# ---- design 1 ----
==> design_1/io_placement.png <==
Drawn at 3 px/µm. Pins as bars across the die edge, other pins in grey.
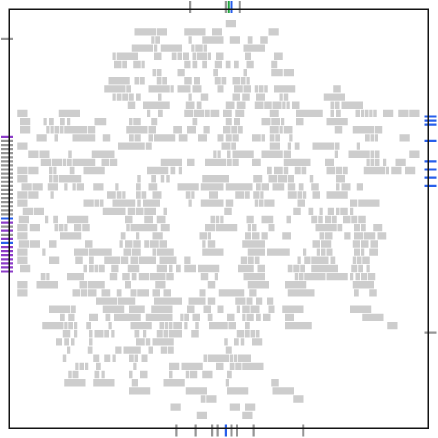

===== config.mk =====
export PLATFORM = sky130hd
export DESIGN_NAME = route_read_ctrl
export DESIGN_NICKNAME = d
export VERILOG_FILES = /design/src/rtl/route_ctrl_pkg.sv /design/src/rtl/route_req_gen.sv /design/src/rtl/route_read_ctrl.sv
export SDC_FILE = /design/constraint.sdc
export NUM_CORES = 1
export LEC_CHECK = 0
export CAP_MARGIN = 20
export CORE_MARGIN = 2
export CORE_UTILIZATION = 23
export CTS_CLUSTER_SIZE = 20
export DETAILED_ROUTE_END_ITERATION = 10
export PLACE_DENSITY_LB_ADDON = 0.15
export SKIP_LAST_GASP = 1
export SLEW_MARGIN = 20
export SYNTH_ARGS = -nofsm -noshare
export SYNTH_HDL_FRONTEND = slang
export SYNTH_SLANG_ARGS = --single-unit
export TNS_END_PERCENT = 100

===== constraint.sdc =====
create_clock -name clk -period 2.3 [get_ports clk]
set_clock_uncertainty 0.1 [all_clocks]
set_input_delay 0.345 -clock clk [delete_from_list [all_inputs] [get_ports clk]]
set_output_delay 0.345 -clock clk [all_outputs]
set_load 0.005 [all_outputs]

===== src/rtl/route_ctrl_pkg.sv =====
// Shared constants for the route-layer read sequencer: FSM state codes,
// inter-row gap length and default widths.
package route_ctrl_pkg;

  localparam int WIDTH_DEF     = 128;
  localparam int ADDR_BITS_DEF = 10;
  localparam int CNT_BITS_DEF  = 12;

  localparam int GAP_CYCLES = 2;

  localparam logic [1:0] F_IDLE = 2'd0;
  localparam logic [1:0] F_REQ  = 2'd1;
  localparam logic [1:0] F_HOLD = 2'd2;
  localparam logic [1:0] F_END  = 2'd3;

  localparam logic [2:0] B_IDLE = 3'd0;
  localparam logic [2:0] B_WAIT = 3'd1;
  localparam logic [2:0] B_READ = 3'd2;
  localparam logic [2:0] B_GAP  = 3'd3;
  localparam logic [2:0] B_DONE = 3'd4;

endpackage


===== src/rtl/route_req_gen.sv =====
// Front FSM: issues one read request per row to the memory reader while the
// FIFO reports room, until row_num requests have been handshaken.
module route_req_gen
  import route_ctrl_pkg::*;
#(
  parameter int CNT_BITS = CNT_BITS_DEF
) (
  input  logic                clk,
  input  logic                rst,
  input  logic                start_i,
  input  logic                finish_i,
  input  logic [CNT_BITS-1:0] row_num_i,
  input  logic                s_ready_i,
  input  logic                req_ready_i,
  output logic                req_valid_o
);

  logic [1:0]          state_q, state_d;
  logic [CNT_BITS-1:0] req_cnt_q, req_cnt_d;

  always_comb begin
    state_d   = state_q;
    req_cnt_d = req_cnt_q;
    case (state_q)
      F_IDLE: begin
        if (start_i) begin
          state_d   = F_REQ;
          req_cnt_d = '0;
        end
      end
      F_REQ: begin
        if (req_cnt_q == row_num_i) state_d = F_END;
        else if (s_ready_i)         state_d = F_HOLD;
      end
      F_HOLD: begin
        // req_valid stays up regardless of S_Ready until the reader takes it
        if (req_ready_i) begin
          req_cnt_d = req_cnt_q + 1'b1;
          state_d   = (req_cnt_d == row_num_i) ? F_END : F_REQ;
        end
      end
      F_END:   state_d = F_END;
      default: state_d = F_IDLE;
    endcase
    if (finish_i) state_d = F_IDLE;
  end

  always_ff @(posedge clk) begin
    if (rst) begin
      state_q   <= F_IDLE;
      req_cnt_q <= '0;
    end else begin
      state_q   <= state_d;
      req_cnt_q <= req_cnt_d;
    end
  end

  assign req_valid_o = (state_q == F_HOLD);

endmodule


===== src/rtl/route_read_ctrl.sv =====
// Route-layer read sequencer: config latch, back (drain) FSM and completion.
// Optional ROUTE_READ_CTRL_ERR_EN adds a sticky err output.
module route_read_ctrl
  import route_ctrl_pkg::*;
#(
  parameter int WIDTH     = WIDTH_DEF,
  parameter int ADDR_BITS = ADDR_BITS_DEF,
  parameter int CNT_BITS  = CNT_BITS_DEF
) (
  input  logic                 clk,
  input  logic                 rst,
  input  logic                 start,
  input  logic [ADDR_BITS:0]   row_words,
  input  logic [CNT_BITS-1:0]  row_num,
  output logic                 busy,
  output logic                 done,
  output logic                 fifo_clr,
  output logic                 req_valid,
  input  logic                 req_ready,
  output logic [ADDR_BITS:0]   M_count,
  output logic [ADDR_BITS:0]   S_count,
  input  logic                 M_Ready,
  input  logic                 S_Ready,
  output logic                 fifo_rd_en,
  output logic                 dout_valid,
  output logic                 row_last
`ifdef ROUTE_READ_CTRL_ERR_EN
  ,
  output logic                 err
`endif
);

  localparam logic [1:0] GAP_LAST = 2'(GAP_CYCLES - 1);

  logic [2:0]          back_q, back_d;
  logic [ADDR_BITS:0]  row_words_q, row_words_d;
  logic [CNT_BITS-1:0] row_num_q, row_num_d;
  logic [CNT_BITS-1:0] row_cnt_q, row_cnt_d;
  logic [ADDR_BITS:0]  word_cnt_q, word_cnt_d;
  logic [1:0]          gap_cnt_q, gap_cnt_d;
  logic                busy_q, done_q, fifo_clr_q, dout_valid_q, row_last_q;
  logic                start_acc, rd_en, word_last;

  assign start_acc = start & (back_q == B_IDLE);
  assign rd_en     = (back_q == B_READ);
  assign word_last = (word_cnt_q == row_words_q - 1'b1);

  always_comb begin
    back_d      = back_q;
    row_words_d = row_words_q;
    row_num_d   = row_num_q;
    row_cnt_d   = row_cnt_q;
    word_cnt_d  = word_cnt_q;
    gap_cnt_d   = gap_cnt_q;
    case (back_q)
      B_IDLE: begin
        if (start) begin
          back_d      = B_WAIT;
          row_words_d = row_words;
          row_num_d   = row_num;
          row_cnt_d   = '0;
          word_cnt_d  = '0;
`ifdef ROUTE_READ_CTRL_ERR_EN
          if (row_words == '0 || row_num == '0) back_d = B_DONE;
`endif
        end
      end
      B_WAIT: begin
        if (M_Ready) back_d = B_READ;
      end
      B_READ: begin
        if (word_last) begin
          word_cnt_d = '0;
          row_cnt_d  = row_cnt_q + 1'b1;
          gap_cnt_d  = '0;
          back_d     = (row_cnt_d == row_num_q) ? B_DONE : B_GAP;
        end else begin
          word_cnt_d = word_cnt_q + 1'b1;
        end
      end
      B_GAP: begin
        // M_Ready lags the FIFO count; give it time to drop after a row drains
        if (gap_cnt_q == GAP_LAST) back_d = B_WAIT;
        else                       gap_cnt_d = gap_cnt_q + 1'b1;
      end
      B_DONE:  back_d = B_IDLE;
      default: back_d = B_IDLE;
    endcase
  end

  always_ff @(posedge clk) begin
    if (rst) begin
      back_q       <= B_IDLE;
      row_words_q  <= '0;
      row_num_q    <= '0;
      row_cnt_q    <= '0;
      word_cnt_q   <= '0;
      gap_cnt_q    <= '0;
      busy_q       <= 1'b0;
      done_q       <= 1'b0;
      fifo_clr_q   <= 1'b0;
      dout_valid_q <= 1'b0;
      row_last_q   <= 1'b0;
    end else begin
      back_q       <= back_d;
      row_words_q  <= row_words_d;
      row_num_q    <= row_num_d;
      row_cnt_q    <= row_cnt_d;
      word_cnt_q   <= word_cnt_d;
      gap_cnt_q    <= gap_cnt_d;
      busy_q       <= start_acc | (busy_q & (back_q != B_DONE));
      done_q       <= (back_q == B_DONE);
      fifo_clr_q   <= start_acc;
      dout_valid_q <= rd_en;
      row_last_q   <= rd_en & word_last;
    end
  end

`ifdef ROUTE_READ_CTRL_ERR_EN
  logic err_q, err_d;

  always_comb begin
    err_d = err_q;
    if (start_acc)                     err_d = (row_words == '0) || (row_num == '0);
    else if (start)                    err_d = 1'b1;
    if (back_q == B_READ && !M_Ready)  err_d = 1'b1;
  end

  always_ff @(posedge clk) begin
    if (rst) err_q <= 1'b0;
    else     err_q <= err_d;
  end

  assign err = err_q;
`endif

  route_req_gen #(
    .CNT_BITS (CNT_BITS)
  ) u_req_gen (
    .clk         (clk),
    .rst         (rst),
    .start_i     (start_acc),
    .finish_i    (back_q == B_DONE),
    .row_num_i   (row_num_q),
    .s_ready_i   (S_Ready),
    .req_ready_i (req_ready),
    .req_valid_o (req_valid)
  );

  assign busy       = busy_q;
  assign done       = done_q;
  assign fifo_clr   = fifo_clr_q;
  assign M_count    = row_words_q;
  assign S_count    = row_words_q;
  assign fifo_rd_en = rd_en;
  assign dout_valid = dout_valid_q & (WIDTH != 0);
  assign row_last   = row_last_q;

endmodule


# ---- design 2 ----
[src/rtl/frame_field_accum.sv]
// frame_field_accum: buffers packed {a, b} words in a small FIFO, accumulates
// a + b[HALF-1:0] over FRAME words and hands the frame total downstream over a
// valid/ready handshake.
//
// Build option: FRAME_FIELD_ACCUM_SAT_EN
//   defined   - accumulator clamps to 2^W-1 on carry-out, ovf flags the clamp
//   undefined - accumulator wraps modulo 2^W, ovf flags the wrap
//
// Ports:
//   clk, rst_n         clock, asynchronous active-low reset
//   in_valid/in_ready  upstream handshake (in_ready = FIFO not full)
//   in_data  [W]       packed word {a[N], b[M]}
//   out_valid/out_ready downstream handshake for the frame total
//   out_sum  [W]       frame total
//   out_ovf            frame total exceeded 2^W-1
//   fifo_level [LW]    current FIFO occupancy
module frame_field_accum #(
  parameter int unsigned N     = 4,
  parameter int unsigned M     = 8,
  parameter int unsigned FRAME = 4,
  parameter int unsigned DEPTH = 4
) (
  input  logic                         clk,
  input  logic                         rst_n,
  input  logic                         in_valid,
  output logic                         in_ready,
  input  logic [N+M-1:0]               in_data,
  output logic                         out_valid,
  input  logic                         out_ready,
  output logic [N+M-1:0]               out_sum,
  output logic                         out_ovf,
  output logic [$clog2(DEPTH+1)-1:0]   fifo_level
);

  localparam int unsigned W    = N + M;
  localparam int unsigned HALF = M / 2;
  localparam int unsigned CW   = $clog2(FRAME + 1);
  localparam int unsigned LW   = $clog2(DEPTH + 1);
  localparam int unsigned AW   = $clog2(DEPTH);

  typedef enum logic {
    S_ACC = 1'b0,
    S_OUT = 1'b1
  } state_e;

  state_e          state_q, state_d;
  logic [W-1:0]    acc_q, acc_d;
  logic [CW-1:0]   cnt_q, cnt_d;
  logic            ovf_q, ovf_d;

  logic [W-1:0]    mem_q [DEPTH];
  logic [AW-1:0]   wr_ptr_q, rd_ptr_q;
  logic [LW-1:0]   level_q, level_d;

  logic            push_c;
  logic            pop_c;
  logic [W-1:0]    head_c;
  logic [W-1:0]    term_c;
  logic [W:0]      sum_c;
  logic            unused_bits_c;

  // FIFO storage: no reset needed, validity is tracked by the pointers/level
  always_ff @(posedge clk) begin
    if (push_c) begin
      mem_q[wr_ptr_q] <= in_data;
    end
  end

  // FIFO pointers and occupancy; DEPTH is a power of two so pointers wrap freely
  always_ff @(posedge clk or negedge rst_n) begin
    if (!rst_n) begin
      wr_ptr_q <= '0;
      rd_ptr_q <= '0;
      level_q  <= '0;
    end else begin
      if (push_c) wr_ptr_q <= wr_ptr_q + AW'(1);
      if (pop_c)  rd_ptr_q <= rd_ptr_q + AW'(1);
      level_q <= level_d;
    end
  end

  always_comb begin
    level_d = level_q;
    unique case ({push_c, pop_c})
      2'b10:   level_d = level_q + LW'(1);
      2'b01:   level_d = level_q - LW'(1);
      default: level_d = level_q;
    endcase
  end

  // Full is judged on the registered level only, so a same-cycle pop never opens a slot
  assign in_ready = (level_q != LW'(DEPTH));
  assign push_c   = in_valid && in_ready;

  // Per-word term from the FIFO head; b's upper half is deliberately dropped
  assign head_c        = mem_q[rd_ptr_q];
  assign term_c        = W'(head_c[W-1:M]) + W'(head_c[HALF-1:0]);
  assign sum_c         = (W+1)'(acc_q) + (W+1)'(term_c);
  assign unused_bits_c = ^head_c[M-1:HALF];

  // FSM state and accumulator registers
  always_ff @(posedge clk or negedge rst_n) begin
    if (!rst_n) begin
      state_q <= S_ACC;
      acc_q   <= '0;
      cnt_q   <= '0;
      ovf_q   <= 1'b0;
    end else begin
      state_q <= state_d;
      acc_q   <= acc_d;
      cnt_q   <= cnt_d;
      ovf_q   <= ovf_d;
    end
  end

  // Next-state: pop/accumulate in ACC, present the total in OUT
  always_comb begin
    state_d = state_q;
    acc_d   = acc_q;
    cnt_d   = cnt_q;
    ovf_d   = ovf_q;
    pop_c   = 1'b0;
    unique case (state_q)
      S_ACC: begin
        if (level_q != '0) begin
          pop_c = 1'b1;
          cnt_d = cnt_q + CW'(1);
`ifdef FRAME_FIELD_ACCUM_SAT_EN
          acc_d = sum_c[W] ? {W{1'b1}} : sum_c[W-1:0];
`else
          acc_d = sum_c[W-1:0];
`endif
          if (sum_c[W]) ovf_d = 1'b1;
          if (cnt_d == CW'(FRAME)) state_d = S_OUT;
        end
      end
      S_OUT: begin
        if (out_ready) begin
          acc_d   = '0;
          cnt_d   = '0;
          ovf_d   = 1'b0;
          state_d = S_ACC;
        end
      end
      default: state_d = S_ACC;
    endcase
  end

  assign out_valid  = (state_q == S_OUT);
  assign out_sum    = acc_q;
  assign out_ovf    = ovf_q;
  assign fifo_level = level_q;

endmodule

[config.mk]
export PLATFORM = sky130hd
export DESIGN_NAME = frame_field_accum
export DESIGN_NICKNAME = d
export VERILOG_FILES = /design/src/rtl/frame_field_accum.sv
export SDC_FILE = /design/constraint.sdc
export NUM_CORES = 1
export LEC_CHECK = 0
export CAP_MARGIN = 0
export CORE_MARGIN = 2
export CORE_UTILIZATION = 59
export CTS_CLUSTER_SIZE = 10
export DETAILED_ROUTE_END_ITERATION = 6
export MAX_ROUTING_LAYER = met4
export PLACE_DENSITY_LB_ADDON = 0.08
export REMOVE_ABC_BUFFERS = 1
export SETUP_SLACK_MARGIN = 0.02
export SLEW_MARGIN = 40
export SYNTH_ARGS = -nofsm -noshare
export SYNTH_HDL_FRONTEND = slang
export SYNTH_SLANG_ARGS = --single-unit
[constraint.sdc]
create_clock -name clk -period 8.2 [get_ports clk]
set_clock_uncertainty 0.15 [all_clocks]
set_input_delay 1.64 -clock clk [delete_from_list [all_inputs] [get_ports clk]]
set_output_delay 1.64 -clock clk [all_outputs]
set_load 0.005 [all_outputs]
# ---- design 3 ----
[src/rtl/cakegame_play_input_pkg.sv]
// Shared definitions for the cake game player-input front end.
// Holds the debounce FSM state codes and the default parameter values.
package cakegame_play_input_pkg;

  typedef enum logic [1:0] {
    IDLE         = 2'd0,
    DEBOUNCE     = 2'd1,
    ACCEPT       = 2'd2,
    WAIT_RELEASE = 2'd3
  } state_t;

  localparam int N_BUTTONS_DEFAULT     = 4;
  // 1 ms at 50 MHz in hardware; the short value keeps simulations fast.
  localparam int DEBOUNCE_CYCLES_SYNTH = 50000;
  localparam int DEBOUNCE_CYCLES_SIM   = 4;

endpackage

[src/rtl/cakegame_play_input_sync_2ff.sv]
// Two-flop synchronizer for a bus of asynchronous level inputs.
// Bits are synchronized independently; consumers must tolerate skew between bits.
module sync_2ff #(
  parameter int WIDTH = 1
) (
  input  logic             clock,
  input  logic             reset,
  input  logic [WIDTH-1:0] i_d,
  output logic [WIDTH-1:0] o_q
);

  logic [WIDTH-1:0] r_meta;
  logic [WIDTH-1:0] r_sync;

  // NOTE: flops use non-blocking assignments so both stages sample the pre-edge values.
  always_ff @(posedge clock) begin
    if (reset) begin
      r_meta <= '0;
      r_sync <= '0;
    end else begin
      r_meta <= i_d;
      r_sync <= r_meta;
    end
  end

  assign o_q = r_sync;

endmodule

[src/rtl/cakegame_play_input.sv]
// Player-input front end: synchronizes and debounces the play buttons and
// emits a one-cycle has_play pulse with a held one-hot/binary play code.
module cakegame_play_input
  import cakegame_play_input_pkg::*;
#(
  parameter int N_BUTTONS       = N_BUTTONS_DEFAULT,
  parameter int DEBOUNCE_CYCLES = DEBOUNCE_CYCLES_SYNTH
) (
  input  logic                         clock,
  input  logic                         reset,
  input  logic [N_BUTTONS-1:0]         buttons,
  input  logic                         enable,
  output logic                         has_play,
  output logic [N_BUTTONS-1:0]         play,
  output logic [$clog2(N_BUTTONS)-1:0] play_index,
  output logic [1:0]                   state
);

  localparam int IW = $clog2(N_BUTTONS);
  localparam int CW = $clog2(DEBOUNCE_CYCLES);
  localparam logic [CW-1:0] CNT_LAST = CW'(DEBOUNCE_CYCLES - 1);

  function automatic logic [IW-1:0] encode(input logic [N_BUTTONS-1:0] onehot);
    logic [IW-1:0] idx;
    idx = '0;
    for (int i = 0; i < N_BUTTONS; i++)
      if (onehot[i]) idx = idx | IW'(i);
    return idx;
  endfunction

  logic [N_BUTTONS-1:0] w_sync;
  logic                 w_single;
  state_t               w_state_nxt;
  logic [CW-1:0]        w_cnt_nxt;
  logic [N_BUTTONS-1:0] w_cand_nxt;
  logic                 w_accept;

  state_t               r_state;
  logic [CW-1:0]        r_cnt;
  logic [N_BUTTONS-1:0] r_cand;
  logic                 r_has_play;
  logic [N_BUTTONS-1:0] r_play;
  logic [IW-1:0]        r_play_index;

  sync_2ff #(.WIDTH(N_BUTTONS)) u_sync (
    .clock (clock),
    .reset (reset),
    .i_d   (buttons),
    .o_q   (w_sync)
  );

  assign w_single = (w_sync != '0) && ((w_sync & (w_sync - N_BUTTONS'(1))) == '0);

  // Reset lands in WAIT_RELEASE so a button held through reset is never reported.
  always_ff @(posedge clock) begin
    if (reset) begin
      r_state <= WAIT_RELEASE;
      r_cnt   <= '0;
      r_cand  <= '0;
    end else begin
      r_state <= w_state_nxt;
      r_cnt   <= w_cnt_nxt;
      r_cand  <= w_cand_nxt;
    end
  end

  // NOTE: every output of this block gets a default first so no path infers a latch.
  always_comb begin
    w_state_nxt = r_state;
    w_cnt_nxt   = r_cnt;
    w_cand_nxt  = r_cand;
    case (r_state)
      IDLE: begin
        if (w_single) begin
          w_cand_nxt  = w_sync;
          w_cnt_nxt   = '0;
          w_state_nxt = DEBOUNCE;
        end else if (w_sync != '0) begin
          w_cnt_nxt   = '0;
          w_state_nxt = WAIT_RELEASE;
        end
      end
      DEBOUNCE: begin
        if (w_sync == r_cand) begin
          if (r_cnt == CNT_LAST) begin
            w_cnt_nxt   = '0;
            w_state_nxt = ACCEPT;
          end else begin
            w_cnt_nxt = r_cnt + CW'(1);
          end
        end else if (w_sync == '0) begin
          w_cnt_nxt   = '0;
          w_state_nxt = IDLE;
        end else begin
          w_cnt_nxt   = '0;
          w_state_nxt = WAIT_RELEASE;
        end
      end
      ACCEPT: begin
        w_cnt_nxt   = '0;
        w_state_nxt = WAIT_RELEASE;
      end
      WAIT_RELEASE: begin
        if (w_sync != '0) begin
          w_cnt_nxt = '0;
        end else if (r_cnt == CNT_LAST) begin
          w_cnt_nxt   = '0;
          w_state_nxt = IDLE;
        end else begin
          w_cnt_nxt = r_cnt + CW'(1);
        end
      end
      default: begin
        w_cnt_nxt   = '0;
        w_state_nxt = WAIT_RELEASE;
      end
    endcase
  end

  // A disabled accept consumes the press without touching the play code.
  assign w_accept = (w_state_nxt == ACCEPT) && (r_state != ACCEPT) && enable;

  always_ff @(posedge clock) begin
    if (reset) begin
      r_has_play   <= 1'b0;
      r_play       <= '0;
      r_play_index <= '0;
    end else begin
      r_has_play <= w_accept;
      if (w_accept) begin
        r_play       <= r_cand;
        r_play_index <= encode(r_cand);
      end
    end
  end

  assign has_play   = r_has_play;
  assign play       = r_play;
  assign play_index = r_play_index;
  assign state      = r_state;

endmodule

[config.mk]
export PLATFORM = sky130hd
export DESIGN_NAME = cakegame_play_input
export DESIGN_NICKNAME = d
export VERILOG_FILES = /design/src/rtl/cakegame_play_input_pkg.sv /design/src/rtl/cakegame_play_input_sync_2ff.sv /design/src/rtl/cakegame_play_input.sv
export SDC_FILE = /design/constraint.sdc
export NUM_CORES = 1
export LEC_CHECK = 0
export ABC_AREA = 1
export CAP_MARGIN = 0
export CORE_ASPECT_RATIO = 0.6
export CORE_MARGIN = 3
export CORE_UTILIZATION = 45
export CTS_CLUSTER_DIAMETER = 150
export CTS_CLUSTER_SIZE = 12
export DETAILED_ROUTE_END_ITERATION = 8
export PLACE_DENSITY_LB_ADDON = 0.25
export REMOVE_ABC_BUFFERS = 1
export SLEW_MARGIN = 10
export SYNTH_ARGS = -nofsm -noshare
export SYNTH_HDL_FRONTEND = slang
export SYNTH_SLANG_ARGS = --single-unit
[constraint.sdc]
create_clock -name clock -period 1.8 [get_ports clock]
set_input_delay 0.54 -clock clock [delete_from_list [all_inputs] [get_ports clock]]
set_output_delay 0.54 -clock clock [all_outputs]
set_load 0.02 [all_outputs]
# ---- design 4 ----
--- config.mk ---
export PLATFORM = sky130hd
export DESIGN_NAME = pipelined_inst_decoder
export DESIGN_NICKNAME = d
export VERILOG_FILES = /design/src/rtl/inst_pkg.sv /design/src/rtl/inst_ctrl_rom.sv /design/src/rtl/pipelined_inst_decoder.sv
export SDC_FILE = /design/constraint.sdc
export NUM_CORES = 1
export LEC_CHECK = 0
export ABC_CLOCK_PERIOD_IN_PS = 3400
export CELL_PAD_IN_SITES_DETAIL_PLACEMENT = 1
export CELL_PAD_IN_SITES_GLOBAL_PLACEMENT = 1
export CORE_MARGIN = 10
export CORE_UTILIZATION = 40
export CTS_CLUSTER_DIAMETER = 200
export DETAILED_ROUTE_END_ITERATION = 10
export GPL_ROUTABILITY_DRIVEN = 1
export HOLD_SLACK_MARGIN = 0.03
export PLACE_DENSITY_LB_ADDON = 0.2
export SYNTH_ARGS = -nofsm -noshare
export SYNTH_HDL_FRONTEND = slang
export SYNTH_SLANG_ARGS = --single-unit
--- constraint.sdc ---
create_clock -name clk -period 3.4 [get_ports clk]
set_input_delay 0.51 -clock clk [delete_from_list [all_inputs] [get_ports clk]]
set_output_delay 0.51 -clock clk [all_outputs]
set_load 0.03 [all_outputs]
--- src/rtl/inst_pkg.sv ---
// ----------------------------------------------------------------------------
// inst_pkg
// Shared definitions for the decode stage: opcode values, register field
// slot indices, the decoded control-flag struct and the decoder FSM states.
// Optional feature macro used by the importers: ILLEGAL_OP_EN.
// ----------------------------------------------------------------------------
package inst_pkg;

    // Opcode values
    localparam int OP_NOP     = 0;
    localparam int OP_WRITE   = 1;
    localparam int OP_JMP     = 2;
    localparam int OP_JMP_Z   = 3;
    localparam int OP_JMP_NZ  = 4;
    localparam int OP_ADD     = 5;
    localparam int OP_SUB     = 6;
    localparam int OP_AND     = 7;
    localparam int OP_NOP_ALT = 8;
    localparam int OP_MOV     = 9;
    localparam int OP_MOV_REG = 10;
    localparam int OP_STORE   = 11;
    localparam int OP_LOAD    = 12;

    // Register field slots below the opcode, counted in REG_W units from the LSB.
    // The instruction reads {op, rd, rs, rt} from MSB to LSB.
    localparam int FIELD_RD = 2;
    localparam int FIELD_RS = 1;
    localparam int FIELD_RT = 0;

    typedef struct packed {
        logic write;
        logic jump;
        logic mov;
        logic mov_reg;
        logic store;
        logic load;
        logic illegal;
    } dec_flags_t;

    typedef enum logic [1:0] {
        ST_RUN    = 2'd0,
        ST_HAZARD = 2'd1,
        ST_SHADOW = 2'd2
    } dec_state_t;

endpackage

--- src/rtl/inst_ctrl_rom.sv ---
// ----------------------------------------------------------------------------
// inst_ctrl_rom
// Pure combinational opcode -> control-flag table.
// Optional feature macro: ILLEGAL_OP_EN (opcodes above OP_LOAD raise illegal
// with every other strobe low; without it they decode as NOPs).
// Ports:
//   i_op     in   OP_W   opcode
//   o_flags  out  struct decoded control strobes
// ----------------------------------------------------------------------------
module inst_ctrl_rom
    import inst_pkg::*;
#(
    parameter int OP_W = 4
) (
    input  logic [OP_W-1:0] i_op,
    output dec_flags_t      o_flags
);

    always_comb begin
        o_flags = '0;
        case (int'(i_op))
            OP_WRITE, OP_ADD, OP_SUB, OP_AND: begin
                o_flags.write = 1'b1;
            end
            OP_JMP, OP_JMP_Z, OP_JMP_NZ: begin
                o_flags.jump = 1'b1;
            end
            OP_MOV: begin
                o_flags.write = 1'b1;
                o_flags.mov   = 1'b1;
            end
            OP_MOV_REG: begin
                o_flags.write   = 1'b1;
                o_flags.mov_reg = 1'b1;
            end
            OP_STORE: begin
                o_flags.store = 1'b1;
            end
            OP_LOAD: begin
                o_flags.write = 1'b1;
                o_flags.load  = 1'b1;
            end
            default: begin
`ifdef ILLEGAL_OP_EN
                if (int'(i_op) > OP_LOAD) begin
                    o_flags.illegal = 1'b1;
                end
`endif
            end
        endcase
    end

endmodule

--- src/rtl/pipelined_inst_decoder.sv ---
// ----------------------------------------------------------------------------
// pipelined_inst_decoder
// Registered decode stage. Accepts instructions on a valid/ready handshake,
// presents opcode, {rd,rs,rt} and control strobes one cycle later, inserts a
// bubble on load-use hazards and drops JUMP_SHADOW accepted words after a jump.
// Optional feature macro: ILLEGAL_OP_EN (drives the illegal strobe for
// opcodes above OP_LOAD; otherwise illegal stays 0).
// Ports:
//   clk, rst               clock, synchronous active-high reset
//   in_valid/in_ready/inst upstream handshake and instruction word
//   out_valid/out_ready    downstream handshake
//   op, reg_addr           decoded opcode and {rd,rs,rt}
//   write..load, illegal   control strobes
//
// state     | meaning
// ----------+-----------------------------------------------------------
// ST_RUN    | normal decode, hazard check active
// ST_HAZARD | one-cycle bubble, in_ready low, load-use tracking cleared
// ST_SHADOW | accepted words are dropped until the shadow count expires
// ----------------------------------------------------------------------------
module pipelined_inst_decoder
    import inst_pkg::*;
#(
    parameter int INST_W      = 16,
    parameter int OP_W        = 4,
    parameter int REG_W       = 4,
    parameter int JUMP_SHADOW = 1
) (
    input  logic                 clk,
    input  logic                 rst,
    input  logic                 in_valid,
    output logic                 in_ready,
    input  logic [INST_W-1:0]    inst,
    output logic                 out_valid,
    input  logic                 out_ready,
    output logic [OP_W-1:0]      op,
    output logic [3*REG_W-1:0]   reg_addr,
    output logic                 write,
    output logic                 jump,
    output logic                 mov,
    output logic                 mov_reg,
    output logic                 store,
    output logic                 load,
    output logic                 illegal
);

    localparam logic       SHADOW_EN   = (JUMP_SHADOW > 0);
    localparam logic [2:0] SHADOW_INIT = 3'(JUMP_SHADOW);

    dec_state_t         r_state;
    dec_state_t         w_state_nxt;
    logic               r_out_valid;
    logic [OP_W-1:0]    r_op;
    logic [3*REG_W-1:0] r_reg_addr;
    dec_flags_t         r_flags;
    logic               r_last_load;
    logic [REG_W-1:0]   r_last_rd;
    logic [2:0]         r_shadow_cnt;

    logic [OP_W-1:0]    w_op;
    logic [REG_W-1:0]   w_rd;
    logic [REG_W-1:0]   w_rs;
    logic [REG_W-1:0]   w_rt;
    dec_flags_t         w_flags;
    logic               w_out_free;
    logic               w_hazard;
    logic               w_in_ready;
    logic               w_accept;
    logic               w_load_out;

    assign w_op = inst[INST_W-1 -: OP_W];
    assign w_rd = inst[FIELD_RD*REG_W +: REG_W];
    assign w_rs = inst[FIELD_RS*REG_W +: REG_W];
    assign w_rt = inst[FIELD_RT*REG_W +: REG_W];

    inst_ctrl_rom #(
        .OP_W (OP_W)
    ) u_rom (
        .i_op    (w_op),
        .o_flags (w_flags)
    );

    assign w_out_free = !r_out_valid || out_ready;
    assign w_hazard   = r_last_load && in_valid && ((w_rs == r_last_rd) || (w_rt == r_last_rd));
    assign w_accept   = in_valid && w_in_ready;
    // Only words accepted in RUN reach the output; SHADOW accepts are dropped.
    assign w_load_out = w_accept && (r_state == ST_RUN);

    always_ff @(posedge clk) begin
        if (rst) begin
            r_state <= ST_RUN;
        end else begin
            r_state <= w_state_nxt;
        end
    end

    always_comb begin
        w_state_nxt = r_state;
        w_in_ready  = 1'b0;
        case (r_state)
            ST_RUN: begin
                w_in_ready = w_out_free && !w_hazard;
                if (w_hazard && w_out_free) begin
                    w_state_nxt = ST_HAZARD;
                end else if (in_valid && w_in_ready && w_flags.jump && SHADOW_EN) begin
                    w_state_nxt = ST_SHADOW;
                end
            end
            ST_HAZARD: begin
                w_state_nxt = ST_RUN;
            end
            ST_SHADOW: begin
                w_in_ready = w_out_free;
                if (in_valid && w_out_free && (r_shadow_cnt == 3'd1)) begin
                    w_state_nxt = ST_RUN;
                end
            end
            default: begin
                w_state_nxt = ST_RUN;
            end
        endcase
    end

    always_ff @(posedge clk) begin
        if (rst) begin
            r_out_valid  <= 1'b0;
            r_op         <= '0;
            r_reg_addr   <= '0;
            r_flags      <= '0;
            r_last_load  <= 1'b0;
            r_last_rd    <= '0;
            r_shadow_cnt <= '0;
        end else begin
            if (w_load_out) begin
                r_out_valid <= 1'b1;
                r_op        <= w_op;
                r_reg_addr  <= inst[3*REG_W-1:0];
                r_flags     <= w_flags;
                r_last_load <= w_flags.load;
                r_last_rd   <= w_rd;
            end else if (out_ready) begin
                r_out_valid <= 1'b0;
            end

            if (r_state == ST_HAZARD) begin
                r_last_load <= 1'b0;
            end

            if (w_load_out && w_flags.jump && SHADOW_EN) begin
                r_shadow_cnt <= SHADOW_INIT;
            end else if ((r_state == ST_SHADOW) && w_accept) begin
                r_shadow_cnt <= r_shadow_cnt - 3'd1;
            end
        end
    end

    assign in_ready  = w_in_ready;
    assign out_valid = r_out_valid;
    assign op        = r_op;
    assign reg_addr  = r_reg_addr;
    assign write     = r_flags.write;
    assign jump      = r_flags.jump;
    assign mov       = r_flags.mov;
    assign mov_reg   = r_flags.mov_reg;
    assign store     = r_flags.store;
    assign load      = r_flags.load;
    assign illegal   = r_flags.illegal;

endmodule

==> design_4/io_placement.png <==
Drawn at 4 px/µm. Pins as bars across the die edge, other pins in grey.
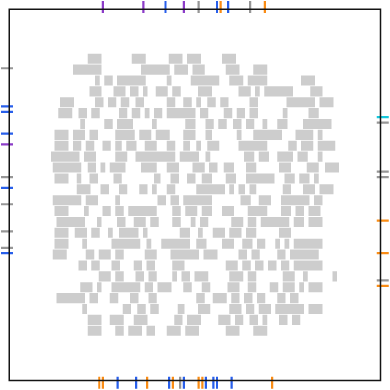
port	colour	pins	direction	edge
op	purple	4	output	3 top, 1 left
out_valid	cyan	1	output	right
inst	blue	16	input	8 bottom, 5 left, 3 top
reg_addr	orange	12	output	7 bottom, 3 right, 2 top
all pins by edge	16 bottom, 11 left, 10 top, 8 right

==> design_4/wires.png <==
Drawn at 3 px/µm. Only two layers are drawn.
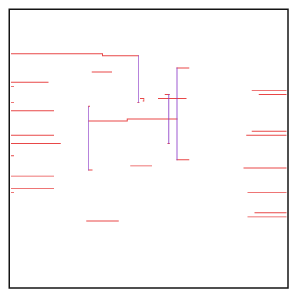
layer	colour	wire length
metal 3	red	302 µm
metal 4	purple	83.6 µm

==> Slide: Implementation Results, design 4 <==
Synthesis and Place & Route Summary

Clock network
  – H-tree Lvls: 2
  – CTS resizes: 0
  – Clock slew at reported path FFs: 0.06 ns
  – CTS tree: done

Synth
  – Ys flop type: dfxtp_1
  – Count leader, synth: dfxtp_1
  – Seq/Total Area, Yosys: 27.7%

Run status
  – Outcome: complete, no violations

Drt
  – Routed Antenna Nets: 0

Finish
  – Layout non-clock buf frac: 19.9%

Setup path
  – CP Cell Sequence: clkdlybuf4s50_1, xnor2_1, nand4_1, a21boi_0, a311oi_1, clkdlybuf4s50_1
  – Crit-path max cell delay: 0.61 ns

Floorplan
  – Chip Area: 8540 µm²

Final timing
  – Max transition margin: 63.6%
  – Clk_skew: 0.00554 ns
  – Final Max-Slew Violation Tally: 0
==> design_1/clocks.png <==
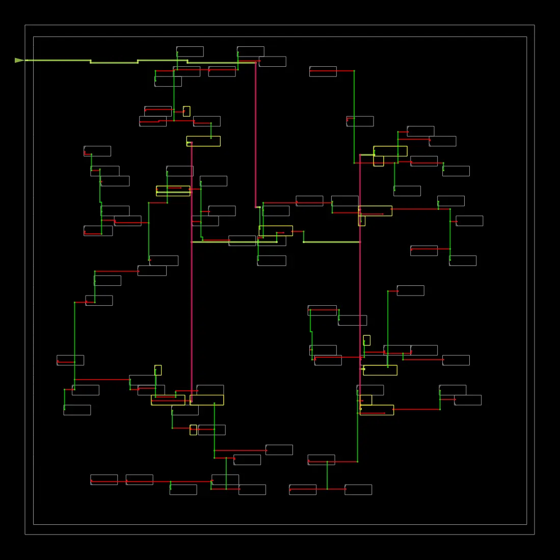
CTS Buf Count: 9
Seq cells: 70
clk latency of the worst-skew pair: 0.34 ns
clock sinks: 70

## Picture notes: design_1/io_placement.png
port	colour	pins	direction	edge
M_count	purple	11	output	left
row_num	blue	12	input	8 right, 2 left, 1 bottom, 1 top
S_Ready	green	1	input	top
all pins by edge	35 left, 9 bottom, 9 right, 5 top
Chip Width: 139 µm
IO buf count: 57
chip height: 139 µm

==> Slide: Implementation Results, design 1 <==
Synthesis and Place & Route Summary

Run status
  – Outcome: finished, violations left
  – Failing checks: setup timing

Setup path
  – Setup slack, reg-to-reg: -0.05 ns
  – R2R depth: 7
  – Buffers & Inverters on Critical Path: 0

Synth
  – Xor/xnor share: 10.0%
  – Compound Share, Synth: 18.5%
  – Post-synth EDFFs: 0
  – Synth Instances: 555
  – Syn. warnings: 0

Final timing
  – Post-layout worst setup margin: -0.0504 ns
  – Fin crit period: 2.35 ns
  – Final setup violation count: 3

Finish
  – Non-clock buffer count in the final layout: 141

Floorplan
  – Number of placement rows: 49
  – Num ports: 58

Global routing
  – GRT met2 Usage: 23.2%
  – Met3 Use GR: 2.56%

Power and ir drop
  – Psw: 1.58 mW

Drt
  – Initial DRC Count: 239

Job
  – Max Cap Viol: 0
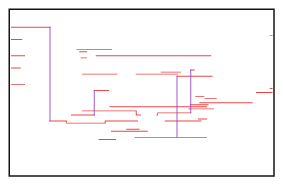
(design_3/wires.png)
Drawn at 3 px/µm. Only two layers are drawn.
layer	colour	wire length
metal 3	red	339 µm
metal 4	purple	74.1 µm
routed len/inst: 12.2 µm
GRT Util Overall: 19.2%

==> Slide: Implementation Results, design 3 <==
Synthesis and Place & Route Summary

Setup path
  – Critical Path Source: state[1]$_SDFF_PP1_
  – Crit-path slowest cell: clkdlybuf4s50_1
  – Crit path to: state[1]
  – Crit path capture type: output pin

Final timing
  – Final setup TNS: 0 ns

Clock network
  – CTS Buf Count: 5
  – Clk latency of the worst-skew pair: 0.29 ns

Power and ir drop
  – Internal power: 1.43 mW
  – Switching part of the total power: 21.2%
  – Psw: 0.383 mW
  – Power Density: 813 nW/µm²

Synth
  – Ys flop type: dfxtp_1
  – # Cells Yosys: 275
  – Adder Area Share: 0.693%
  – Synth flops: 37

Finish
  – Non-clock buffer count in the final layout: 20
  – Max reg flops: 16
  – ClkCell Share: 6.01%
  – Comb area share: 40.6%

Floorplan
  – Number of placement rows: 17
  – Num ports: 16

Run status
  – Outcome: complete, no violations

Place
  – Area after DPL: 2040 µm²
==> design_2/logic_types.png <==
Drawn at 6 px/µm.
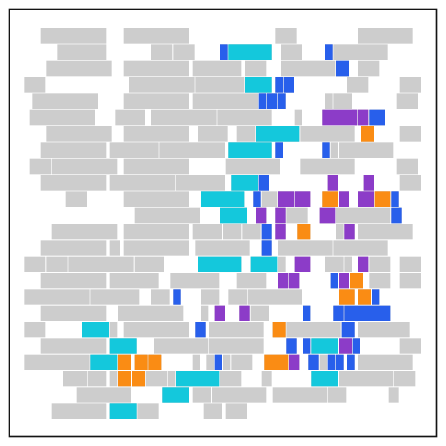
family	colour	cells	most used
fa/ha/maj cells	cyan	17	ha_1
and/or cells	orange	14	and3_1
nand cells	blue	33	nand2_1
aoi and oai cells	purple	22	a21oi_1

==> Slide: Implementation Results, design 2 <==
Synthesis and Place & Route Summary

Clock network
  – Hold buffer count at cts: 0
  – Clk latency of the worst-skew pair: 0.30 ns

Final timing
  – Endpoints failing hold: 0
  – Post-layout worst setup margin: 4.78 ns

Finish
  – Seq cells: 56
  – Layout clock buffers: 5
  – Layout area overhead: 15.4%

Drt
  – Via count: 1559
  – Met2 WL post-DR: 2.22 mm
  – Routed len/inst: 15.7 µm

Setup path
  – CP max FO: 10
  – CP Cell Sequence: mux4_2, fa_1, ha_1, fa_1, nand3_1, and2_1, or4_1, a21oi_1

Synth
  – Adder Area Share: 9.74%
  – Area share, top type: 36.3%
  – Synth area leaders: edfxtp_1 (36%), dfrtp_1 (23%), mux4_2 (6.8%), ha_1 (5.2%), fa_1 (4.5%)

Job
  – Max Cap Viol: 0

Global routing
  – First-pass GRT wire length: 7.38 mm

Run status
  – Outcome: complete, no violations

==> layout pictures side by side <==
Clock wires, drivers and flops.
(a)
Drawn at 6 px/µm.
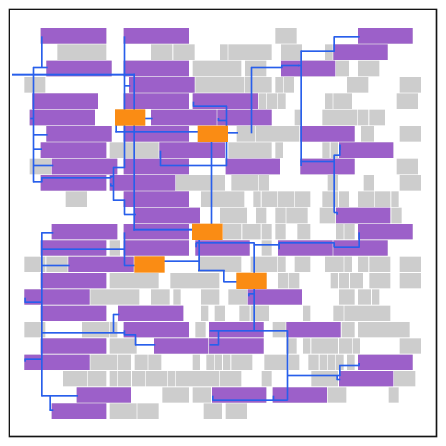
(b)
Drawn at 4 px/µm.
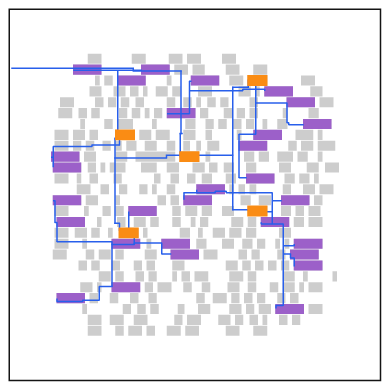
(c)
Drawn at 6 px/µm.
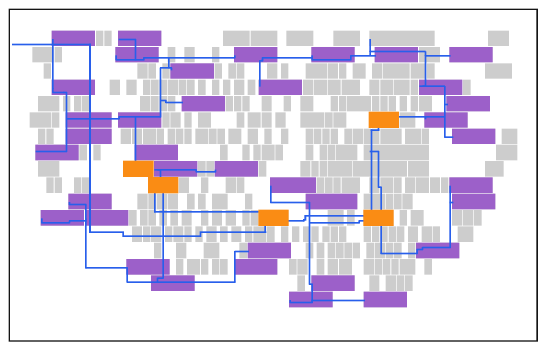
design 4: (b)
design 2: (a)
design 3: (c)

Key to (b):
[clock drivers] orange | count: 5
[flip-flops] purple | count: 29
[clock wires] blue | length: 464 µm
routed clock nets	6


# ---- design 5 ----
## config.mk

```make
export PLATFORM = sky130hd
export DESIGN_NAME = life_engine_flat
export DESIGN_NICKNAME = d
export VERILOG_FILES = /design/src/rtl/life_pkg.sv /design/src/rtl/life_if.sv /design/src/rtl/life_rule.sv /design/src/rtl/life_engine.sv /design/src/flat_wrapper.sv
export SDC_FILE = /design/constraint.sdc
export NUM_CORES = 1
export LEC_CHECK = 0
export CAP_MARGIN = 30
export CELL_PAD_IN_SITES_DETAIL_PLACEMENT = 0
export CELL_PAD_IN_SITES_GLOBAL_PLACEMENT = 1
export CORE_ASPECT_RATIO = 0.9
export CORE_UTILIZATION = 56
export DETAILED_ROUTE_END_ITERATION = 12
export PLACE_DENSITY = 0.95
export SLEW_MARGIN = 0
export SYNTH_ARGS = -nofsm -noshare
export SYNTH_HDL_FRONTEND = slang
export SYNTH_SLANG_ARGS = --single-unit
```

## constraint.sdc

```tcl
create_clock -name clk -period 13.5 [get_ports clk]
set_input_delay 1.35 -clock clk [delete_from_list [all_inputs] [get_ports clk]]
set_output_delay 1.35 -clock clk [all_outputs]
set_load 0.05 [all_outputs]
```

## src/rtl/life_pkg.sv

```systemverilog
// -----------------------------------------------------------------------------
// life_pkg
// Shared definitions for the Game of Life generation engine: grid geometry,
// the engine state encoding and the default 16x16 seed pattern.
// Grid bit index is y*16+x; each 16-bit row below is listed from row 15
// down to row 0, with bit 0 of a row being column x=0.
// -----------------------------------------------------------------------------
package life_pkg;

    localparam int unsigned GRID_W     = 16;
    localparam int unsigned GRID_H     = 16;
    localparam int unsigned GRID_CELLS = GRID_W * GRID_H;

    typedef enum logic [1:0] {
        IDLE   = 2'd0,
        SCAN   = 2'd1,
        COMMIT = 2'd2
    } life_state_t;

    // Default seed: a lone cell at (3,0) plus a glider in the upper-left area.
    localparam logic [GRID_CELLS-1:0] SEED_UWE = {
        {11{16'h0000}},  // rows 15..5
        16'h0007,        // row 4: (0,4) (1,4) (2,4)
        16'h0004,        // row 3: (2,3)
        16'h0002,        // row 2: (1,2)
        16'h0000,        // row 1
        16'h0008         // row 0: (3,0)
    };

endpackage

```

## src/rtl/life_if.sv

```systemverilog
// -----------------------------------------------------------------------------
// life_if
// Control and read-port bundle between the demoscene top level (master) and
// the life engine (slave).
//   frame_tick  : one-cycle pulse per frame
//   pause       : freezes frame counting and generation start
//   reseed      : one-cycle pulse, reloads the seed pattern
//   rd_x, rd_y  : renderer cell coordinate
//   rd_cell     : displayed state of (rd_x, rd_y), combinational
//   busy        : a generation is being computed or committed
//   gen_count   : generations committed since reset or reseed
// -----------------------------------------------------------------------------
interface life_if;

    logic        frame_tick;
    logic        pause;
    logic        reseed;
    logic [3:0]  rd_x;
    logic [3:0]  rd_y;
    logic        rd_cell;
    logic        busy;
    logic [15:0] gen_count;

    modport master (
        output frame_tick, pause, reseed, rd_x, rd_y,
        input  rd_cell, busy, gen_count
    );

    modport slave (
        input  frame_tick, pause, reseed, rd_x, rd_y,
        output rd_cell, busy, gen_count
    );

endinterface

```

## src/rtl/life_rule.sv

```systemverilog
// -----------------------------------------------------------------------------
// life_rule
// Combinational B3/S23 rule for a single cell.
//   nbr    : the 8 neighbour states (out-of-grid neighbours already forced dead)
//   centre : current state of the cell
//   next   : state of the cell in the next generation
// -----------------------------------------------------------------------------
module life_rule (
    input  logic [7:0] nbr,
    input  logic       centre,
    output logic       next
);

    logic [3:0] cnt;

    always_comb begin
        // NOTE: give every always_comb variable a value before any loop or
        // branch, otherwise synthesis infers a latch to hold the old value.
        cnt = '0;
        for (int i = 0; i < 8; i++) begin
            cnt = cnt + {3'b000, nbr[i]};
        end
    end

    assign next = (cnt == 4'd3) | (centre & (cnt == 4'd2));

endmodule

```

## src/rtl/life_engine.sv

```systemverilog
// -----------------------------------------------------------------------------
// life_engine
// Sequential Game of Life engine for a 16x16 grid. Every FRAMES_PER_GEN
// un-paused frame ticks it scans all 256 cells (one per clock) into a scratch
// grid, then commits the scratch grid to the displayed grid in one cycle, so
// the renderer never sees a partially computed generation.
//
// Parameters:
//   FRAMES_PER_GEN : frame ticks per generation (>= 1)
//   SEED           : initial grid, bit index y*16+x
// Ports:
//   clk, rst_n     : pixel clock, asynchronous active-low reset
//   bus            : life_if.slave (frame_tick, pause, reseed, rd_x, rd_y in;
//                    rd_cell, busy, gen_count out)
// Build option:
//   LIFE_WRAP_EN   : when defined the grid is toroidal; otherwise cells
//                    outside the grid count as dead.
// -----------------------------------------------------------------------------
module life_engine
    import life_pkg::*;
#(
    parameter int unsigned            FRAMES_PER_GEN = 60,
    parameter logic [GRID_CELLS-1:0]  SEED           = SEED_UWE
) (
    input  logic   clk,
    input  logic   rst_n,
    life_if.slave  bus
);

    localparam int unsigned FW = (FRAMES_PER_GEN > 1) ? $clog2(FRAMES_PER_GEN) : 1;
    localparam logic [FW-1:0] FCNT_LAST = FW'(FRAMES_PER_GEN - 1);

    life_state_t           state;
    logic [7:0]            idx;
    logic [GRID_CELLS-1:0] cur;
    logic [GRID_CELLS-1:0] nxt;
    logic [FW-1:0]         fcnt;
    logic                  busy_q;
    logic [15:0]           gen_q;

    // Generation request: the tick that wraps the frame counter.
    logic gen_req;
    assign gen_req = bus.frame_tick & ~bus.pause & (fcnt == FCNT_LAST);

    // ---------------------------------------------------------------------
    // Neighbour gathering for the cell under the scan index.
    // ---------------------------------------------------------------------
    logic [3:0] x, y, xm, xp, ym, yp;
    logic       xm_ok, xp_ok, ym_ok, yp_ok;
    logic [7:0] nbr;
    logic       next_cell;

    assign x  = idx[3:0];
    assign y  = idx[7:4];
    // 4-bit arithmetic wraps naturally, which is exactly the toroidal case.
    assign xm = x - 4'd1;
    assign xp = x + 4'd1;
    assign ym = y - 4'd1;
    assign yp = y + 4'd1;

`ifdef LIFE_WRAP_EN
    assign xm_ok = 1'b1;
    assign xp_ok = 1'b1;
    assign ym_ok = 1'b1;
    assign yp_ok = 1'b1;
`else
    assign xm_ok = (x != 4'd0);
    assign xp_ok = (x != 4'd15);
    assign ym_ok = (y != 4'd0);
    assign yp_ok = (y != 4'd15);
`endif

    assign nbr[0] = ym_ok & xm_ok & cur[{ym, xm}];
    assign nbr[1] = ym_ok &         cur[{ym, x }];
    assign nbr[2] = ym_ok & xp_ok & cur[{ym, xp}];
    assign nbr[3] =         xm_ok & cur[{y,  xm}];
    assign nbr[4] =         xp_ok & cur[{y,  xp}];
    assign nbr[5] = yp_ok & xm_ok & cur[{yp, xm}];
    assign nbr[6] = yp_ok &         cur[{yp, x }];
    assign nbr[7] = yp_ok & xp_ok & cur[{yp, xp}];

    life_rule u_rule (
        .nbr    (nbr),
        .centre (cur[idx]),
        .next   (next_cell)
    );

    // ---------------------------------------------------------------------
    // Control FSM and grid storage.
    // ---------------------------------------------------------------------
    always_ff @(posedge clk or negedge rst_n) begin
        if (!rst_n) begin
            // NOTE: both grids are plain flops, not a RAM, so they take a
            // reset value; the displayed grid must come up as the seed.
            state  <= IDLE;
            idx    <= '0;
            cur    <= SEED;
            nxt    <= '0;
            fcnt   <= '0;
            busy_q <= 1'b0;
            gen_q  <= '0;
        end else if (bus.reseed) begin
            // Reseed overrides everything, including a same-cycle frame tick.
            state  <= IDLE;
            idx    <= '0;
            cur    <= SEED;
            nxt    <= '0;
            fcnt   <= '0;
            busy_q <= 1'b0;
            gen_q  <= '0;
        end else begin
            // NOTE: non-blocking assignments here so every register samples
            // the values from before this edge, independent of statement order.
            if (bus.frame_tick && !bus.pause) begin
                fcnt <= (fcnt == FCNT_LAST) ? '0 : fcnt + 1'b1;
            end

            case (state)
                IDLE: begin
                    if (gen_req) begin
                        state  <= SCAN;
                        idx    <= '0;
                        busy_q <= 1'b1;
                    end
                end
                SCAN: begin
                    nxt[idx] <= next_cell;
                    idx      <= idx + 8'd1;
                    if (idx == 8'd255) begin
                        state <= COMMIT;
                    end
                end
                COMMIT: begin
                    cur    <= nxt;
                    gen_q  <= gen_q + 16'd1;
                    state  <= IDLE;
                    busy_q <= 1'b0;
                end
                default: begin
                    state  <= IDLE;
                    busy_q <= 1'b0;
                end
            endcase
        end
    end

    assign bus.rd_cell   = cur[{bus.rd_y, bus.rd_x}];
    assign bus.busy      = busy_q;
    assign bus.gen_count = gen_q;

endmodule

```

## src/flat_wrapper.sv

```systemverilog
// flat-port wrapper written by rule: the top's interface ports become plain ports
module life_engine_flat import life_pkg::*;
#(
    parameter int unsigned            FRAMES_PER_GEN = 60,
    parameter logic [GRID_CELLS-1:0]  SEED           = SEED_UWE
)
  (clk, rst_n, bus_frame_tick, bus_pause, bus_reseed, bus_rd_x, bus_rd_y, bus_rd_cell, bus_busy, bus_gen_count);
  life_if bus_i ();
  input  logic clk;
  input  logic rst_n;
  input wire logic [$bits(bus_i.frame_tick)-1:0] bus_frame_tick;
  input wire logic [$bits(bus_i.pause)-1:0] bus_pause;
  input wire logic [$bits(bus_i.reseed)-1:0] bus_reseed;
  input wire logic [$bits(bus_i.rd_x)-1:0] bus_rd_x;
  input wire logic [$bits(bus_i.rd_y)-1:0] bus_rd_y;
  output wire logic [$bits(bus_i.rd_cell)-1:0] bus_rd_cell;
  output wire logic [$bits(bus_i.busy)-1:0] bus_busy;
  output wire logic [$bits(bus_i.gen_count)-1:0] bus_gen_count;
  assign bus_i.frame_tick = bus_frame_tick;
  assign bus_i.pause = bus_pause;
  assign bus_i.reseed = bus_reseed;
  assign bus_i.rd_x = bus_rd_x;
  assign bus_i.rd_y = bus_rd_y;
  assign bus_rd_cell = bus_i.rd_cell;
  assign bus_busy = bus_i.busy;
  assign bus_gen_count = bus_i.gen_count;
  life_engine #(.FRAMES_PER_GEN(FRAMES_PER_GEN), .SEED(SEED)) u_core (.clk(clk), .rst_n(rst_n), .bus(bus_i));
endmodule
```

# ---- design 6 ----
### config.mk
export PLATFORM = sky130hd
export DESIGN_NAME = dec_lut_sched_flat
export DESIGN_NICKNAME = d
export VERILOG_FILES = /design/src/rtl/dec_lut_sched_if.sv /design/src/rtl/dec_lut_sched.sv /design/src/flat_wrapper.sv
export SDC_FILE = /design/constraint.sdc
export NUM_CORES = 1
export LEC_CHECK = 0
export ABC_AREA = 1
export CAP_MARGIN = 20
export CORE_MARGIN = 3
export CORE_UTILIZATION = 45
export CTS_CLUSTER_DIAMETER = 50
export DETAILED_ROUTE_END_ITERATION = 12
export DONT_BUFFER_PORTS = 1
export GPL_TIMING_DRIVEN = 0
export MAX_ROUTING_LAYER = met4
export PLACE_DENSITY_LB_ADDON = 0.05
export REMOVE_ABC_BUFFERS = 1
export SYNTH_ARGS = -nofsm -noshare
export SYNTH_HDL_FRONTEND = slang
export SYNTH_SLANG_ARGS = --single-unit
export TNS_END_PERCENT = 20
### constraint.sdc
create_clock -name clk -period 3.8 [get_ports clk]
set_clock_uncertainty 0.15 [all_clocks]
set_input_delay 0.76 -clock clk [delete_from_list [all_inputs] [get_ports clk]]
set_output_delay 0.76 -clock clk [all_outputs]
set_load 0.1 [all_outputs]
### src/rtl/dec_lut_sched_if.sv
// Bus bundle between the requesters, the shared LUT decoder and dec_lut_sched.
// The slave modport is the scheduler's view; master is the requester/decoder side.
interface dec_lut_sched_if #(
    parameter int W_BITS = 25,
    parameter int N_BITS = 13,
    parameter int NREQ   = 4
);
    logic [NREQ-1:0]        req_valid;
    logic [NREQ*W_BITS-1:0] req_W;
    logic [NREQ-1:0]        req_ready;
    logic [NREQ-1:0]        rsp_valid;
    logic [N_BITS-1:0]      rsp_N;
    logic                   rsp_hit;
    logic [W_BITS-1:0]      dec_W;
    logic                   dec_start;
    logic                   dec_found;
    logic [N_BITS-1:0]      dec_N;

    modport master (
        output req_valid, req_W, dec_found, dec_N,
        input  req_ready, rsp_valid, rsp_N, rsp_hit, dec_W, dec_start
    );

    modport slave (
        input  req_valid, req_W, dec_found, dec_N,
        output req_ready, rsp_valid, rsp_N, rsp_hit, dec_W, dec_start
    );
endinterface

### src/rtl/dec_lut_sched.sv
// Round-robin scheduler sharing one LUT decoder among NREQ requesters,
// with a per-search timeout that reports a miss when the decoder never answers.
module dec_lut_sched #(
    parameter int W_BITS  = 25,
    parameter int N_BITS  = 13,
    parameter int NREQ    = 4,
    parameter int TIMEOUT = 5000
) (
    input  logic           clk,
    input  logic           rst,
    dec_lut_sched_if.slave bus,
    output logic           busy,
    output logic [7:0]     timeout_cnt
);
    localparam int PTR_W = (NREQ > 1) ? $clog2(NREQ) : 1;
    localparam int CNT_W = (TIMEOUT > 1) ? $clog2(TIMEOUT) : 1;
    localparam logic [CNT_W-1:0] CNT_LAST = CNT_W'(TIMEOUT - 1);
    localparam logic [PTR_W-1:0] PTR_LAST = PTR_W'(NREQ - 1);

    typedef enum logic [1:0] {
        ST_IDLE = 2'd0,
        ST_WAIT = 2'd1,
        ST_RESP = 2'd2
    } state_t;

    // First requester with valid set, scanning upward from start and wrapping.
    function automatic logic [PTR_W-1:0] rr_pick(input logic [NREQ-1:0] valid,
                                                 input logic [PTR_W-1:0] start);
        logic [PTR_W:0]   sum;
        logic [PTR_W:0]   idx;
        logic [PTR_W-1:0] pick;
        pick = start;
        for (int k = NREQ - 1; k >= 0; k--) begin
            sum  = {1'b0, start} + (PTR_W+1)'(k);
            idx  = (sum >= (PTR_W+1)'(NREQ)) ? (sum - (PTR_W+1)'(NREQ)) : sum;
            pick = valid[idx[PTR_W-1:0]] ? idx[PTR_W-1:0] : pick;
        end
        return pick;
    endfunction

    state_t            state_r, state_nxt_s;
    logic [PTR_W-1:0]  ptr_r, ptr_nxt_s, pick_s;
    logic [CNT_W-1:0]  cnt_r, cnt_nxt_s;
    logic [NREQ-1:0]   gnt_r, gnt_nxt_s, pick_oh_s;
    logic [NREQ-1:0]   req_ready_r, req_ready_nxt_s;
    logic [NREQ-1:0]   rsp_valid_r, rsp_valid_nxt_s;
    logic [N_BITS-1:0] rsp_n_r, rsp_n_nxt_s;
    logic              rsp_hit_r, rsp_hit_nxt_s;
    logic [W_BITS-1:0] dec_w_r, dec_w_nxt_s;
    logic              dec_start_r, dec_start_nxt_s;
    logic              busy_r, busy_nxt_s;
    logic [7:0]        timeout_cnt_r, timeout_cnt_nxt_s;
    logic              any_req_s, found_s, expire_s;
    logic [W_BITS-1:0] key_s [NREQ];

    for (genvar i = 0; i < NREQ; i++) begin : g_key
        assign key_s[i] = bus.req_W[i*W_BITS +: W_BITS];
    end

    assign any_req_s = |bus.req_valid;
    assign pick_s    = rr_pick(bus.req_valid, ptr_r);
    assign pick_oh_s = NREQ'(1'b1) << pick_s;
    // A completion flag seen alongside the launch pulse belongs to no search of ours.
    assign found_s   = bus.dec_found & ~dec_start_r;
    assign expire_s  = (cnt_r == CNT_LAST);

    // State register.
    always_ff @(posedge clk or posedge rst) begin
        if (rst) begin
            state_r <= ST_IDLE;
        end else begin
            state_r <= state_nxt_s;
        end
    end

    // Next-state decode.
    always_comb begin
        state_nxt_s = state_r;
        case (state_r)
            ST_IDLE: begin
                if (any_req_s) begin
                    state_nxt_s = ST_WAIT;
                end else begin
                    state_nxt_s = ST_IDLE;
                end
            end
            ST_WAIT: begin
                if (found_s || expire_s) begin
                    state_nxt_s = ST_RESP;
                end else begin
                    state_nxt_s = ST_WAIT;
                end
            end
            ST_RESP: state_nxt_s = ST_IDLE;
            default: state_nxt_s = ST_IDLE;
        endcase
    end

    // Next values of the registered outputs and the arbitration/timeout datapath.
    always_comb begin
        ptr_nxt_s         = ptr_r;
        cnt_nxt_s         = cnt_r;
        gnt_nxt_s         = gnt_r;
        dec_w_nxt_s       = dec_w_r;
        timeout_cnt_nxt_s = timeout_cnt_r;
        req_ready_nxt_s   = '0;
        dec_start_nxt_s   = 1'b0;
        rsp_valid_nxt_s   = '0;
        rsp_n_nxt_s       = '0;
        rsp_hit_nxt_s     = 1'b0;
        case (state_r)
            ST_IDLE: begin
                if (any_req_s) begin
                    gnt_nxt_s       = pick_oh_s;
                    req_ready_nxt_s = pick_oh_s;
                    dec_w_nxt_s     = key_s[pick_s];
                    dec_start_nxt_s = 1'b1;
                    cnt_nxt_s       = '0;
                    ptr_nxt_s       = (pick_s == PTR_LAST) ? '0 : (pick_s + PTR_W'(1'b1));
                end else begin
                    gnt_nxt_s = gnt_r;
                end
            end
            ST_WAIT: begin
                cnt_nxt_s = cnt_r + CNT_W'(1'b1);
                if (found_s) begin
                    rsp_valid_nxt_s = gnt_r;
                    rsp_n_nxt_s     = bus.dec_N;
                    rsp_hit_nxt_s   = 1'b1;
                end else if (expire_s) begin
                    rsp_valid_nxt_s   = gnt_r;
                    rsp_n_nxt_s       = '1;
                    rsp_hit_nxt_s     = 1'b0;
                    timeout_cnt_nxt_s = (timeout_cnt_r == 8'hFF) ? 8'hFF : (timeout_cnt_r + 8'd1);
                end else begin
                    rsp_valid_nxt_s = '0;
                end
            end
            ST_RESP: rsp_valid_nxt_s = '0;
            default: rsp_valid_nxt_s = '0;
        endcase
        busy_nxt_s = (state_nxt_s != ST_IDLE);
    end

    // Output and datapath registers.
    always_ff @(posedge clk or posedge rst) begin
        if (rst) begin
            ptr_r         <= '0;
            cnt_r         <= '0;
            gnt_r         <= '0;
            dec_w_r       <= '0;
            timeout_cnt_r <= 8'd0;
            req_ready_r   <= '0;
            dec_start_r   <= 1'b0;
            rsp_valid_r   <= '0;
            rsp_n_r       <= '0;
            rsp_hit_r     <= 1'b0;
            busy_r        <= 1'b0;
        end else begin
            ptr_r         <= ptr_nxt_s;
            cnt_r         <= cnt_nxt_s;
            gnt_r         <= gnt_nxt_s;
            dec_w_r       <= dec_w_nxt_s;
            timeout_cnt_r <= timeout_cnt_nxt_s;
            req_ready_r   <= req_ready_nxt_s;
            dec_start_r   <= dec_start_nxt_s;
            rsp_valid_r   <= rsp_valid_nxt_s;
            rsp_n_r       <= rsp_n_nxt_s;
            rsp_hit_r     <= rsp_hit_nxt_s;
            busy_r        <= busy_nxt_s;
        end
    end

    assign bus.req_ready = req_ready_r;
    assign bus.dec_start = dec_start_r;
    assign bus.dec_W     = dec_w_r;
    assign bus.rsp_valid = rsp_valid_r;
    assign bus.rsp_N     = rsp_n_r;
    assign bus.rsp_hit   = rsp_hit_r;
    assign busy          = busy_r;
    assign timeout_cnt   = timeout_cnt_r;
endmodule

### src/flat_wrapper.sv
// flat-port wrapper written by rule: the top's interface ports become plain ports
module dec_lut_sched_flat 
#(
    parameter int W_BITS  = 25,
    parameter int N_BITS  = 13,
    parameter int NREQ    = 4,
    parameter int TIMEOUT = 5000
)
  (clk, rst, busy, timeout_cnt, bus_req_valid, bus_req_W, bus_dec_found, bus_dec_N, bus_req_ready, bus_rsp_valid, bus_rsp_N, bus_rsp_hit, bus_dec_W, bus_dec_start);
  dec_lut_sched_if #(.W_BITS(W_BITS), .N_BITS(N_BITS), .NREQ(NREQ)) bus_i ();
  input  logic clk;
  input  logic rst;
  output logic busy;
  output logic [7:0] timeout_cnt;
  input wire logic [$bits(bus_i.req_valid)-1:0] bus_req_valid;
  input wire logic [$bits(bus_i.req_W)-1:0] bus_req_W;
  input wire logic [$bits(bus_i.dec_found)-1:0] bus_dec_found;
  input wire logic [$bits(bus_i.dec_N)-1:0] bus_dec_N;
  output wire logic [$bits(bus_i.req_ready)-1:0] bus_req_ready;
  output wire logic [$bits(bus_i.rsp_valid)-1:0] bus_rsp_valid;
  output wire logic [$bits(bus_i.rsp_N)-1:0] bus_rsp_N;
  output wire logic [$bits(bus_i.rsp_hit)-1:0] bus_rsp_hit;
  output wire logic [$bits(bus_i.dec_W)-1:0] bus_dec_W;
  output wire logic [$bits(bus_i.dec_start)-1:0] bus_dec_start;
  assign bus_i.req_valid = bus_req_valid;
  assign bus_i.req_W = bus_req_W;
  assign bus_i.dec_found = bus_dec_found;
  assign bus_i.dec_N = bus_dec_N;
  assign bus_req_ready = bus_i.req_ready;
  assign bus_rsp_valid = bus_i.rsp_valid;
  assign bus_rsp_N = bus_i.rsp_N;
  assign bus_rsp_hit = bus_i.rsp_hit;
  assign bus_dec_W = bus_i.dec_W;
  assign bus_dec_start = bus_i.dec_start;
  dec_lut_sched #(.W_BITS(W_BITS), .N_BITS(N_BITS), .NREQ(NREQ), .TIMEOUT(TIMEOUT)) u_core (.clk(clk), .rst(rst), .bus(bus_i), .busy(busy), .timeout_cnt(timeout_cnt));
endmodule
# ---- design 7 ----
## config.mk

```make
export PLATFORM = sky130hd
export DESIGN_NAME = sram_controller
export DESIGN_NICKNAME = d
export VERILOG_FILES = /design/src/rtl/sram_controller_pkg.sv /design/src/rtl/sram_controller_phase_counter.sv /design/src/rtl/sram_controller.sv
export SDC_FILE = /design/constraint.sdc
export NUM_CORES = 1
export LEC_CHECK = 0
export CAP_MARGIN = 20
export CORE_ASPECT_RATIO = 1.2
export CORE_MARGIN = 2
export CORE_UTILIZATION = 43
export DETAILED_ROUTE_END_ITERATION = 8
export PLACE_DENSITY = 0.85
export SLEW_MARGIN = 5
export SYNTH_ARGS = -nofsm -noshare
export SYNTH_HDL_FRONTEND = slang
export SYNTH_HIERARCHICAL = 1
export SYNTH_SLANG_ARGS = --single-unit
export TNS_END_PERCENT = 10
```

## constraint.sdc

```tcl
create_clock -name clk -period 2.5 [get_ports clk]
set_input_delay 0.5 -clock clk [delete_from_list [all_inputs] [get_ports clk]]
set_output_delay 0.5 -clock clk [all_outputs]
set_load 0.02 [all_outputs]
```

## src/rtl/sram_controller_pkg.sv

```systemverilog
// sram_controller_pkg: state encoding, default sizing and counter-width helper
// shared by the SRAM controller and its phase counter.
package sram_controller_pkg;

   typedef enum logic [1:0] {
      ST_IDLE = 2'd0,
      ST_LOW  = 2'd1,
      ST_HIGH = 2'd2,
      ST_DONE = 2'd3
   } state_t;

   localparam int DEF_WAIT_CYCLES = 2;
   localparam int DEF_SRAM_ADDR_W = 17;
   localparam int DEF_SRAM_DATA_W = 16;

   function automatic int cnt_width(input int wait_cycles);
      return (wait_cycles < 1) ? 1 : $clog2(wait_cycles + 1);
   endfunction

endpackage

```

## src/rtl/sram_controller_phase_counter.sv

```systemverilog
// sram_phase_counter: counts the cycles of one half-word phase and flags the
// final cycle; wraps to zero by itself so the next phase also starts at zero.
module sram_phase_counter
   import sram_controller_pkg::*;
#(
   parameter int WAIT_CYCLES = DEF_WAIT_CYCLES
) (
   input  logic clk,
   input  logic rst_n,
   input  logic i_clr,
   input  logic i_inc,
   output logic o_tc
);

   localparam int CW = cnt_width(WAIT_CYCLES);
   localparam logic [CW-1:0] LAST = CW'(WAIT_CYCLES);

   logic [CW-1:0] r_cnt;

   assign o_tc = (r_cnt == LAST);

   always_ff @(posedge clk or negedge rst_n) begin
      if (!rst_n)
         r_cnt <= '0;
      else if (i_clr || o_tc)
         r_cnt <= '0;
      else if (i_inc)
         r_cnt <= r_cnt + 1'b1;
   end

endmodule

```

## src/rtl/sram_controller.sv

```systemverilog
// sram_controller: sequences one 32-bit load/store as two 16-bit accesses on an
// asynchronous SRAM, holding ready low until the word access completes.
module sram_controller
   import sram_controller_pkg::*;
#(
   parameter int WAIT_CYCLES = DEF_WAIT_CYCLES,
   parameter int SRAM_ADDR_W = DEF_SRAM_ADDR_W,
   parameter int SRAM_DATA_W = DEF_SRAM_DATA_W
) (
   input  logic                   clk,
   input  logic                   rst,
   input  logic                   mem_read,
   input  logic                   mem_write,
   input  logic [31:0]            address,
   input  logic [31:0]            st_val,
   output logic                   ready,
   output logic [31:0]            read_data,
   output logic [SRAM_ADDR_W-1:0] sram_addr,
   output logic                   sram_we_n,
   output logic [SRAM_DATA_W-1:0] sram_dq_out,
   output logic                   sram_dq_oe,
   input  logic [SRAM_DATA_W-1:0] sram_dq_in
);

   localparam int WW = SRAM_ADDR_W - 1;

   state_t                 r_state, w_next;
   logic                   r_wr;
   logic [WW-1:0]          r_word;
   logic [31:0]            r_st;
   logic [SRAM_DATA_W-1:0] r_lo, r_hi;
   logic                   w_req, w_phase, w_tc, w_unused;

   assign w_req     = mem_read | mem_write;
   assign w_phase   = (r_state == ST_LOW) || (r_state == ST_HIGH);
   assign read_data = {r_hi, r_lo};
   assign w_unused  = ^{address[31:SRAM_ADDR_W+1], address[1:0]};

   sram_phase_counter #(.WAIT_CYCLES(WAIT_CYCLES)) u_cnt (
      .clk   (clk),
      .rst_n (rst),
      .i_clr (!w_phase),
      .i_inc (w_phase),
      .o_tc  (w_tc)
   );

   always_comb begin
      w_next      = r_state;
      ready       = 1'b0;
      sram_addr   = '0;
      sram_we_n   = 1'b1;
      sram_dq_oe  = 1'b0;
      sram_dq_out = '0;
      case (r_state)
         ST_IDLE: begin
            w_next = w_req ? ST_LOW : ST_IDLE;
            ready  = !w_req;
         end
         ST_LOW, ST_HIGH: begin
            w_next      = !w_tc ? r_state : (r_state == ST_LOW) ? ST_HIGH : ST_DONE;
            sram_addr   = {r_word, r_state == ST_HIGH};
            sram_dq_oe  = r_wr;
            // final phase cycle releases WE while data is still driven (hold)
            sram_we_n   = !(r_wr && !w_tc);
            sram_dq_out = !r_wr ? '0 : (r_state == ST_HIGH) ? r_st[31:16] : r_st[15:0];
         end
         default: begin
            w_next = ST_IDLE;
            ready  = 1'b1;
         end
      endcase
   end

   always_ff @(posedge clk or negedge rst) begin
      if (!rst) begin
         r_state <= ST_IDLE;
         r_wr    <= 1'b0;
         r_word  <= '0;
         r_st    <= '0;
         r_lo    <= '0;
         r_hi    <= '0;
      end else begin
         r_state <= w_next;
         if (r_state == ST_IDLE && w_req) begin
            r_wr   <= mem_write;
            r_word <= address[SRAM_ADDR_W:2];
            r_st   <= st_val;
         end
         if (w_phase && w_tc && !r_wr) begin
            if (r_state == ST_HIGH)
               r_hi <= sram_dq_in;
            else
               r_lo <= sram_dq_in;
         end
      end
   end

endmodule
```

# ---- design 8 ----
**config.mk**
```make
export PLATFORM = sky130hd
export DESIGN_NAME = parity_frame_tx
export DESIGN_NICKNAME = d
export VERILOG_FILES = /design/src/rtl/parity_pkg.sv /design/src/rtl/parity4_gen.sv /design/src/rtl/parity_frame_tx.sv
export SDC_FILE = /design/constraint.sdc
export NUM_CORES = 1
export LEC_CHECK = 0
export ABC_AREA = 1
export CAP_MARGIN = 20
export CORE_MARGIN = 2
export CORE_UTILIZATION = 54
export CTS_BUF_LIST = sky130_fd_sc_hd__clkbuf_4 sky130_fd_sc_hd__clkbuf_8
export DETAILED_ROUTE_END_ITERATION = 10
export HOLD_SLACK_MARGIN = 0.02
export PLACE_DENSITY_LB_ADDON = 0.3
export SLEW_MARGIN = 20
export SYNTH_ARGS = -nofsm -noshare
export SYNTH_HDL_FRONTEND = slang
export SYNTH_SLANG_ARGS = --single-unit
```
**constraint.sdc**
```tcl
create_clock -name clk -period 3 [get_ports clk]
set_clock_uncertainty 0.2 [all_clocks]
set_input_delay 0.3 -clock clk [delete_from_list [all_inputs] [get_ports clk]]
set_output_delay 0.3 -clock clk [all_outputs]
set_load 0.005 [all_outputs]
```
**src/rtl/parity_pkg.sv**
```systemverilog
// Shared types and constants for the parity-framed serial transmitter.
package parity_pkg;

  typedef enum logic [2:0] {
    IDLE,
    START,
    DATA,
    PARITY,
    STOP
  } state_t;

  localparam int unsigned DATA_BITS  = 4;
  localparam int unsigned FRAME_BITS = 7;

endpackage

```
**src/rtl/parity4_gen.sv**
```systemverilog
// Combinational parity bit for a nibble: even parity when par_sel=0, odd when 1.
module parity4_gen
  import parity_pkg::*;
(
  input  logic [DATA_BITS-1:0] data,
  input  logic                 par_sel,
  output logic                 par
);

  always_comb begin
    par = (^data) ^ par_sel;
  end

endmodule

```
**src/rtl/parity_frame_tx.sv**
```systemverilog
// Frames a nibble as start, 4 data bits LSB first, parity, stop; each bit held BIT_CYCLES clocks.
module parity_frame_tx
  import parity_pkg::*;
#(
  parameter int unsigned BIT_CYCLES = 4
) (
  input  logic                 clk,
  input  logic                 rst,
  input  logic [DATA_BITS-1:0] din,
  input  logic                 din_valid,
  output logic                 din_ready,
  input  logic                 par_sel,
  output logic                 tx,
  output logic                 busy,
  output logic                 frame_done
);

  localparam int unsigned CW = $clog2(BIT_CYCLES + 1);
  localparam logic [CW-1:0] LAST     = CW'(BIT_CYCLES - 1);
  localparam logic [CW-1:0] PRE_LAST = CW'(BIT_CYCLES - 2);
  localparam logic [1:0]    LAST_IDX = 2'(DATA_BITS - 1);

  state_t                 state;
  logic [CW-1:0]          cnt;
  logic [1:0]             idx;
  logic [DATA_BITS-1:0]   data;
  logic                   sel;
  logic                   par;

  parity4_gen u_parity (
    .data    (data),
    .par_sel (sel),
    .par     (par)
  );

  // Outputs are loaded alongside the state change so they line up with the state they describe.
  always_ff @(posedge clk or posedge rst) begin
    if (rst) begin
      state      <= IDLE;
      cnt        <= '0;
      idx        <= '0;
      data       <= '0;
      sel        <= 1'b0;
      tx         <= 1'b1;
      busy       <= 1'b0;
      frame_done <= 1'b0;
      din_ready  <= 1'b1;
    end else begin
      frame_done <= 1'b0;
      case (state)
        IDLE: begin
          if (din_valid) begin
            data      <= din;
            sel       <= par_sel;
            state     <= START;
            cnt       <= '0;
            idx       <= '0;
            tx        <= 1'b0;
            busy      <= 1'b1;
            din_ready <= 1'b0;
          end
        end
        START: begin
          if (cnt == LAST) begin
            cnt   <= '0;
            state <= DATA;
            tx    <= data[0];
          end else begin
            cnt <= cnt + 1'b1;
          end
        end
        DATA: begin
          if (cnt == LAST) begin
            cnt <= '0;
            if (idx == LAST_IDX) begin
              idx   <= '0;
              state <= PARITY;
              tx    <= par;
            end else begin
              idx <= idx + 2'd1;
              tx  <= data[idx + 2'd1];
            end
          end else begin
            cnt <= cnt + 1'b1;
          end
        end
        PARITY: begin
          if (cnt == LAST) begin
            cnt        <= '0;
            state      <= STOP;
            tx         <= 1'b1;
            // With one clock per bit the single STOP clock is also the last one.
            frame_done <= (BIT_CYCLES == 1);
          end else begin
            cnt <= cnt + 1'b1;
          end
        end
        STOP: begin
          if (cnt == LAST) begin
            cnt       <= '0;
            state     <= IDLE;
            busy      <= 1'b0;
            din_ready <= 1'b1;
          end else begin
            cnt        <= cnt + 1'b1;
            frame_done <= (cnt == PRE_LAST);
          end
        end
        default: begin
          state     <= IDLE;
          cnt       <= '0;
          idx       <= '0;
          tx        <= 1'b1;
          busy      <= 1'b0;
          din_ready <= 1'b1;
        end
      endcase
    end
  end

endmodule

```
==> design_6/io_placement.png <==
Drawn at 4 px/µm. Pins as bars across the die edge, other pins in grey.
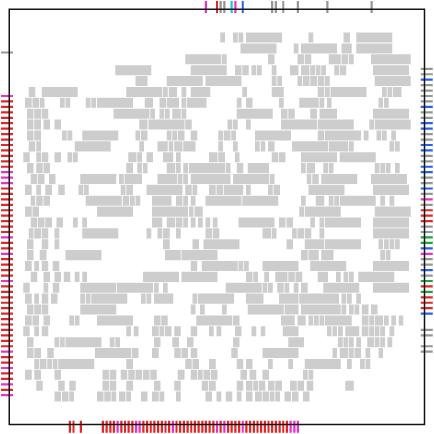
port	colour	pins	direction	edge
bus_dec_N	blue	13	input	12 right, 1 top
bus_req_ready	green	4	output	right
bus_req_W	red	100	input	47 bottom, 45 left, 7 right, 1 top
busy	cyan	1	output	top
bus_dec_W	magenta	25	output	11 left, 10 bottom, 2 right, 2 top
all pins by edge	57 bottom, 57 left, 50 right, 13 top

==> Slide: Implementation Results, design 6 <==
Synthesis and Place & Route Summary

Setup path
  – CP max FO: 27

Finish
  – Final Non-Filler Cells: 685
  – Top cells excl fill/tap: nand3_1 (165), nand2_1 (129), dfrtp_1 (78)
  – Nets@finish: 678
  – Inverters: 49
  – Max reg flops: 25

Place
  – Place WS: 0.122 ns
  – HPWL Detailed: 7.94 mm

Synth
  – Async set-reset flop share out of synthesis: 100%
  – Yosys chip area: 4270 µm²

Clock network
  – Clock slew at reported path FFs: 0.08 ns

Global routing
  – GR peak layer: met2

Run status
  – Outcome: complete, no violations

Floorplan
  – Number of placement rows: 34

Drt
  – Met2 WL post-DR: 5.45 mm
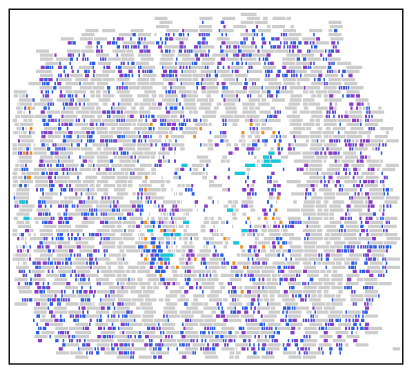
(design_5/logic_types.png)
Drawn at 1.5 px/µm.
family	colour	cells	most used
and/or cells	orange	40	and2_1
nand cells	blue	1102	nand2_1
aoi and oai cells	purple	633	a21oi_1
fa/ha/maj cells	cyan	19	ha_1
most frequent logic cell in the layout: nand2_1
Comb area share: 51.2%
Final Non-Filler Cells: 3966

==> Slide: Implementation Results, design 5 <==
Synthesis and Place & Route Summary

Final timing
  – Final period util: 69.9%
  – Final setup violation count: 0

Setup path
  – Crit Reg-Reg Endpoint: u_core.nxt[150]$_DFFE_PN0P_
  – Setup slack, reg-to-reg: 4.07 ns
  – CP top delay family: buffers and inverters

Synth
  – Synth Instances: 3328
  – Ys flop type: dfrtp_1
  – Adder Area Share: 0.790%
  – Async set-reset flop share out of synthesis: 100%
  – Area share, top type: 39.8%

Finish
  – Seq cells: 545

Clock network
  – CTS tree: done
  – CTS resizes: 0

Floorplan
  – Chip height: 235 µm

Global routing
  – GRT Util Overall: 38.9%

Run status
  – Outcome: complete, no violations

Drt
  – Met3 Wirelength: 16.4 mm
  – Drt drc: 0
==> design_8/io_placement.png <==
Drawn at 8 px/µm. Pins as bars across the die edge, other pins in grey.
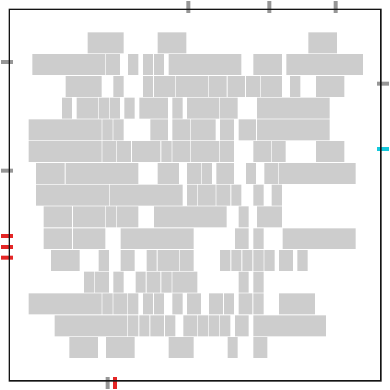
port	colour	pins	direction	edge
tx	cyan	1	output	right
din	red	4	input	3 left, 1 bottom
all pins by edge	5 left, 3 top, 2 bottom, 2 right
IO buf count: 11
chip height: 46.3 µm
Chip Width: 46.3 µm

==> Slide: Implementation Results, design 8 <==
Synthesis and Place & Route Summary

Setup path
  – Reg2reg start: state[0]$_DFFE_PP0P_
  – Crit Reg-Reg Endpoint: busy$_DFFE_PP0P_
  – Crit-path max cell delay: 0.54 ns
  – R2R depth: 7

Worst hold path
  – Min-delay worst type: in -> async

Final timing
  – Final setup TNS: 0 ns

Drt
  – Initial DRC Count: 14
  – First-pass detailed-route iteration total: 4
  – Routed Antenna Nets: 0

Synth
  – Post-Syn Area: 965 µm²
  – Post-synth top area cell: dfrtp_1
  – Mux cell area share: 2.33%
  – Count leader, synth: nand2_1
  – Top cells by count: nand2_1 (22), dfrtp_1 (15), inv_1 (14), nor2_1 (11), nand3_1 (10)
  – Syn Nets: 129

Run status
  – Outcome: complete, no violations

Finish
  – Antenna Cells: 0
  – Flop share of the area: 37.7%
  – Fill cells: 144
  – ClkCell Share: 2.64%
  – Comb. cell area: 469 µm²
  – Ratio of cells with drive above 1 in the final layout: 18.8%

Place
  – Placer congestion estimate: 0.818

Floorplan
  – Chip Area: 2140 µm²
==> design_7/logic_types.png <==
Drawn at 4 px/µm.
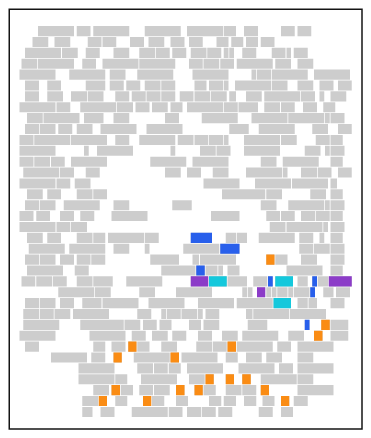
family	colour	cells
nand cells	blue	7
fa/ha/maj cells	cyan	3
aoi and oai cells	purple	3
and/or cells	orange	17
Comb area share: 26.6%
most frequent logic cell in the layout: clkdlybuf4s50_1
Final Non-Filler Cells: 514

==> Slide: Implementation Results, design 7 <==
Synthesis and Place & Route Summary

Finish
  – Max reg flops: 32
  – Nets@finish: 482
  – Fill cells: 652
  – Comb. cell area: 1420 µm²
  – Register area: 2130 µm²
  – Ratio of cells with drive above 1 in the final layout: 27.8%
  – Post-layout util: 65.4%

Drt
  – Via count: 2480

Setup path
  – Crit-path max cell delay: 0.39 ns
  – Setup slack, reg-to-reg: 0.41 ns
  – CP max FO: 5

Clock network
  – CTS Buf Count: 9
  – CTS resizes: 33
  – Hold buffer count at cts: 0

Run status
  – Outcome: complete, no violations

Place
  – Area after DPL: 5150 µm²

Synth
  – Post-synth EDFFs: 0
  – Mean Syn Cell Area: 14.4 µm²
  – Xor/xnor share: 0.242%

Global routing
  – GR peak layer: met2

Final timing
  – Endpoints failing hold: 0

Floorplan
  – Well-Tap Cells: 114

==> notes/layouts.md <==
Pictures saved along the way, in no particular order.

Wiring by layer.
shot_01.png
Drawn at 1 px/µm. Only two layers are drawn.
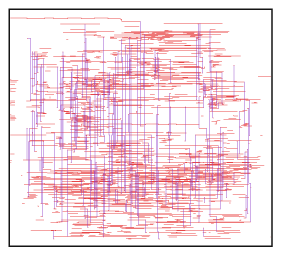
shot_02.png
Drawn at 3 px/µm. Only two layers are drawn.
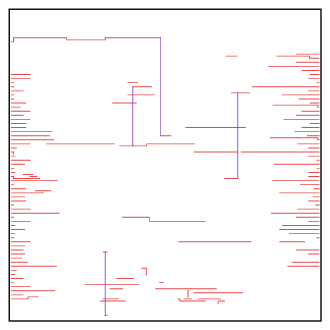
shot_03.png
Drawn at 3 px/µm. Only two layers are drawn.
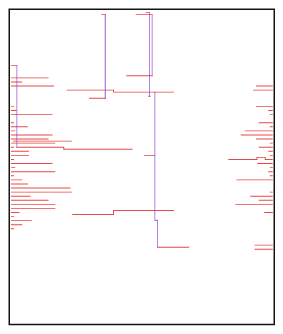
shot_04.png
Drawn at 6 px/µm. Only two layers are drawn.
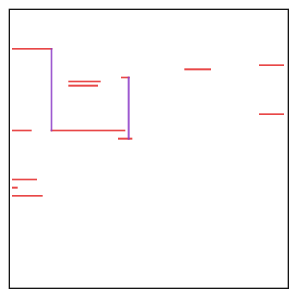
Of these, least wire: shot_04.png
Of these, largest die: shot_01.png
- shot_04.png = design 8
- shot_02.png = design 6
- shot_01.png = design 5
- shot_03.png = design 7

Key to shot_01.png:
layer	colour	wire length
metal 3	red	16400 µm
metal 4	purple	7440 µm


# ---- design 9 ----
==> design_9/layer_met4.png <==
Drawn at 1.5 px/µm.
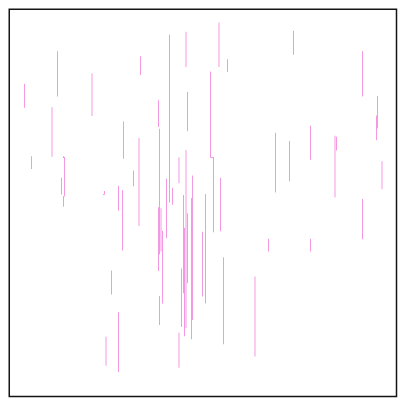

--- config.mk ---
export PLATFORM = sky130hd
export DESIGN_NAME = gyro_filter_sequencer
export DESIGN_NICKNAME = d
export VERILOG_FILES = /design/src/rtl/gyro_filter_pkg.sv /design/src/rtl/gyro_mac_unit.sv /design/src/rtl/gyro_filter_sequencer.sv
export SDC_FILE = /design/constraint.sdc
export NUM_CORES = 1
export LEC_CHECK = 0
export CORE_MARGIN = 2
export CORE_UTILIZATION = 37
export CTS_CLUSTER_DIAMETER = 30
export DETAILED_ROUTE_END_ITERATION = 10
export GPL_ROUTABILITY_DRIVEN = 0
export GPL_TIMING_DRIVEN = 0
export PLACE_DENSITY = 0.54
export SLEW_MARGIN = 20
export SYNTH_ARGS = -nofsm -noshare
export SYNTH_HDL_FRONTEND = slang
export SYNTH_SLANG_ARGS = --single-unit
--- constraint.sdc ---
create_clock -name Clock -period 8.67 [get_ports Clock]
set_input_delay 0.867 -clock Clock [delete_from_list [all_inputs] [get_ports Clock]]
set_output_delay 0.867 -clock Clock [all_outputs]
set_load 0.005 [all_outputs]
--- src/rtl/gyro_filter_pkg.sv ---
// Shared constants, coefficient table and typedefs for the time-multiplexed gyro high-pass FIR.
package gyro_filter_pkg;

    localparam int unsigned Taps  = 10;
    localparam int unsigned DataW = 10;
    localparam int unsigned CoefW = 16;
    localparam int unsigned AccW  = 30;
    localparam int unsigned FracW = 15;
    localparam int unsigned TapW  = $clog2(Taps);
    localparam int unsigned CntW  = $clog2(Taps + 1);

    // High-pass taps in Q1.15; they sum to exactly zero so DC is fully rejected.
    localparam logic signed [CoefW-1:0] COEF [Taps] = '{
        16'shfda5, 16'sh0e32, 16'shd54b, 16'sh52ed, 16'sh8e58,
        16'sh71a8, 16'shad13, 16'sh2ab5, 16'shf1ce, 16'sh025b
    };

    typedef enum logic [1:0] {
        IDLE = 2'd0,
        MAC  = 2'd1,
        DONE = 2'd2
    } seqState_t;

    typedef enum logic [1:0] {
        AXIS_X = 2'd0,
        AXIS_Y = 2'd1,
        AXIS_Z = 2'd2
    } axis_t;

endpackage

--- src/rtl/gyro_mac_unit.sv ---
// Shared signed multiply-accumulate with Q1.15 rescale; GYRO_FILTER_SATURATE_EN clamps instead of wrapping.
module gyro_mac_unit
    import gyro_filter_pkg::*;
(
    input  logic                    Clock,
    input  logic                    Reset_n,
    input  logic                    accEn,
    input  logic                    accClear,
    input  logic signed [DataW-1:0] sample,
    input  logic signed [CoefW-1:0] coef,
    output logic signed [DataW-1:0] scaled_c
);

    localparam int unsigned ProdW = DataW + CoefW;

    logic signed [ProdW-1:0] product;
    logic signed [AccW-1:0]  acc;
    logic signed [AccW-1:0]  accSum;

    assign product = ProdW'(sample) * ProdW'(coef);
    assign accSum  = acc + AccW'(product);

    // Clear has priority so the last tap of an axis can both publish and reset.
    always_ff @(posedge Clock or negedge Reset_n) begin
        if (!Reset_n) begin
            acc <= '0;
        end else if (accClear) begin
            acc <= '0;
        end else if (accEn) begin
            acc <= accSum;
        end
    end

    // The result includes the product of the current cycle so the last tap needs no extra cycle.
`ifdef GYRO_FILTER_SATURATE_EN
    localparam logic signed [AccW-1:0] SatMax = AccW'(2 ** (DataW - 1) - 1);
    localparam logic signed [AccW-1:0] SatMin = ~SatMax;

    logic signed [AccW-1:0] shifted;

    assign shifted = accSum >>> FracW;

    always_comb begin
        scaled_c = shifted[DataW-1:0];
        if (shifted > SatMax) begin
            scaled_c = SatMax[DataW-1:0];
        end else if (shifted < SatMin) begin
            scaled_c = SatMin[DataW-1:0];
        end
    end
`else
    assign scaled_c = accSum[FracW +: DataW];
`endif

endmodule

--- src/rtl/gyro_filter_sequencer.sv ---
// Gyro high-pass FIR sequencer: one shared MAC walks X/Y/Z histories, then publishes all axes at once.
// Optional GYRO_FILTER_SATURATE_EN clamps outputs to the DataW range instead of wrapping.
module gyro_filter_sequencer
    import gyro_filter_pkg::*;
(
    input  logic                    Clock,
    input  logic                    Reset_n,
    input  logic                    SampleValid,
    input  logic signed [DataW-1:0] GyroX,
    input  logic signed [DataW-1:0] GyroY,
    input  logic signed [DataW-1:0] GyroZ,
    input  logic                    ClearOverrun,
    output logic signed [DataW-1:0] GyroXOut,
    output logic signed [DataW-1:0] GyroYOut,
    output logic signed [DataW-1:0] GyroZOut,
    output logic                    DataReady,
    output logic                    Busy,
    output logic                    Primed,
    output logic                    Overrun
);

    seqState_t               state;
    axis_t                   axis;
    logic [TapW-1:0]         tap;
    logic [CntW-1:0]         primeCnt;
    logic signed [DataW-1:0] histX [Taps];
    logic signed [DataW-1:0] histY [Taps];
    logic signed [DataW-1:0] histZ [Taps];
    logic signed [DataW-1:0] holdX;
    logic signed [DataW-1:0] holdY;

    logic                    accept;
    logic                    overrunSet;
    logic                    lastTap;
    logic                    accEn;
    logic                    accClear;
    logic signed [DataW-1:0] macSample;
    logic signed [CoefW-1:0] macCoef;
    logic signed [DataW-1:0] scaled;

    assign accept     = SampleValid && (state == IDLE);
    assign overrunSet = SampleValid && (state != IDLE);
    assign lastTap    = (tap == TapW'(Taps - 1));
    assign accEn      = (state == MAC);
    assign accClear   = accept || ((state == MAC) && lastTap);
    assign macCoef    = COEF[tap];

    always_comb begin
        macSample = '0;
        case (axis)
            AXIS_X:  macSample = histX[tap];
            AXIS_Y:  macSample = histY[tap];
            AXIS_Z:  macSample = histZ[tap];
            default: macSample = '0;
        endcase
    end

    gyro_mac_unit u_mac (
        .Clock    (Clock),
        .Reset_n  (Reset_n),
        .accEn    (accEn),
        .accClear (accClear),
        .sample   (macSample),
        .coef     (macCoef),
        .scaled_c (scaled)
    );

    // Sequencer FSM, sample histories, prime counter and registered outputs.
    always_ff @(posedge Clock or negedge Reset_n) begin
        if (!Reset_n) begin
            state     <= IDLE;
            axis      <= AXIS_X;
            tap       <= '0;
            primeCnt  <= '0;
            holdX     <= '0;
            holdY     <= '0;
            GyroXOut  <= '0;
            GyroYOut  <= '0;
            GyroZOut  <= '0;
            DataReady <= 1'b0;
            Busy      <= 1'b0;
            Primed    <= 1'b0;
            Overrun   <= 1'b0;
            for (int unsigned k = 0; k < Taps; k++) begin
                histX[k] <= '0;
                histY[k] <= '0;
                histZ[k] <= '0;
            end
        end else begin
            DataReady <= 1'b0;

            // A new overrun outranks a simultaneous clear.
            if (overrunSet) begin
                Overrun <= 1'b1;
            end else if (ClearOverrun) begin
                Overrun <= 1'b0;
            end

            case (state)
                IDLE: begin
                    if (accept) begin
                        for (int unsigned k = Taps - 1; k > 0; k--) begin
                            histX[k] <= histX[k-1];
                            histY[k] <= histY[k-1];
                            histZ[k] <= histZ[k-1];
                        end
                        histX[0] <= GyroX;
                        histY[0] <= GyroY;
                        histZ[0] <= GyroZ;
                        if (primeCnt != CntW'(Taps)) begin
                            primeCnt <= primeCnt + CntW'(1);
                        end
                        Primed <= (primeCnt >= CntW'(Taps - 1));
                        axis   <= AXIS_X;
                        tap    <= '0;
                        Busy   <= 1'b1;
                        state  <= MAC;
                    end
                end

                MAC: begin
                    if (lastTap) begin
                        tap <= '0;
                        case (axis)
                            AXIS_X: begin
                                holdX <= scaled;
                                axis  <= AXIS_Y;
                            end
                            AXIS_Y: begin
                                holdY <= scaled;
                                axis  <= AXIS_Z;
                            end
                            default: begin
                                // Z finishes here; publish so outputs are valid during DONE.
                                GyroXOut  <= holdX;
                                GyroYOut  <= holdY;
                                GyroZOut  <= scaled;
                                DataReady <= 1'b1;
                                axis      <= AXIS_X;
                                state     <= DONE;
                            end
                        endcase
                    end else begin
                        tap <= tap + TapW'(1);
                    end
                end

                DONE: begin
                    Busy  <= 1'b0;
                    state <= IDLE;
                end

                default: begin
                    Busy  <= 1'b0;
                    state <= IDLE;
                end
            endcase
        end
    end

endmodule

# ---- design 10 ----
## src/rtl/fb_scanout.sv

```systemverilog
// Display-side frame buffer reader: 640x480@60 VGA timing, 4x4 pixel replication,
// incremental address generation and a latency-matched sync/blank pipeline.
module fb_scanout #(
  parameter int H_VISIBLE    = 640,
  parameter int H_FRONT      = 16,
  parameter int H_SYNC       = 96,
  parameter int H_BACK       = 48,
  parameter int V_VISIBLE    = 480,
  parameter int V_FRONT      = 10,
  parameter int V_SYNC       = 2,
  parameter int V_BACK       = 33,
  parameter int SCALE_LOG2   = 2,
  parameter int FB_WIDTH     = 160,
  parameter int READ_LATENCY = 1
) (
  input  logic        clock,
  input  logic        nreset,
  input  logic        scan_en,
  output logic [14:0] pixel_addr,
  input  logic [11:0] pixel_data,
  output logic [11:0] pixel,
  output logic        h_sync,
  output logic        v_sync,
  output logic        vblank_int
);

  localparam int H_TOTAL = H_VISIBLE + H_FRONT + H_SYNC + H_BACK;
  localparam int V_TOTAL = V_VISIBLE + V_FRONT + V_SYNC + V_BACK;
  // Stages ahead of the output register: address register plus read latency.
  localparam int DL = READ_LATENCY + 1;

  localparam logic [9:0]  H_LAST   = 10'(H_TOTAL - 1);
  localparam logic [9:0]  V_LAST   = 10'(V_TOTAL - 1);
  localparam logic [9:0]  H_VIS    = 10'(H_VISIBLE);
  localparam logic [9:0]  V_VIS    = 10'(V_VISIBLE);
  localparam logic [9:0]  HS_START = 10'(H_VISIBLE + H_FRONT);
  localparam logic [9:0]  HS_END   = 10'(H_VISIBLE + H_FRONT + H_SYNC);
  localparam logic [9:0]  VS_START = 10'(V_VISIBLE + V_FRONT);
  localparam logic [9:0]  VS_END   = 10'(V_VISIBLE + V_FRONT + V_SYNC);
  localparam logic [14:0] ROW_STEP = 15'(FB_WIDTH);

  logic [9:0]    h_cnt;
  logic [9:0]    v_cnt;
  logic [14:0]   row_base;
  logic [7:0]    col;
  logic          h_last;
  logic          v_last;
  logic          visible;
  logic          hs_raw;
  logic          vs_raw;
  logic          vb_raw;
  logic          row_end;
  logic          col_step;
  logic [DL-1:0] vis_sr;
  logic [DL-1:0] hs_sr;
  logic [DL-1:0] vs_sr;
  logic [DL-1:0] vb_sr;

  assign h_last   = (h_cnt == H_LAST);
  assign v_last   = (v_cnt == V_LAST);
  assign visible  = (h_cnt < H_VIS) && (v_cnt < V_VIS);
  assign hs_raw   = !((h_cnt >= HS_START) && (h_cnt < HS_END));
  assign vs_raw   = !((v_cnt >= VS_START) && (v_cnt < VS_END));
  assign vb_raw   = (h_cnt == 10'd0) && (v_cnt == V_VIS);
  assign col_step = (h_cnt < H_VIS) && (&h_cnt[SCALE_LOG2-1:0]);
  // Last replicated line of a stored row: advance to the next frame buffer row.
  assign row_end  = h_last && (v_cnt < V_VIS) && (&v_cnt[SCALE_LOG2-1:0]);

  always_ff @(posedge clock or negedge nreset) begin
    if (!nreset) begin
      h_cnt <= '0;
      v_cnt <= '0;
    end else if (h_last) begin
      h_cnt <= '0;
      v_cnt <= v_last ? 10'd0 : v_cnt + 10'd1;
    end else begin
      h_cnt <= h_cnt + 10'd1;
    end
  end

  always_ff @(posedge clock or negedge nreset) begin
    if (!nreset) begin
      row_base   <= '0;
      col        <= '0;
      pixel_addr <= '0;
    end else begin
      if (h_last) begin
        col <= '0;
      end else if (col_step) begin
        col <= col + 8'd1;
      end
      if (h_last && v_last) begin
        row_base <= '0;
      end else if (row_end) begin
        row_base <= row_base + ROW_STEP;
      end
      // Held outside the visible area so the address never runs past the last row.
      if (visible) begin
        pixel_addr <= row_base + {7'd0, col};
      end
    end
  end

  always_ff @(posedge clock or negedge nreset) begin
    if (!nreset) begin
      vis_sr <= '0;
      hs_sr  <= '1;
      vs_sr  <= '1;
      vb_sr  <= '0;
    end else begin
      vis_sr <= {vis_sr[DL-2:0], visible};
      hs_sr  <= {hs_sr[DL-2:0], hs_raw};
      vs_sr  <= {vs_sr[DL-2:0], vs_raw};
      vb_sr  <= {vb_sr[DL-2:0], vb_raw};
    end
  end

  always_ff @(posedge clock or negedge nreset) begin
    if (!nreset) begin
      pixel      <= '0;
      h_sync     <= 1'b1;
      v_sync     <= 1'b1;
      vblank_int <= 1'b0;
    end else begin
      pixel      <= (vis_sr[DL-1] && scan_en) ? pixel_data : 12'h000;
      h_sync     <= hs_sr[DL-1];
      v_sync     <= vs_sr[DL-1];
      vblank_int <= vb_sr[DL-1];
    end
  end

endmodule
```

## config.mk

```make
export PLATFORM = sky130hd
export DESIGN_NAME = fb_scanout
export DESIGN_NICKNAME = d
export VERILOG_FILES = /design/src/rtl/fb_scanout.sv
export SDC_FILE = /design/constraint.sdc
export NUM_CORES = 1
export LEC_CHECK = 0
export ABC_AREA = 1
export CELL_PAD_IN_SITES_DETAIL_PLACEMENT = 1
export CELL_PAD_IN_SITES_GLOBAL_PLACEMENT = 2
export CORE_ASPECT_RATIO = 0.5
export CORE_MARGIN = 2
export CORE_UTILIZATION = 32
export DETAILED_ROUTE_END_ITERATION = 16
export PLACE_DENSITY = 0.87
export SLEW_MARGIN = 20
export SYNTH_ARGS = -nofsm -noshare
export SYNTH_HDL_FRONTEND = slang
export SYNTH_SLANG_ARGS = --single-unit
export TNS_END_PERCENT = 5
```

## constraint.sdc

```tcl
create_clock -name clock -period 2.9 [get_ports clock]
set_clock_uncertainty 0.15 [all_clocks]
set_input_delay 0.58 -clock clock [delete_from_list [all_inputs] [get_ports clock]]
set_output_delay 0.58 -clock clock [all_outputs]
set_load 0.02 [all_outputs]
```

==> design_10/clk_routes.png <==
Drawn at 4 px/µm.
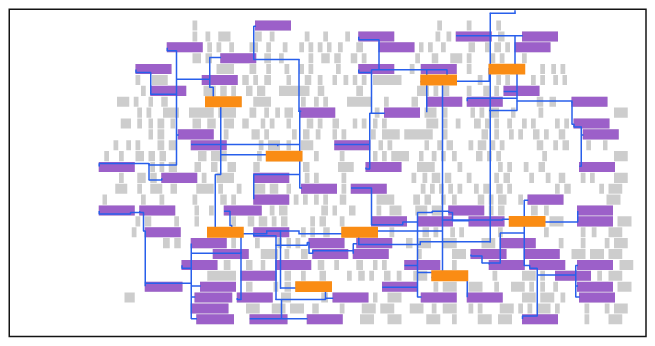
[flip-flops] purple | count: 76
[clock wires] blue | length: 1080 µm
[clock drivers] orange | count: 9
flops lie	widely spread
routed clock nets	10

==> design_10/logic_types.png <==
Drawn at 3 px/µm.
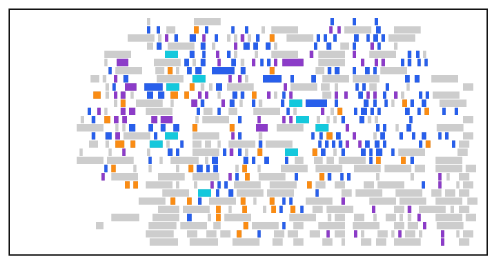
family	colour	cells	most used
nor cells	purple	71	nor2_1
nand cells	blue	174	nand2_1
fa/ha/maj cells	cyan	10	ha_1
aoi and oai cells	orange	43	o21ai_0

==> Slide: Implementation Results, design 10 <==
Synthesis and Place & Route Summary

Floorplan
  – Num ports: 45
  – Well-Tap Cells: 165

Finish
  – Largest register by flop count: pixel_addr
  – ClkCell Share: 5.86%

Synth
  – Ys flop type: dfrtp_1

Final timing
  – Final setup violation count: 0
  – Final period util: 74.9%

Run status
  – Outcome: complete, no violations

Clock network
  – Root buffer cell: clkbuf_16

Setup path
  – CP max FO: 1
  – Crit Reg-Reg Endpoint: row_base[9]$_DFFE_PN0P_

Drt
  – Final WL: 9.24 mm
==> design_9/wires.png <==
Drawn at 1 px/µm. Only two layers are drawn.
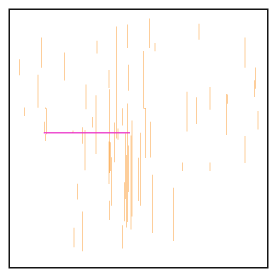
layer	colour	wire length
metal 5	magenta	84.6 µm
metal 4	orange	2110 µm

==> design_9/io_placement.png <==
Drawn at 1.5 px/µm. Pins as bars across the die edge, other pins in grey.
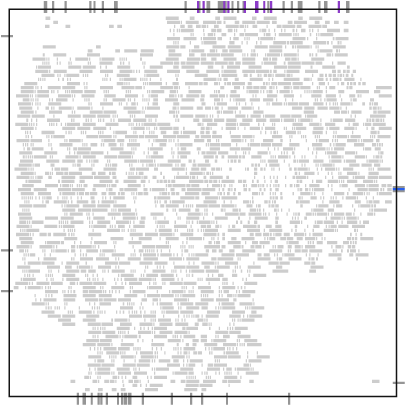
port	colour	pins	direction	edge
ClearOverrun	blue	1	input	right
GyroYOut	purple	10	output	top

## Picture notes: design_9/layer_met4.png
wire length on this layer	2110 µm
share of all routed wire	3.1%
via count: 18404
final WL: 67.9 mm

==> Slide: Implementation Results, design 9 <==
Synthesis and Place & Route Summary

Job
  – Max Cap Viol: 0

Finish
  – Comb area share: 43.8%
  – Layout clock buffers: 132
  – Non-clock buffer count in the final layout: 213
  – Final Non-Filler Cells: 3651
  – Inverters: 225

Synth
  – Synth flops: 391
  – Syn. warnings: 0
  – Yosys chip area: 23700 µm²
  – Netlist cell types: 63

Final timing
  – Final Max-Slew Violation Tally: 0
  – Max transition margin: 31.2%

Drt
  – First-pass detailed-route iteration total: 5

Run status
  – Outcome: complete, no violations

Floorplan
  – Number of placement rows: 92

Global routing
  – Met1 usage: 28.6%

Setup path
  – Startpoint Class: flip-flop
  – Worst EP arrival: 8.94 ns

Clock network
  – Hold buffer count at cts: 0

Place
  – Place WS: -1.79 ns

# ---- design 11 ----
==> design_11/clocks.png <==
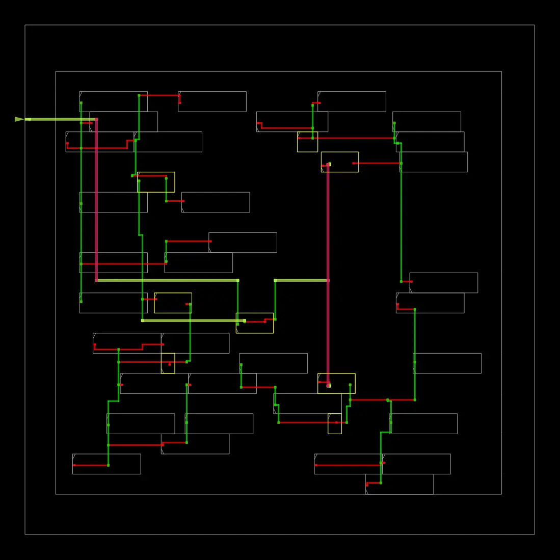

--- config.mk ---
export PLATFORM = sky130hd
export DESIGN_NAME = uart_tx
export DESIGN_NICKNAME = d
export VERILOG_FILES = /design/src/rtl/uart_pkg.sv /design/src/rtl/uart_bit_timer.sv /design/src/rtl/uart_tx.sv
export SDC_FILE = /design/constraint.sdc
export NUM_CORES = 1
export LEC_CHECK = 0
export CORE_MARGIN = 4
export CORE_UTILIZATION = 45
export DETAILED_ROUTE_END_ITERATION = 12
export PLACE_DENSITY_LB_ADDON = 0.05
export SETUP_SLACK_MARGIN = 0.02
export SLEW_MARGIN = 10
export SYNTH_ARGS = -nofsm -noshare
export SYNTH_HDL_FRONTEND = slang
export SYNTH_SLANG_ARGS = --single-unit
--- constraint.sdc ---
create_clock -name clkx16 -period 4.9 [get_ports clkx16]
set_input_delay 1.225 -clock clkx16 [delete_from_list [all_inputs] [get_ports clkx16]]
set_output_delay 1.225 -clock clkx16 [all_outputs]
set_load 0.05 [all_outputs]
--- src/rtl/uart_pkg.sv ---
// Framing constants and FSM encoding shared by the UART transmitter and receiver,
// so both ends of the link agree on bit timing and line levels.
package uart_pkg;

    localparam int   DEFAULT_OVERSAMPLE = 16;
    localparam int   DEFAULT_DATA_BITS  = 8;
    localparam logic LINE_IDLE          = 1'b1;
    localparam logic LINE_START         = 1'b0;

    typedef enum logic [1:0] {
        IDLE,
        START,
        DATA,
        STOP
    } uart_state_e;

endpackage

--- src/rtl/uart_bit_timer.sv ---
// Free-running OVERSAMPLE-cycle counter with synchronous clear; tc marks the
// last clkx16 cycle of a bit period.
module uart_bit_timer #(
    parameter int OVERSAMPLE = uart_pkg::DEFAULT_OVERSAMPLE
) (
    input  logic clkx16,
    input  logic reset,
    input  logic clear,
    output logic tc
);

    localparam int CNT_W = (OVERSAMPLE > 1) ? $clog2(OVERSAMPLE) : 1;
    localparam logic [CNT_W-1:0] CNT_LAST = CNT_W'(OVERSAMPLE - 1);

    logic [CNT_W-1:0] count;

    always_ff @(posedge clkx16 or posedge reset) begin
        if (reset) begin
            count <= '0;
        end else if (clear || tc) begin
            count <= '0;
        end else begin
            count <= count + 1'b1;
        end
    end

    assign tc = (count == CNT_LAST);

endmodule

--- src/rtl/uart_tx.sv ---
// 8N1 UART transmitter, MSB first, with a one-entry holding register in front of
// the shift register so consecutive frames go out with no idle gap.
module uart_tx #(
    parameter int DATA_BITS  = uart_pkg::DEFAULT_DATA_BITS,
    parameter int OVERSAMPLE = uart_pkg::DEFAULT_OVERSAMPLE,
    parameter int STOP_BITS  = 1
) (
    input  logic                 clkx16,
    input  logic                 reset,
    input  logic [DATA_BITS-1:0] data,
    input  logic                 load,
    input  logic                 tx_en,
    output logic                 ready,
    output logic                 busy,
    output logic                 done,
    output logic                 tx
);

    import uart_pkg::*;

    localparam int IDX_W    = (DATA_BITS > 1) ? $clog2(DATA_BITS) : 1;
    localparam int STOP_LEN = OVERSAMPLE * STOP_BITS;
    localparam int SC_W     = (STOP_LEN > 1) ? $clog2(STOP_LEN) : 1;
    localparam logic [IDX_W-1:0] IDX_TOP   = IDX_W'(DATA_BITS - 1);
    localparam logic [IDX_W-1:0] IDX_ONE   = IDX_W'(1);
    localparam logic [SC_W-1:0]  STOP_LAST = SC_W'(STOP_LEN - 1);

    uart_state_e          state;
    logic [DATA_BITS-1:0] hold_reg;
    logic [DATA_BITS-1:0] shift_reg;
    logic                 hold_valid;
    logic [IDX_W-1:0]     bit_idx;
    logic [SC_W-1:0]      stop_cnt;
    logic                 bit_tc;
    logic                 stop_end;
    logic                 transfer;
    logic                 timer_clear;

    // A frame may start from IDLE or straight out of the final stop cycle, which
    // is what makes back-to-back frames seamless.
    assign stop_end    = (state == STOP) && (stop_cnt == STOP_LAST);
    assign transfer    = hold_valid && tx_en && ((state == IDLE) || stop_end);
    assign timer_clear = (state == IDLE) || stop_end;
    assign ready       = ~hold_valid;

    uart_bit_timer #(
        .OVERSAMPLE(OVERSAMPLE)
    ) u_bit_timer (
        .clkx16(clkx16),
        .reset (reset),
        .clear (timer_clear),
        .tc    (bit_tc)
    );

    always_ff @(posedge clkx16 or posedge reset) begin
        if (reset) begin
            state      <= IDLE;
            tx         <= LINE_IDLE;
            busy       <= 1'b0;
            done       <= 1'b0;
            hold_valid <= 1'b0;
            hold_reg   <= '0;
            shift_reg  <= '0;
            bit_idx    <= '0;
            stop_cnt   <= '0;
        end else begin
            done <= stop_end;

            // Accept only while the holding register is empty, so it can never
            // coincide with a transfer out of it.
            if (load && !hold_valid) begin
                hold_reg   <= data;
                hold_valid <= 1'b1;
            end

            if (transfer) begin
                shift_reg  <= hold_reg;
                hold_valid <= 1'b0;
                state      <= START;
                tx         <= LINE_START;
                busy       <= 1'b1;
            end else begin
                case (state)
                    IDLE: begin
                        tx   <= LINE_IDLE;
                        busy <= 1'b0;
                    end
                    START: begin
                        if (bit_tc) begin
                            state   <= DATA;
                            bit_idx <= IDX_TOP;
                            tx      <= shift_reg[IDX_TOP];
                        end
                    end
                    DATA: begin
                        if (bit_tc) begin
                            if (bit_idx == '0) begin
                                state    <= STOP;
                                stop_cnt <= '0;
                                tx       <= LINE_IDLE;
                            end else begin
                                bit_idx <= bit_idx - IDX_ONE;
                                tx      <= shift_reg[bit_idx - IDX_ONE];
                            end
                        end
                    end
                    STOP: begin
                        if (stop_end) begin
                            state <= IDLE;
                            busy  <= 1'b0;
                        end else begin
                            stop_cnt <= stop_cnt + 1'b1;
                        end
                    end
                    default: begin
                        state <= IDLE;
                        tx    <= LINE_IDLE;
                        busy  <= 1'b0;
                    end
                endcase
            end
        end
    end

endmodule
# ---- design 12 ----
**config.mk**
```make
export PLATFORM = sky130hd
export DESIGN_NAME = rf_port_scheduler
export DESIGN_NICKNAME = d
export VERILOG_FILES = /design/src/rtl/rf_port_scheduler.sv
export SDC_FILE = /design/constraint.sdc
export NUM_CORES = 1
export LEC_CHECK = 0
export ABC_CLOCK_PERIOD_IN_PS = 4880
export CORE_AREA = 3 3 116 118
export CTS_CLUSTER_DIAMETER = 80
export DETAILED_ROUTE_END_ITERATION = 16
export DIE_AREA = 0 0 119 121
export SLEW_MARGIN = 20
export SYNTH_ARGS = -nofsm -noshare
export SYNTH_HDL_FRONTEND = slang
export SYNTH_SLANG_ARGS = --single-unit
```
**constraint.sdc**
```tcl
create_clock -name clk -period 4.88 [get_ports clk]
set_input_delay 0.976 -clock clk [delete_from_list [all_inputs] [get_ports clk]]
set_output_delay 0.976 -clock clk [all_outputs]
set_load 0.02 [all_outputs]
```
**src/rtl/rf_port_scheduler.sv**
```systemverilog
// Arbitrates the register file's single write port between ALU, LOAD and LINK writeback and the
// decode operand read. Optional same-cycle r31 forwarding of link data: RF_LINK_BYPASS_EN.
module rf_port_scheduler #(
    parameter int DATA_W      = 32,
    parameter int IDX_W       = 5,
    parameter int MAX_RD_WAIT = 4
) (
    input  logic              clk,
    input  logic              rst,
    input  logic              alu_valid,
    input  logic [IDX_W-1:0]  alu_idx,
    input  logic [DATA_W-1:0] alu_data,
    output logic              alu_ready,
    input  logic              ld_valid,
    input  logic [IDX_W-1:0]  ld_idx,
    input  logic [DATA_W-1:0] ld_data,
    output logic              ld_ready,
    input  logic              lnk_valid,
    input  logic [DATA_W-1:0] lnk_data,
    output logic              lnk_ready,
    input  logic              rd_req,
    input  logic [IDX_W-1:0]  rd_idx1,
    input  logic [IDX_W-1:0]  rd_idx2,
    output logic              rd_gnt,
    output logic [DATA_W-1:0] rd_val1,
    output logic [DATA_W-1:0] rd_val2,
    output logic [IDX_W-1:0]  rf_reg1_index,
    output logic [IDX_W-1:0]  rf_reg2_index,
    output logic [1:0]        rf_reg_write,
    output logic [DATA_W-1:0] rf_data_write,
    input  logic [DATA_W-1:0] rf_reg1_value,
    input  logic [DATA_W-1:0] rf_reg2_value
);

    localparam int WAIT_W = (MAX_RD_WAIT < 1) ? 1 : $clog2(MAX_RD_WAIT + 1);
    localparam logic [WAIT_W-1:0] WAIT_MAX = WAIT_W'(MAX_RD_WAIT);
    localparam logic [IDX_W-1:0] LINK_IDX = IDX_W'(31);

    typedef enum logic [1:0] {
        SRC_ALU  = 2'd0,
        SRC_LOAD = 2'd1,
        SRC_LINK = 2'd2
    } src_e;

    src_e              rr_ptr;
    src_e              rr_next;
    src_e              winner;
    src_e              cand;
    logic              grant_any;
    logic              force_rd;
    logic [2:0]        eligible;
    logic [WAIT_W-1:0] wait_cnt;
    logic [WAIT_W-1:0] wait_next;

    function automatic src_e next_src(input src_e s);
        case (s)
            SRC_ALU:  return SRC_LOAD;
            SRC_LOAD: return SRC_LINK;
            default:  return SRC_ALU;
        endcase
    endfunction

    // A starved read locks out ALU/LOAD; LINK still goes because it uses the r31 write code.
    always_comb begin
        force_rd  = rd_req && (wait_cnt == WAIT_MAX);
        eligible  = {lnk_valid, ld_valid & ~force_rd, alu_valid & ~force_rd};
        grant_any = 1'b0;
        winner    = rr_ptr;
        cand      = rr_ptr;
        for (int k = 0; k < 3; k++) begin
            if (!grant_any && eligible[cand]) begin
                grant_any = 1'b1;
                winner    = cand;
            end
            cand = next_src(cand);
        end
    end

    always_comb begin
        alu_ready     = 1'b0;
        ld_ready      = 1'b0;
        lnk_ready     = 1'b0;
        rd_gnt        = 1'b0;
        rf_reg_write  = 2'b00;
        rf_data_write = '0;
        rf_reg1_index = rd_idx1;
        rf_reg2_index = rd_idx2;
        rd_val1       = rf_reg1_value;
        rd_val2       = rf_reg2_value;
        rr_next       = rr_ptr;
        if (rst) begin
            rd_gnt = rd_req;
            if (grant_any) begin
                rr_next = next_src(winner);
                case (winner)
                    SRC_ALU: begin
                        alu_ready     = 1'b1;
                        rf_reg_write  = 2'b10;
                        rf_reg1_index = alu_idx;
                        rf_data_write = alu_data;
                        rd_gnt        = 1'b0;
                    end
                    SRC_LOAD: begin
                        ld_ready      = 1'b1;
                        rf_reg_write  = 2'b10;
                        rf_reg1_index = ld_idx;
                        rf_data_write = ld_data;
                        rd_gnt        = 1'b0;
                    end
                    default: begin
                        lnk_ready     = 1'b1;
                        rf_reg_write  = 2'b01;
                        rf_data_write = lnk_data;
`ifdef RF_LINK_BYPASS_EN
                        if (rd_req && rd_idx1 == LINK_IDX) rd_val1 = lnk_data;
                        if (rd_req && rd_idx2 == LINK_IDX) rd_val2 = lnk_data;
`endif
                    end
                endcase
            end
        end
    end

    always_comb begin
        if (rd_req && !rd_gnt)
            wait_next = (wait_cnt == WAIT_MAX) ? wait_cnt : wait_cnt + 1'b1;
        else
            wait_next = '0;
    end

    always_ff @(posedge clk or negedge rst) begin
        if (!rst) begin
            rr_ptr   <= SRC_ALU;
            wait_cnt <= '0;
        end else begin
            rr_ptr   <= rr_next;
            wait_cnt <= wait_next;
        end
    end

endmodule

```
==> design_12/layer_met4.png <==
Drawn at 3 px/µm.
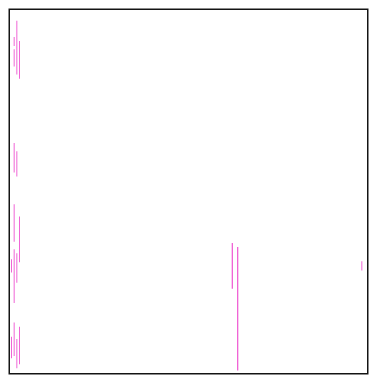
wire length on this layer	212 µm
longest straight run	40.8 µm
via count: 1755
final WL: 6.89 mm

==> Slide: Implementation Results, design 12 <==
Synthesis and Place & Route Summary

Run status
  – Outcome: complete, no violations

Finish
  – Comb area share: 32.6%
  – Layout area overhead: 74.3%
  – Comb. cell area: 993 µm²
  – Largest register by flop count: wait_cnt
  – Fill cells: 1361

Floorplan
  – Number of placement rows: 41
  – Chip Area: 14400 µm²

Drt
  – Met2 WL post-DR: 3.59 mm

Synth
  – Mux cell area share: 25.6%
  – Count leader, synth: buf_4
  – Ys flop type: dfrtp_1

Power and ir drop
  – P_seq: 0.0591 mW

Clock network
  – Clock slew at reported path FFs: 0.03 ns
  – H-tree Lvls: 1

Global routing
  – GR peak layer: met2

Setup path
  – Reg2reg start: wait_cnt[0]$_DFFE_PN0P_
  – Crit Path Class: in -> out
==> design_11/io_placement.png <==
Drawn at 6 px/µm. Pins as bars across the die edge, other pins in grey.
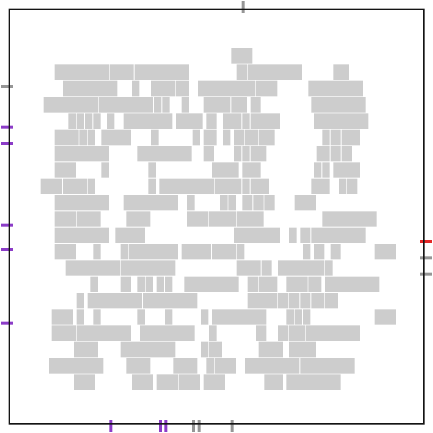
port	colour	pins	direction	edge
tx_en	red	1	input	right
data	purple	8	input	5 left, 3 bottom

About design_11/clocks.png:
P_clk: 0.198 mW
clk latency of the worst-skew pair: 0.28 ns
clk_skew: 0.00499 ns
Seq cells: 33

==> Slide: Implementation Results, design 11 <==
Synthesis and Place & Route Summary

Finish
  – Register area: 827 µm²
  – ClkCell Share: 4.48%
  – Layout area overhead: 15.7%
  – Layout clock buffers: 5
  – Final Non-Filler Cells: 222

Power and ir drop
  – Internal power: 0.392 mW
  – Switching part of the total power: 22.2%
  – Clock Power Share: 39.3%

Setup path
  – R2R depth: 5
  – Crit Reg-Reg Endpoint: state[1]$_DFFE_PP0P_
  – CP top delay family: buffers and inverters

Global routing
  – Vias in the first global route: 1254

Drt
  – WL met1: 1.35 mm
  – Met2 WL post-DR: 1.53 mm
  – Final WL: 3.00 mm
  – Initial DRC Count: 67

Final timing
  – Post-layout worst setup margin: 2.07 ns
  – RSZ-0062 raised after global routing: false

Synth
  – Mux cell area share: 11.4%
  – Netlist cell types: 38
  – Post-synth top area cell: dfrtp_1
  – Count leader, synth: dfrtp_1
  – Compound Share, Synth: 11.0%
  – Area share, top type: 48.1%

Worst hold path
  – Min-delay src: hold_reg[7]$_DFFE_PP0P_

Clock network
  – CTS tree: done

Floorplan
  – Num ports: 16

Run status
  – Outcome: complete, no violations

Place
  – IO buf count: 15

# ---- design 13 ----
==> src/rtl/uart_rx_if.sv <==
// Receiver-side UART signal bundle: line and enable in, received word plus status strobes out.
// The master modport is the side that drives the line; the slave modport is the receiver.
interface uart_rx_if #(
    parameter int DATA_BITS = 8
);
    logic                 rx_en;
    logic                 rx_serial;
    logic [DATA_BITS-1:0] rx_data;
    logic                 rx_busy;
    logic                 rx_done;
    logic                 rx_error;

    modport master (
        output rx_en,
        output rx_serial,
        input  rx_data,
        input  rx_busy,
        input  rx_done,
        input  rx_error
    );

    modport slave (
        input  rx_en,
        input  rx_serial,
        output rx_data,
        output rx_busy,
        output rx_done,
        output rx_error
    );
endinterface

==> src/rtl/uart_rx.sv <==
// UART receiver: start bit, DATA_BITS data bits LSB first, one stop bit, each sampled mid-bit.
// Latency: rx_done about 2 + CLKS_PER_BIT/2 + (DATA_BITS+1)*CLKS_PER_BIT cycles after the start edge.
// Backpressure: none; the serial line cannot be stalled, so each word is offered once with rx_done.
module uart_rx #(
    parameter int BAUD_RATE = 9600,
    parameter int CLK_FREQ  = 100_000_000,
    parameter int DATA_BITS = 8
) (
    input  logic     clk,
    input  logic     arst_n,
    uart_rx_if.slave rx
);
    localparam int CLKS_PER_BIT = CLK_FREQ / BAUD_RATE;
    localparam int CNT_W        = $clog2(CLKS_PER_BIT);
    localparam int IDX_W        = (DATA_BITS > 1) ? $clog2(DATA_BITS) : 1;

    localparam logic [CNT_W-1:0] HALF_TC  = CNT_W'(CLKS_PER_BIT / 2 - 1);
    localparam logic [CNT_W-1:0] BIT_TC   = CNT_W'(CLKS_PER_BIT - 1);
    localparam logic [IDX_W-1:0] LAST_IDX = IDX_W'(DATA_BITS - 1);

    typedef enum logic [1:0] {
        IDLE  = 2'd0,
        START = 2'd1,
        DATA  = 2'd2,
        STOP  = 2'd3
    } state_t;

    state_t               state;
    state_t               state_nxt;
    logic                 rx_meta;
    logic                 rx_s;
    logic                 rx_prev;
    logic [CNT_W-1:0]     baud_cnt;
    logic [IDX_W-1:0]     bit_idx;
    logic [DATA_BITS-1:0] shift;
    logic [DATA_BITS-1:0] data_q;
    logic                 done_q;
    logic                 err_q;
    logic                 tc;
    logic                 sample_bit;
    logic                 frame_ok;
    logic                 frame_bad;

    // Synchronizer and edge history idle high so reset never looks like a start edge.
    always_ff @(posedge clk or negedge arst_n) begin
        if (!arst_n) begin
            rx_meta <= 1'b1;
            rx_s    <= 1'b1;
            rx_prev <= 1'b1;
            state   <= IDLE;
        end else begin
            rx_meta <= rx.rx_serial;
            rx_s    <= rx_meta;
            rx_prev <= rx_s;
            state   <= state_nxt;
        end
    end

    always_comb begin
        state_nxt  = state;
        tc         = 1'b0;
        sample_bit = 1'b0;
        frame_ok   = 1'b0;
        frame_bad  = 1'b0;
        case (state)
            IDLE: begin
                if (rx.rx_en && rx_prev && !rx_s) begin
                    state_nxt = START;
                end
            end
            START: begin
                tc = (baud_cnt == HALF_TC);
                if (tc) begin
                    state_nxt = rx_s ? IDLE : DATA;
                end
            end
            DATA: begin
                tc = (baud_cnt == BIT_TC);
                if (tc) begin
                    sample_bit = 1'b1;
                    if (bit_idx == LAST_IDX) begin
                        state_nxt = STOP;
                    end
                end
            end
            STOP: begin
                tc = (baud_cnt == BIT_TC);
                if (tc) begin
                    state_nxt = IDLE;
                    frame_ok  = rx_s;
                    frame_bad = !rx_s;
                end
            end
            default: state_nxt = IDLE;
        endcase
    end

    // Baud counter restarts on every state entry and on every bit boundary inside DATA.
    always_ff @(posedge clk or negedge arst_n) begin
        if (!arst_n) begin
            baud_cnt <= '0;
            bit_idx  <= '0;
            shift    <= '0;
            data_q   <= '0;
            done_q   <= 1'b0;
            err_q    <= 1'b0;
        end else begin
            if ((state_nxt != state) || tc) begin
                baud_cnt <= '0;
            end else if (state != IDLE) begin
                baud_cnt <= baud_cnt + CNT_W'(1);
            end

            if ((state == START) && (state_nxt == DATA)) begin
                bit_idx <= '0;
            end else if (sample_bit) begin
                bit_idx <= bit_idx + IDX_W'(1);
            end

            if (sample_bit) begin
                shift[bit_idx] <= rx_s;
            end

            if (frame_ok) begin
                data_q <= shift;
            end
            done_q <= frame_ok | frame_bad;
            err_q  <= frame_bad;
        end
    end

    assign rx.rx_data  = data_q;
    assign rx.rx_busy  = (state != IDLE);
    assign rx.rx_done  = done_q;
    assign rx.rx_error = err_q;
endmodule

==> src/flat_wrapper.sv <==
// flat-port wrapper written by rule: the top's interface ports become plain ports
module uart_rx_flat 
#(
    parameter int BAUD_RATE = 9600,
    parameter int CLK_FREQ  = 100_000_000,
    parameter int DATA_BITS = 8
)
  (clk, arst_n, rx_rx_en, rx_rx_serial, rx_rx_data, rx_rx_busy, rx_rx_done, rx_rx_error);
  uart_rx_if #(.DATA_BITS(DATA_BITS)) rx_i ();
  input  logic clk;
  input  logic arst_n;
  input wire logic [$bits(rx_i.rx_en)-1:0] rx_rx_en;
  input wire logic [$bits(rx_i.rx_serial)-1:0] rx_rx_serial;
  output wire logic [$bits(rx_i.rx_data)-1:0] rx_rx_data;
  output wire logic [$bits(rx_i.rx_busy)-1:0] rx_rx_busy;
  output wire logic [$bits(rx_i.rx_done)-1:0] rx_rx_done;
  output wire logic [$bits(rx_i.rx_error)-1:0] rx_rx_error;
  assign rx_i.rx_en = rx_rx_en;
  assign rx_i.rx_serial = rx_rx_serial;
  assign rx_rx_data = rx_i.rx_data;
  assign rx_rx_busy = rx_i.rx_busy;
  assign rx_rx_done = rx_i.rx_done;
  assign rx_rx_error = rx_i.rx_error;
  uart_rx #(.BAUD_RATE(BAUD_RATE), .CLK_FREQ(CLK_FREQ), .DATA_BITS(DATA_BITS)) u_core (.clk(clk), .arst_n(arst_n), .rx(rx_i));
endmodule
==> config.mk <==
export PLATFORM = sky130hd
export DESIGN_NAME = uart_rx_flat
export DESIGN_NICKNAME = d
export VERILOG_FILES = /design/src/rtl/uart_rx_if.sv /design/src/rtl/uart_rx.sv /design/src/flat_wrapper.sv
export SDC_FILE = /design/constraint.sdc
export NUM_CORES = 1
export LEC_CHECK = 0
export CORE_MARGIN = 1.5
export CORE_UTILIZATION = 45
export CTS_CLUSTER_SIZE = 10
export DETAILED_ROUTE_END_ITERATION = 8
export PLACE_DENSITY = 0.71
export SETUP_SLACK_MARGIN = 0.5
export SLEW_MARGIN = 20
export SYNTH_ARGS = -nofsm -noshare
export SYNTH_HDL_FRONTEND = slang
export SYNTH_SLANG_ARGS = --single-unit
==> constraint.sdc <==
create_clock -name clk -period 3.1 [get_ports clk]
set_input_delay 0.62 -clock clk [delete_from_list [all_inputs] [get_ports clk]]
set_output_delay 0.62 -clock clk [all_outputs]
set_load 0.03 [all_outputs]
==> design_13/io_placement.png <==
Drawn at 6 px/µm. Pins as bars across the die edge, other pins in grey.
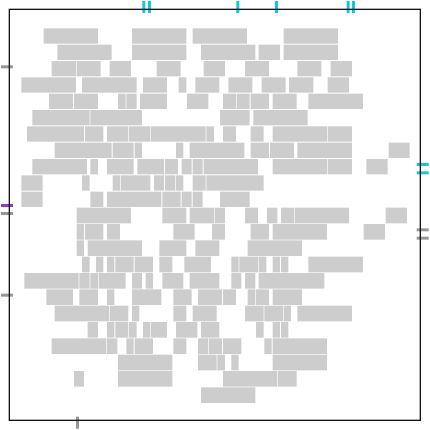
port	colour	pins	direction	edge
rx_rx_data	cyan	8	output	6 top, 2 right
rx_rx_serial	purple	1	input	left

==> Slide: Implementation Results <==
Synthesis and Place & Route Summary

Global routing
  – Vias in the first global route: 1181
  – GR peak layer: met2
  – Met1 usage: 24.5%

Finish
  – Non-clock buffer count in the final layout: 14
  – Comb area share: 39.5%
  – Layout non-clock buf frac: 6.23%
  – Flop share of the area: 45.6%

Clock network
  – CTS tree: done
  – Clock sinks: 40

Synth
  – Post-synth top area cell: dfrtp_1
  – # Cells Yosys: 167
  – Area share, top type: 48.3%
  – Adder Area Share: 1.96%
  – Ys flop type: dfrtp_1
  – Mux cell area share: 10.4%
  – Syn Nets: 174
  – Seq/Total Area, Yosys: 52.4%

Setup path
  – Crit path to: u_core.baud_cnt[9]$_DFFE_PN0P_
  – R2R depth: 5
  – CP Cell Sequence: ha_1, nand4_1, or4_4, a22oi_2, nor2_1

Job
  – Max Cap Viol: 0

Place
  – Cells after DPL: 225
  – Placer congestion estimate: 0.839

Worst hold path
  – Hold Path Depth: 0

Run status
  – Outcome: complete, no violations

Power and ir drop
  – Combinational gate power: 0.0134 mW


==> gallery <==
Wiring by layer.
panel A
Drawn at 4 px/µm. Only two layers are drawn.
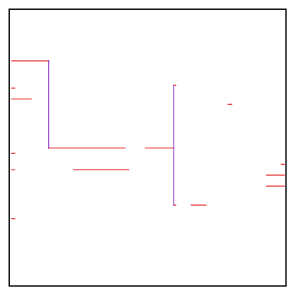
panel B
Drawn at 2 px/µm. Only two layers are drawn.
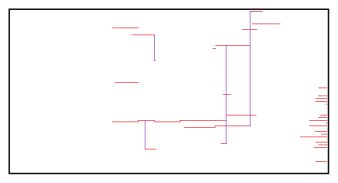
panel C
Drawn at 4 px/µm. Only two layers are drawn.
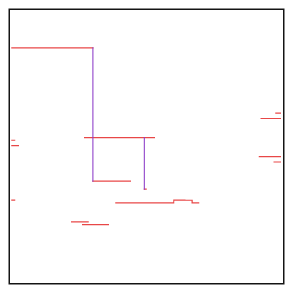
panel D
Drawn at 4 px/µm. Only two layers are drawn.
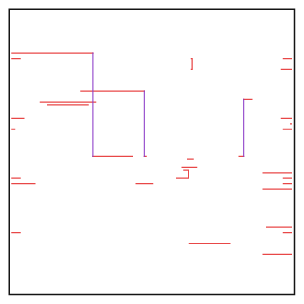
panel E
Drawn at 2 px/µm. Only two layers are drawn.
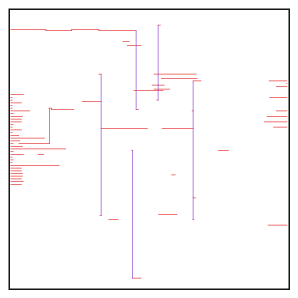
panel F
Drawn at 2 px/µm. Only two layers are drawn.
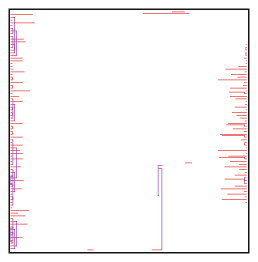
- largest die: panel E
- most wire: panel E
design 12 -> panel F
design 2 -> panel D
design 13 -> panel C
design 10 -> panel B
design 11 -> panel A
design 1 -> panel E


==> screenshots <==
Ports around the boundary.
image #1
Drawn at 3 px/µm. Pins as bars across the die edge, other pins in grey.
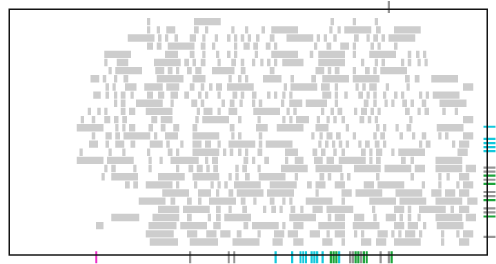
image #2
Drawn at 4 px/µm. Pins as bars across the die edge, other pins in grey.
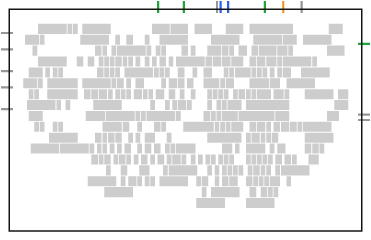
image #3
Drawn at 1.5 px/µm. Pins as bars across the die edge, other pins in grey.
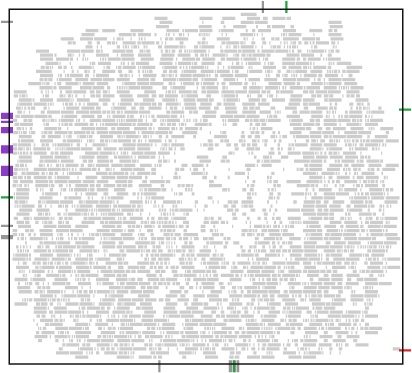
image #4
Drawn at 3 px/µm. Pins as bars across the die edge, other pins in grey.
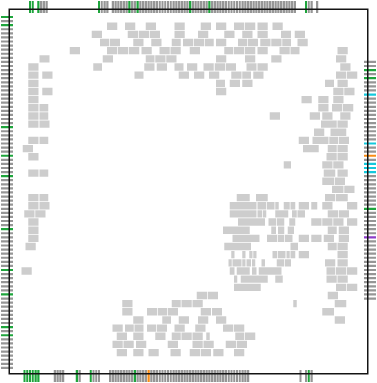
image #5
Drawn at 4 px/µm. Pins as bars across the die edge, other pins in grey.
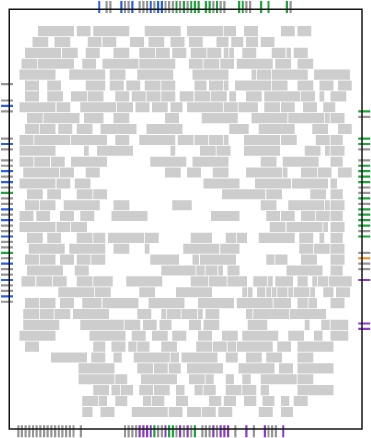
image #6
Drawn at 6 px/µm. Pins as bars across the die edge, other pins in grey.
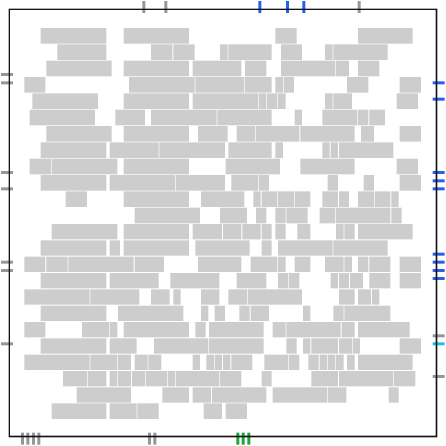
Of these, most pins: image #4
design 2: image #6
design 10: image #1
design 5: image #3
design 7: image #5
design 12: image #4
design 3: image #2

Power figures rest on the tool's default switching activity, not on a simulated workload.
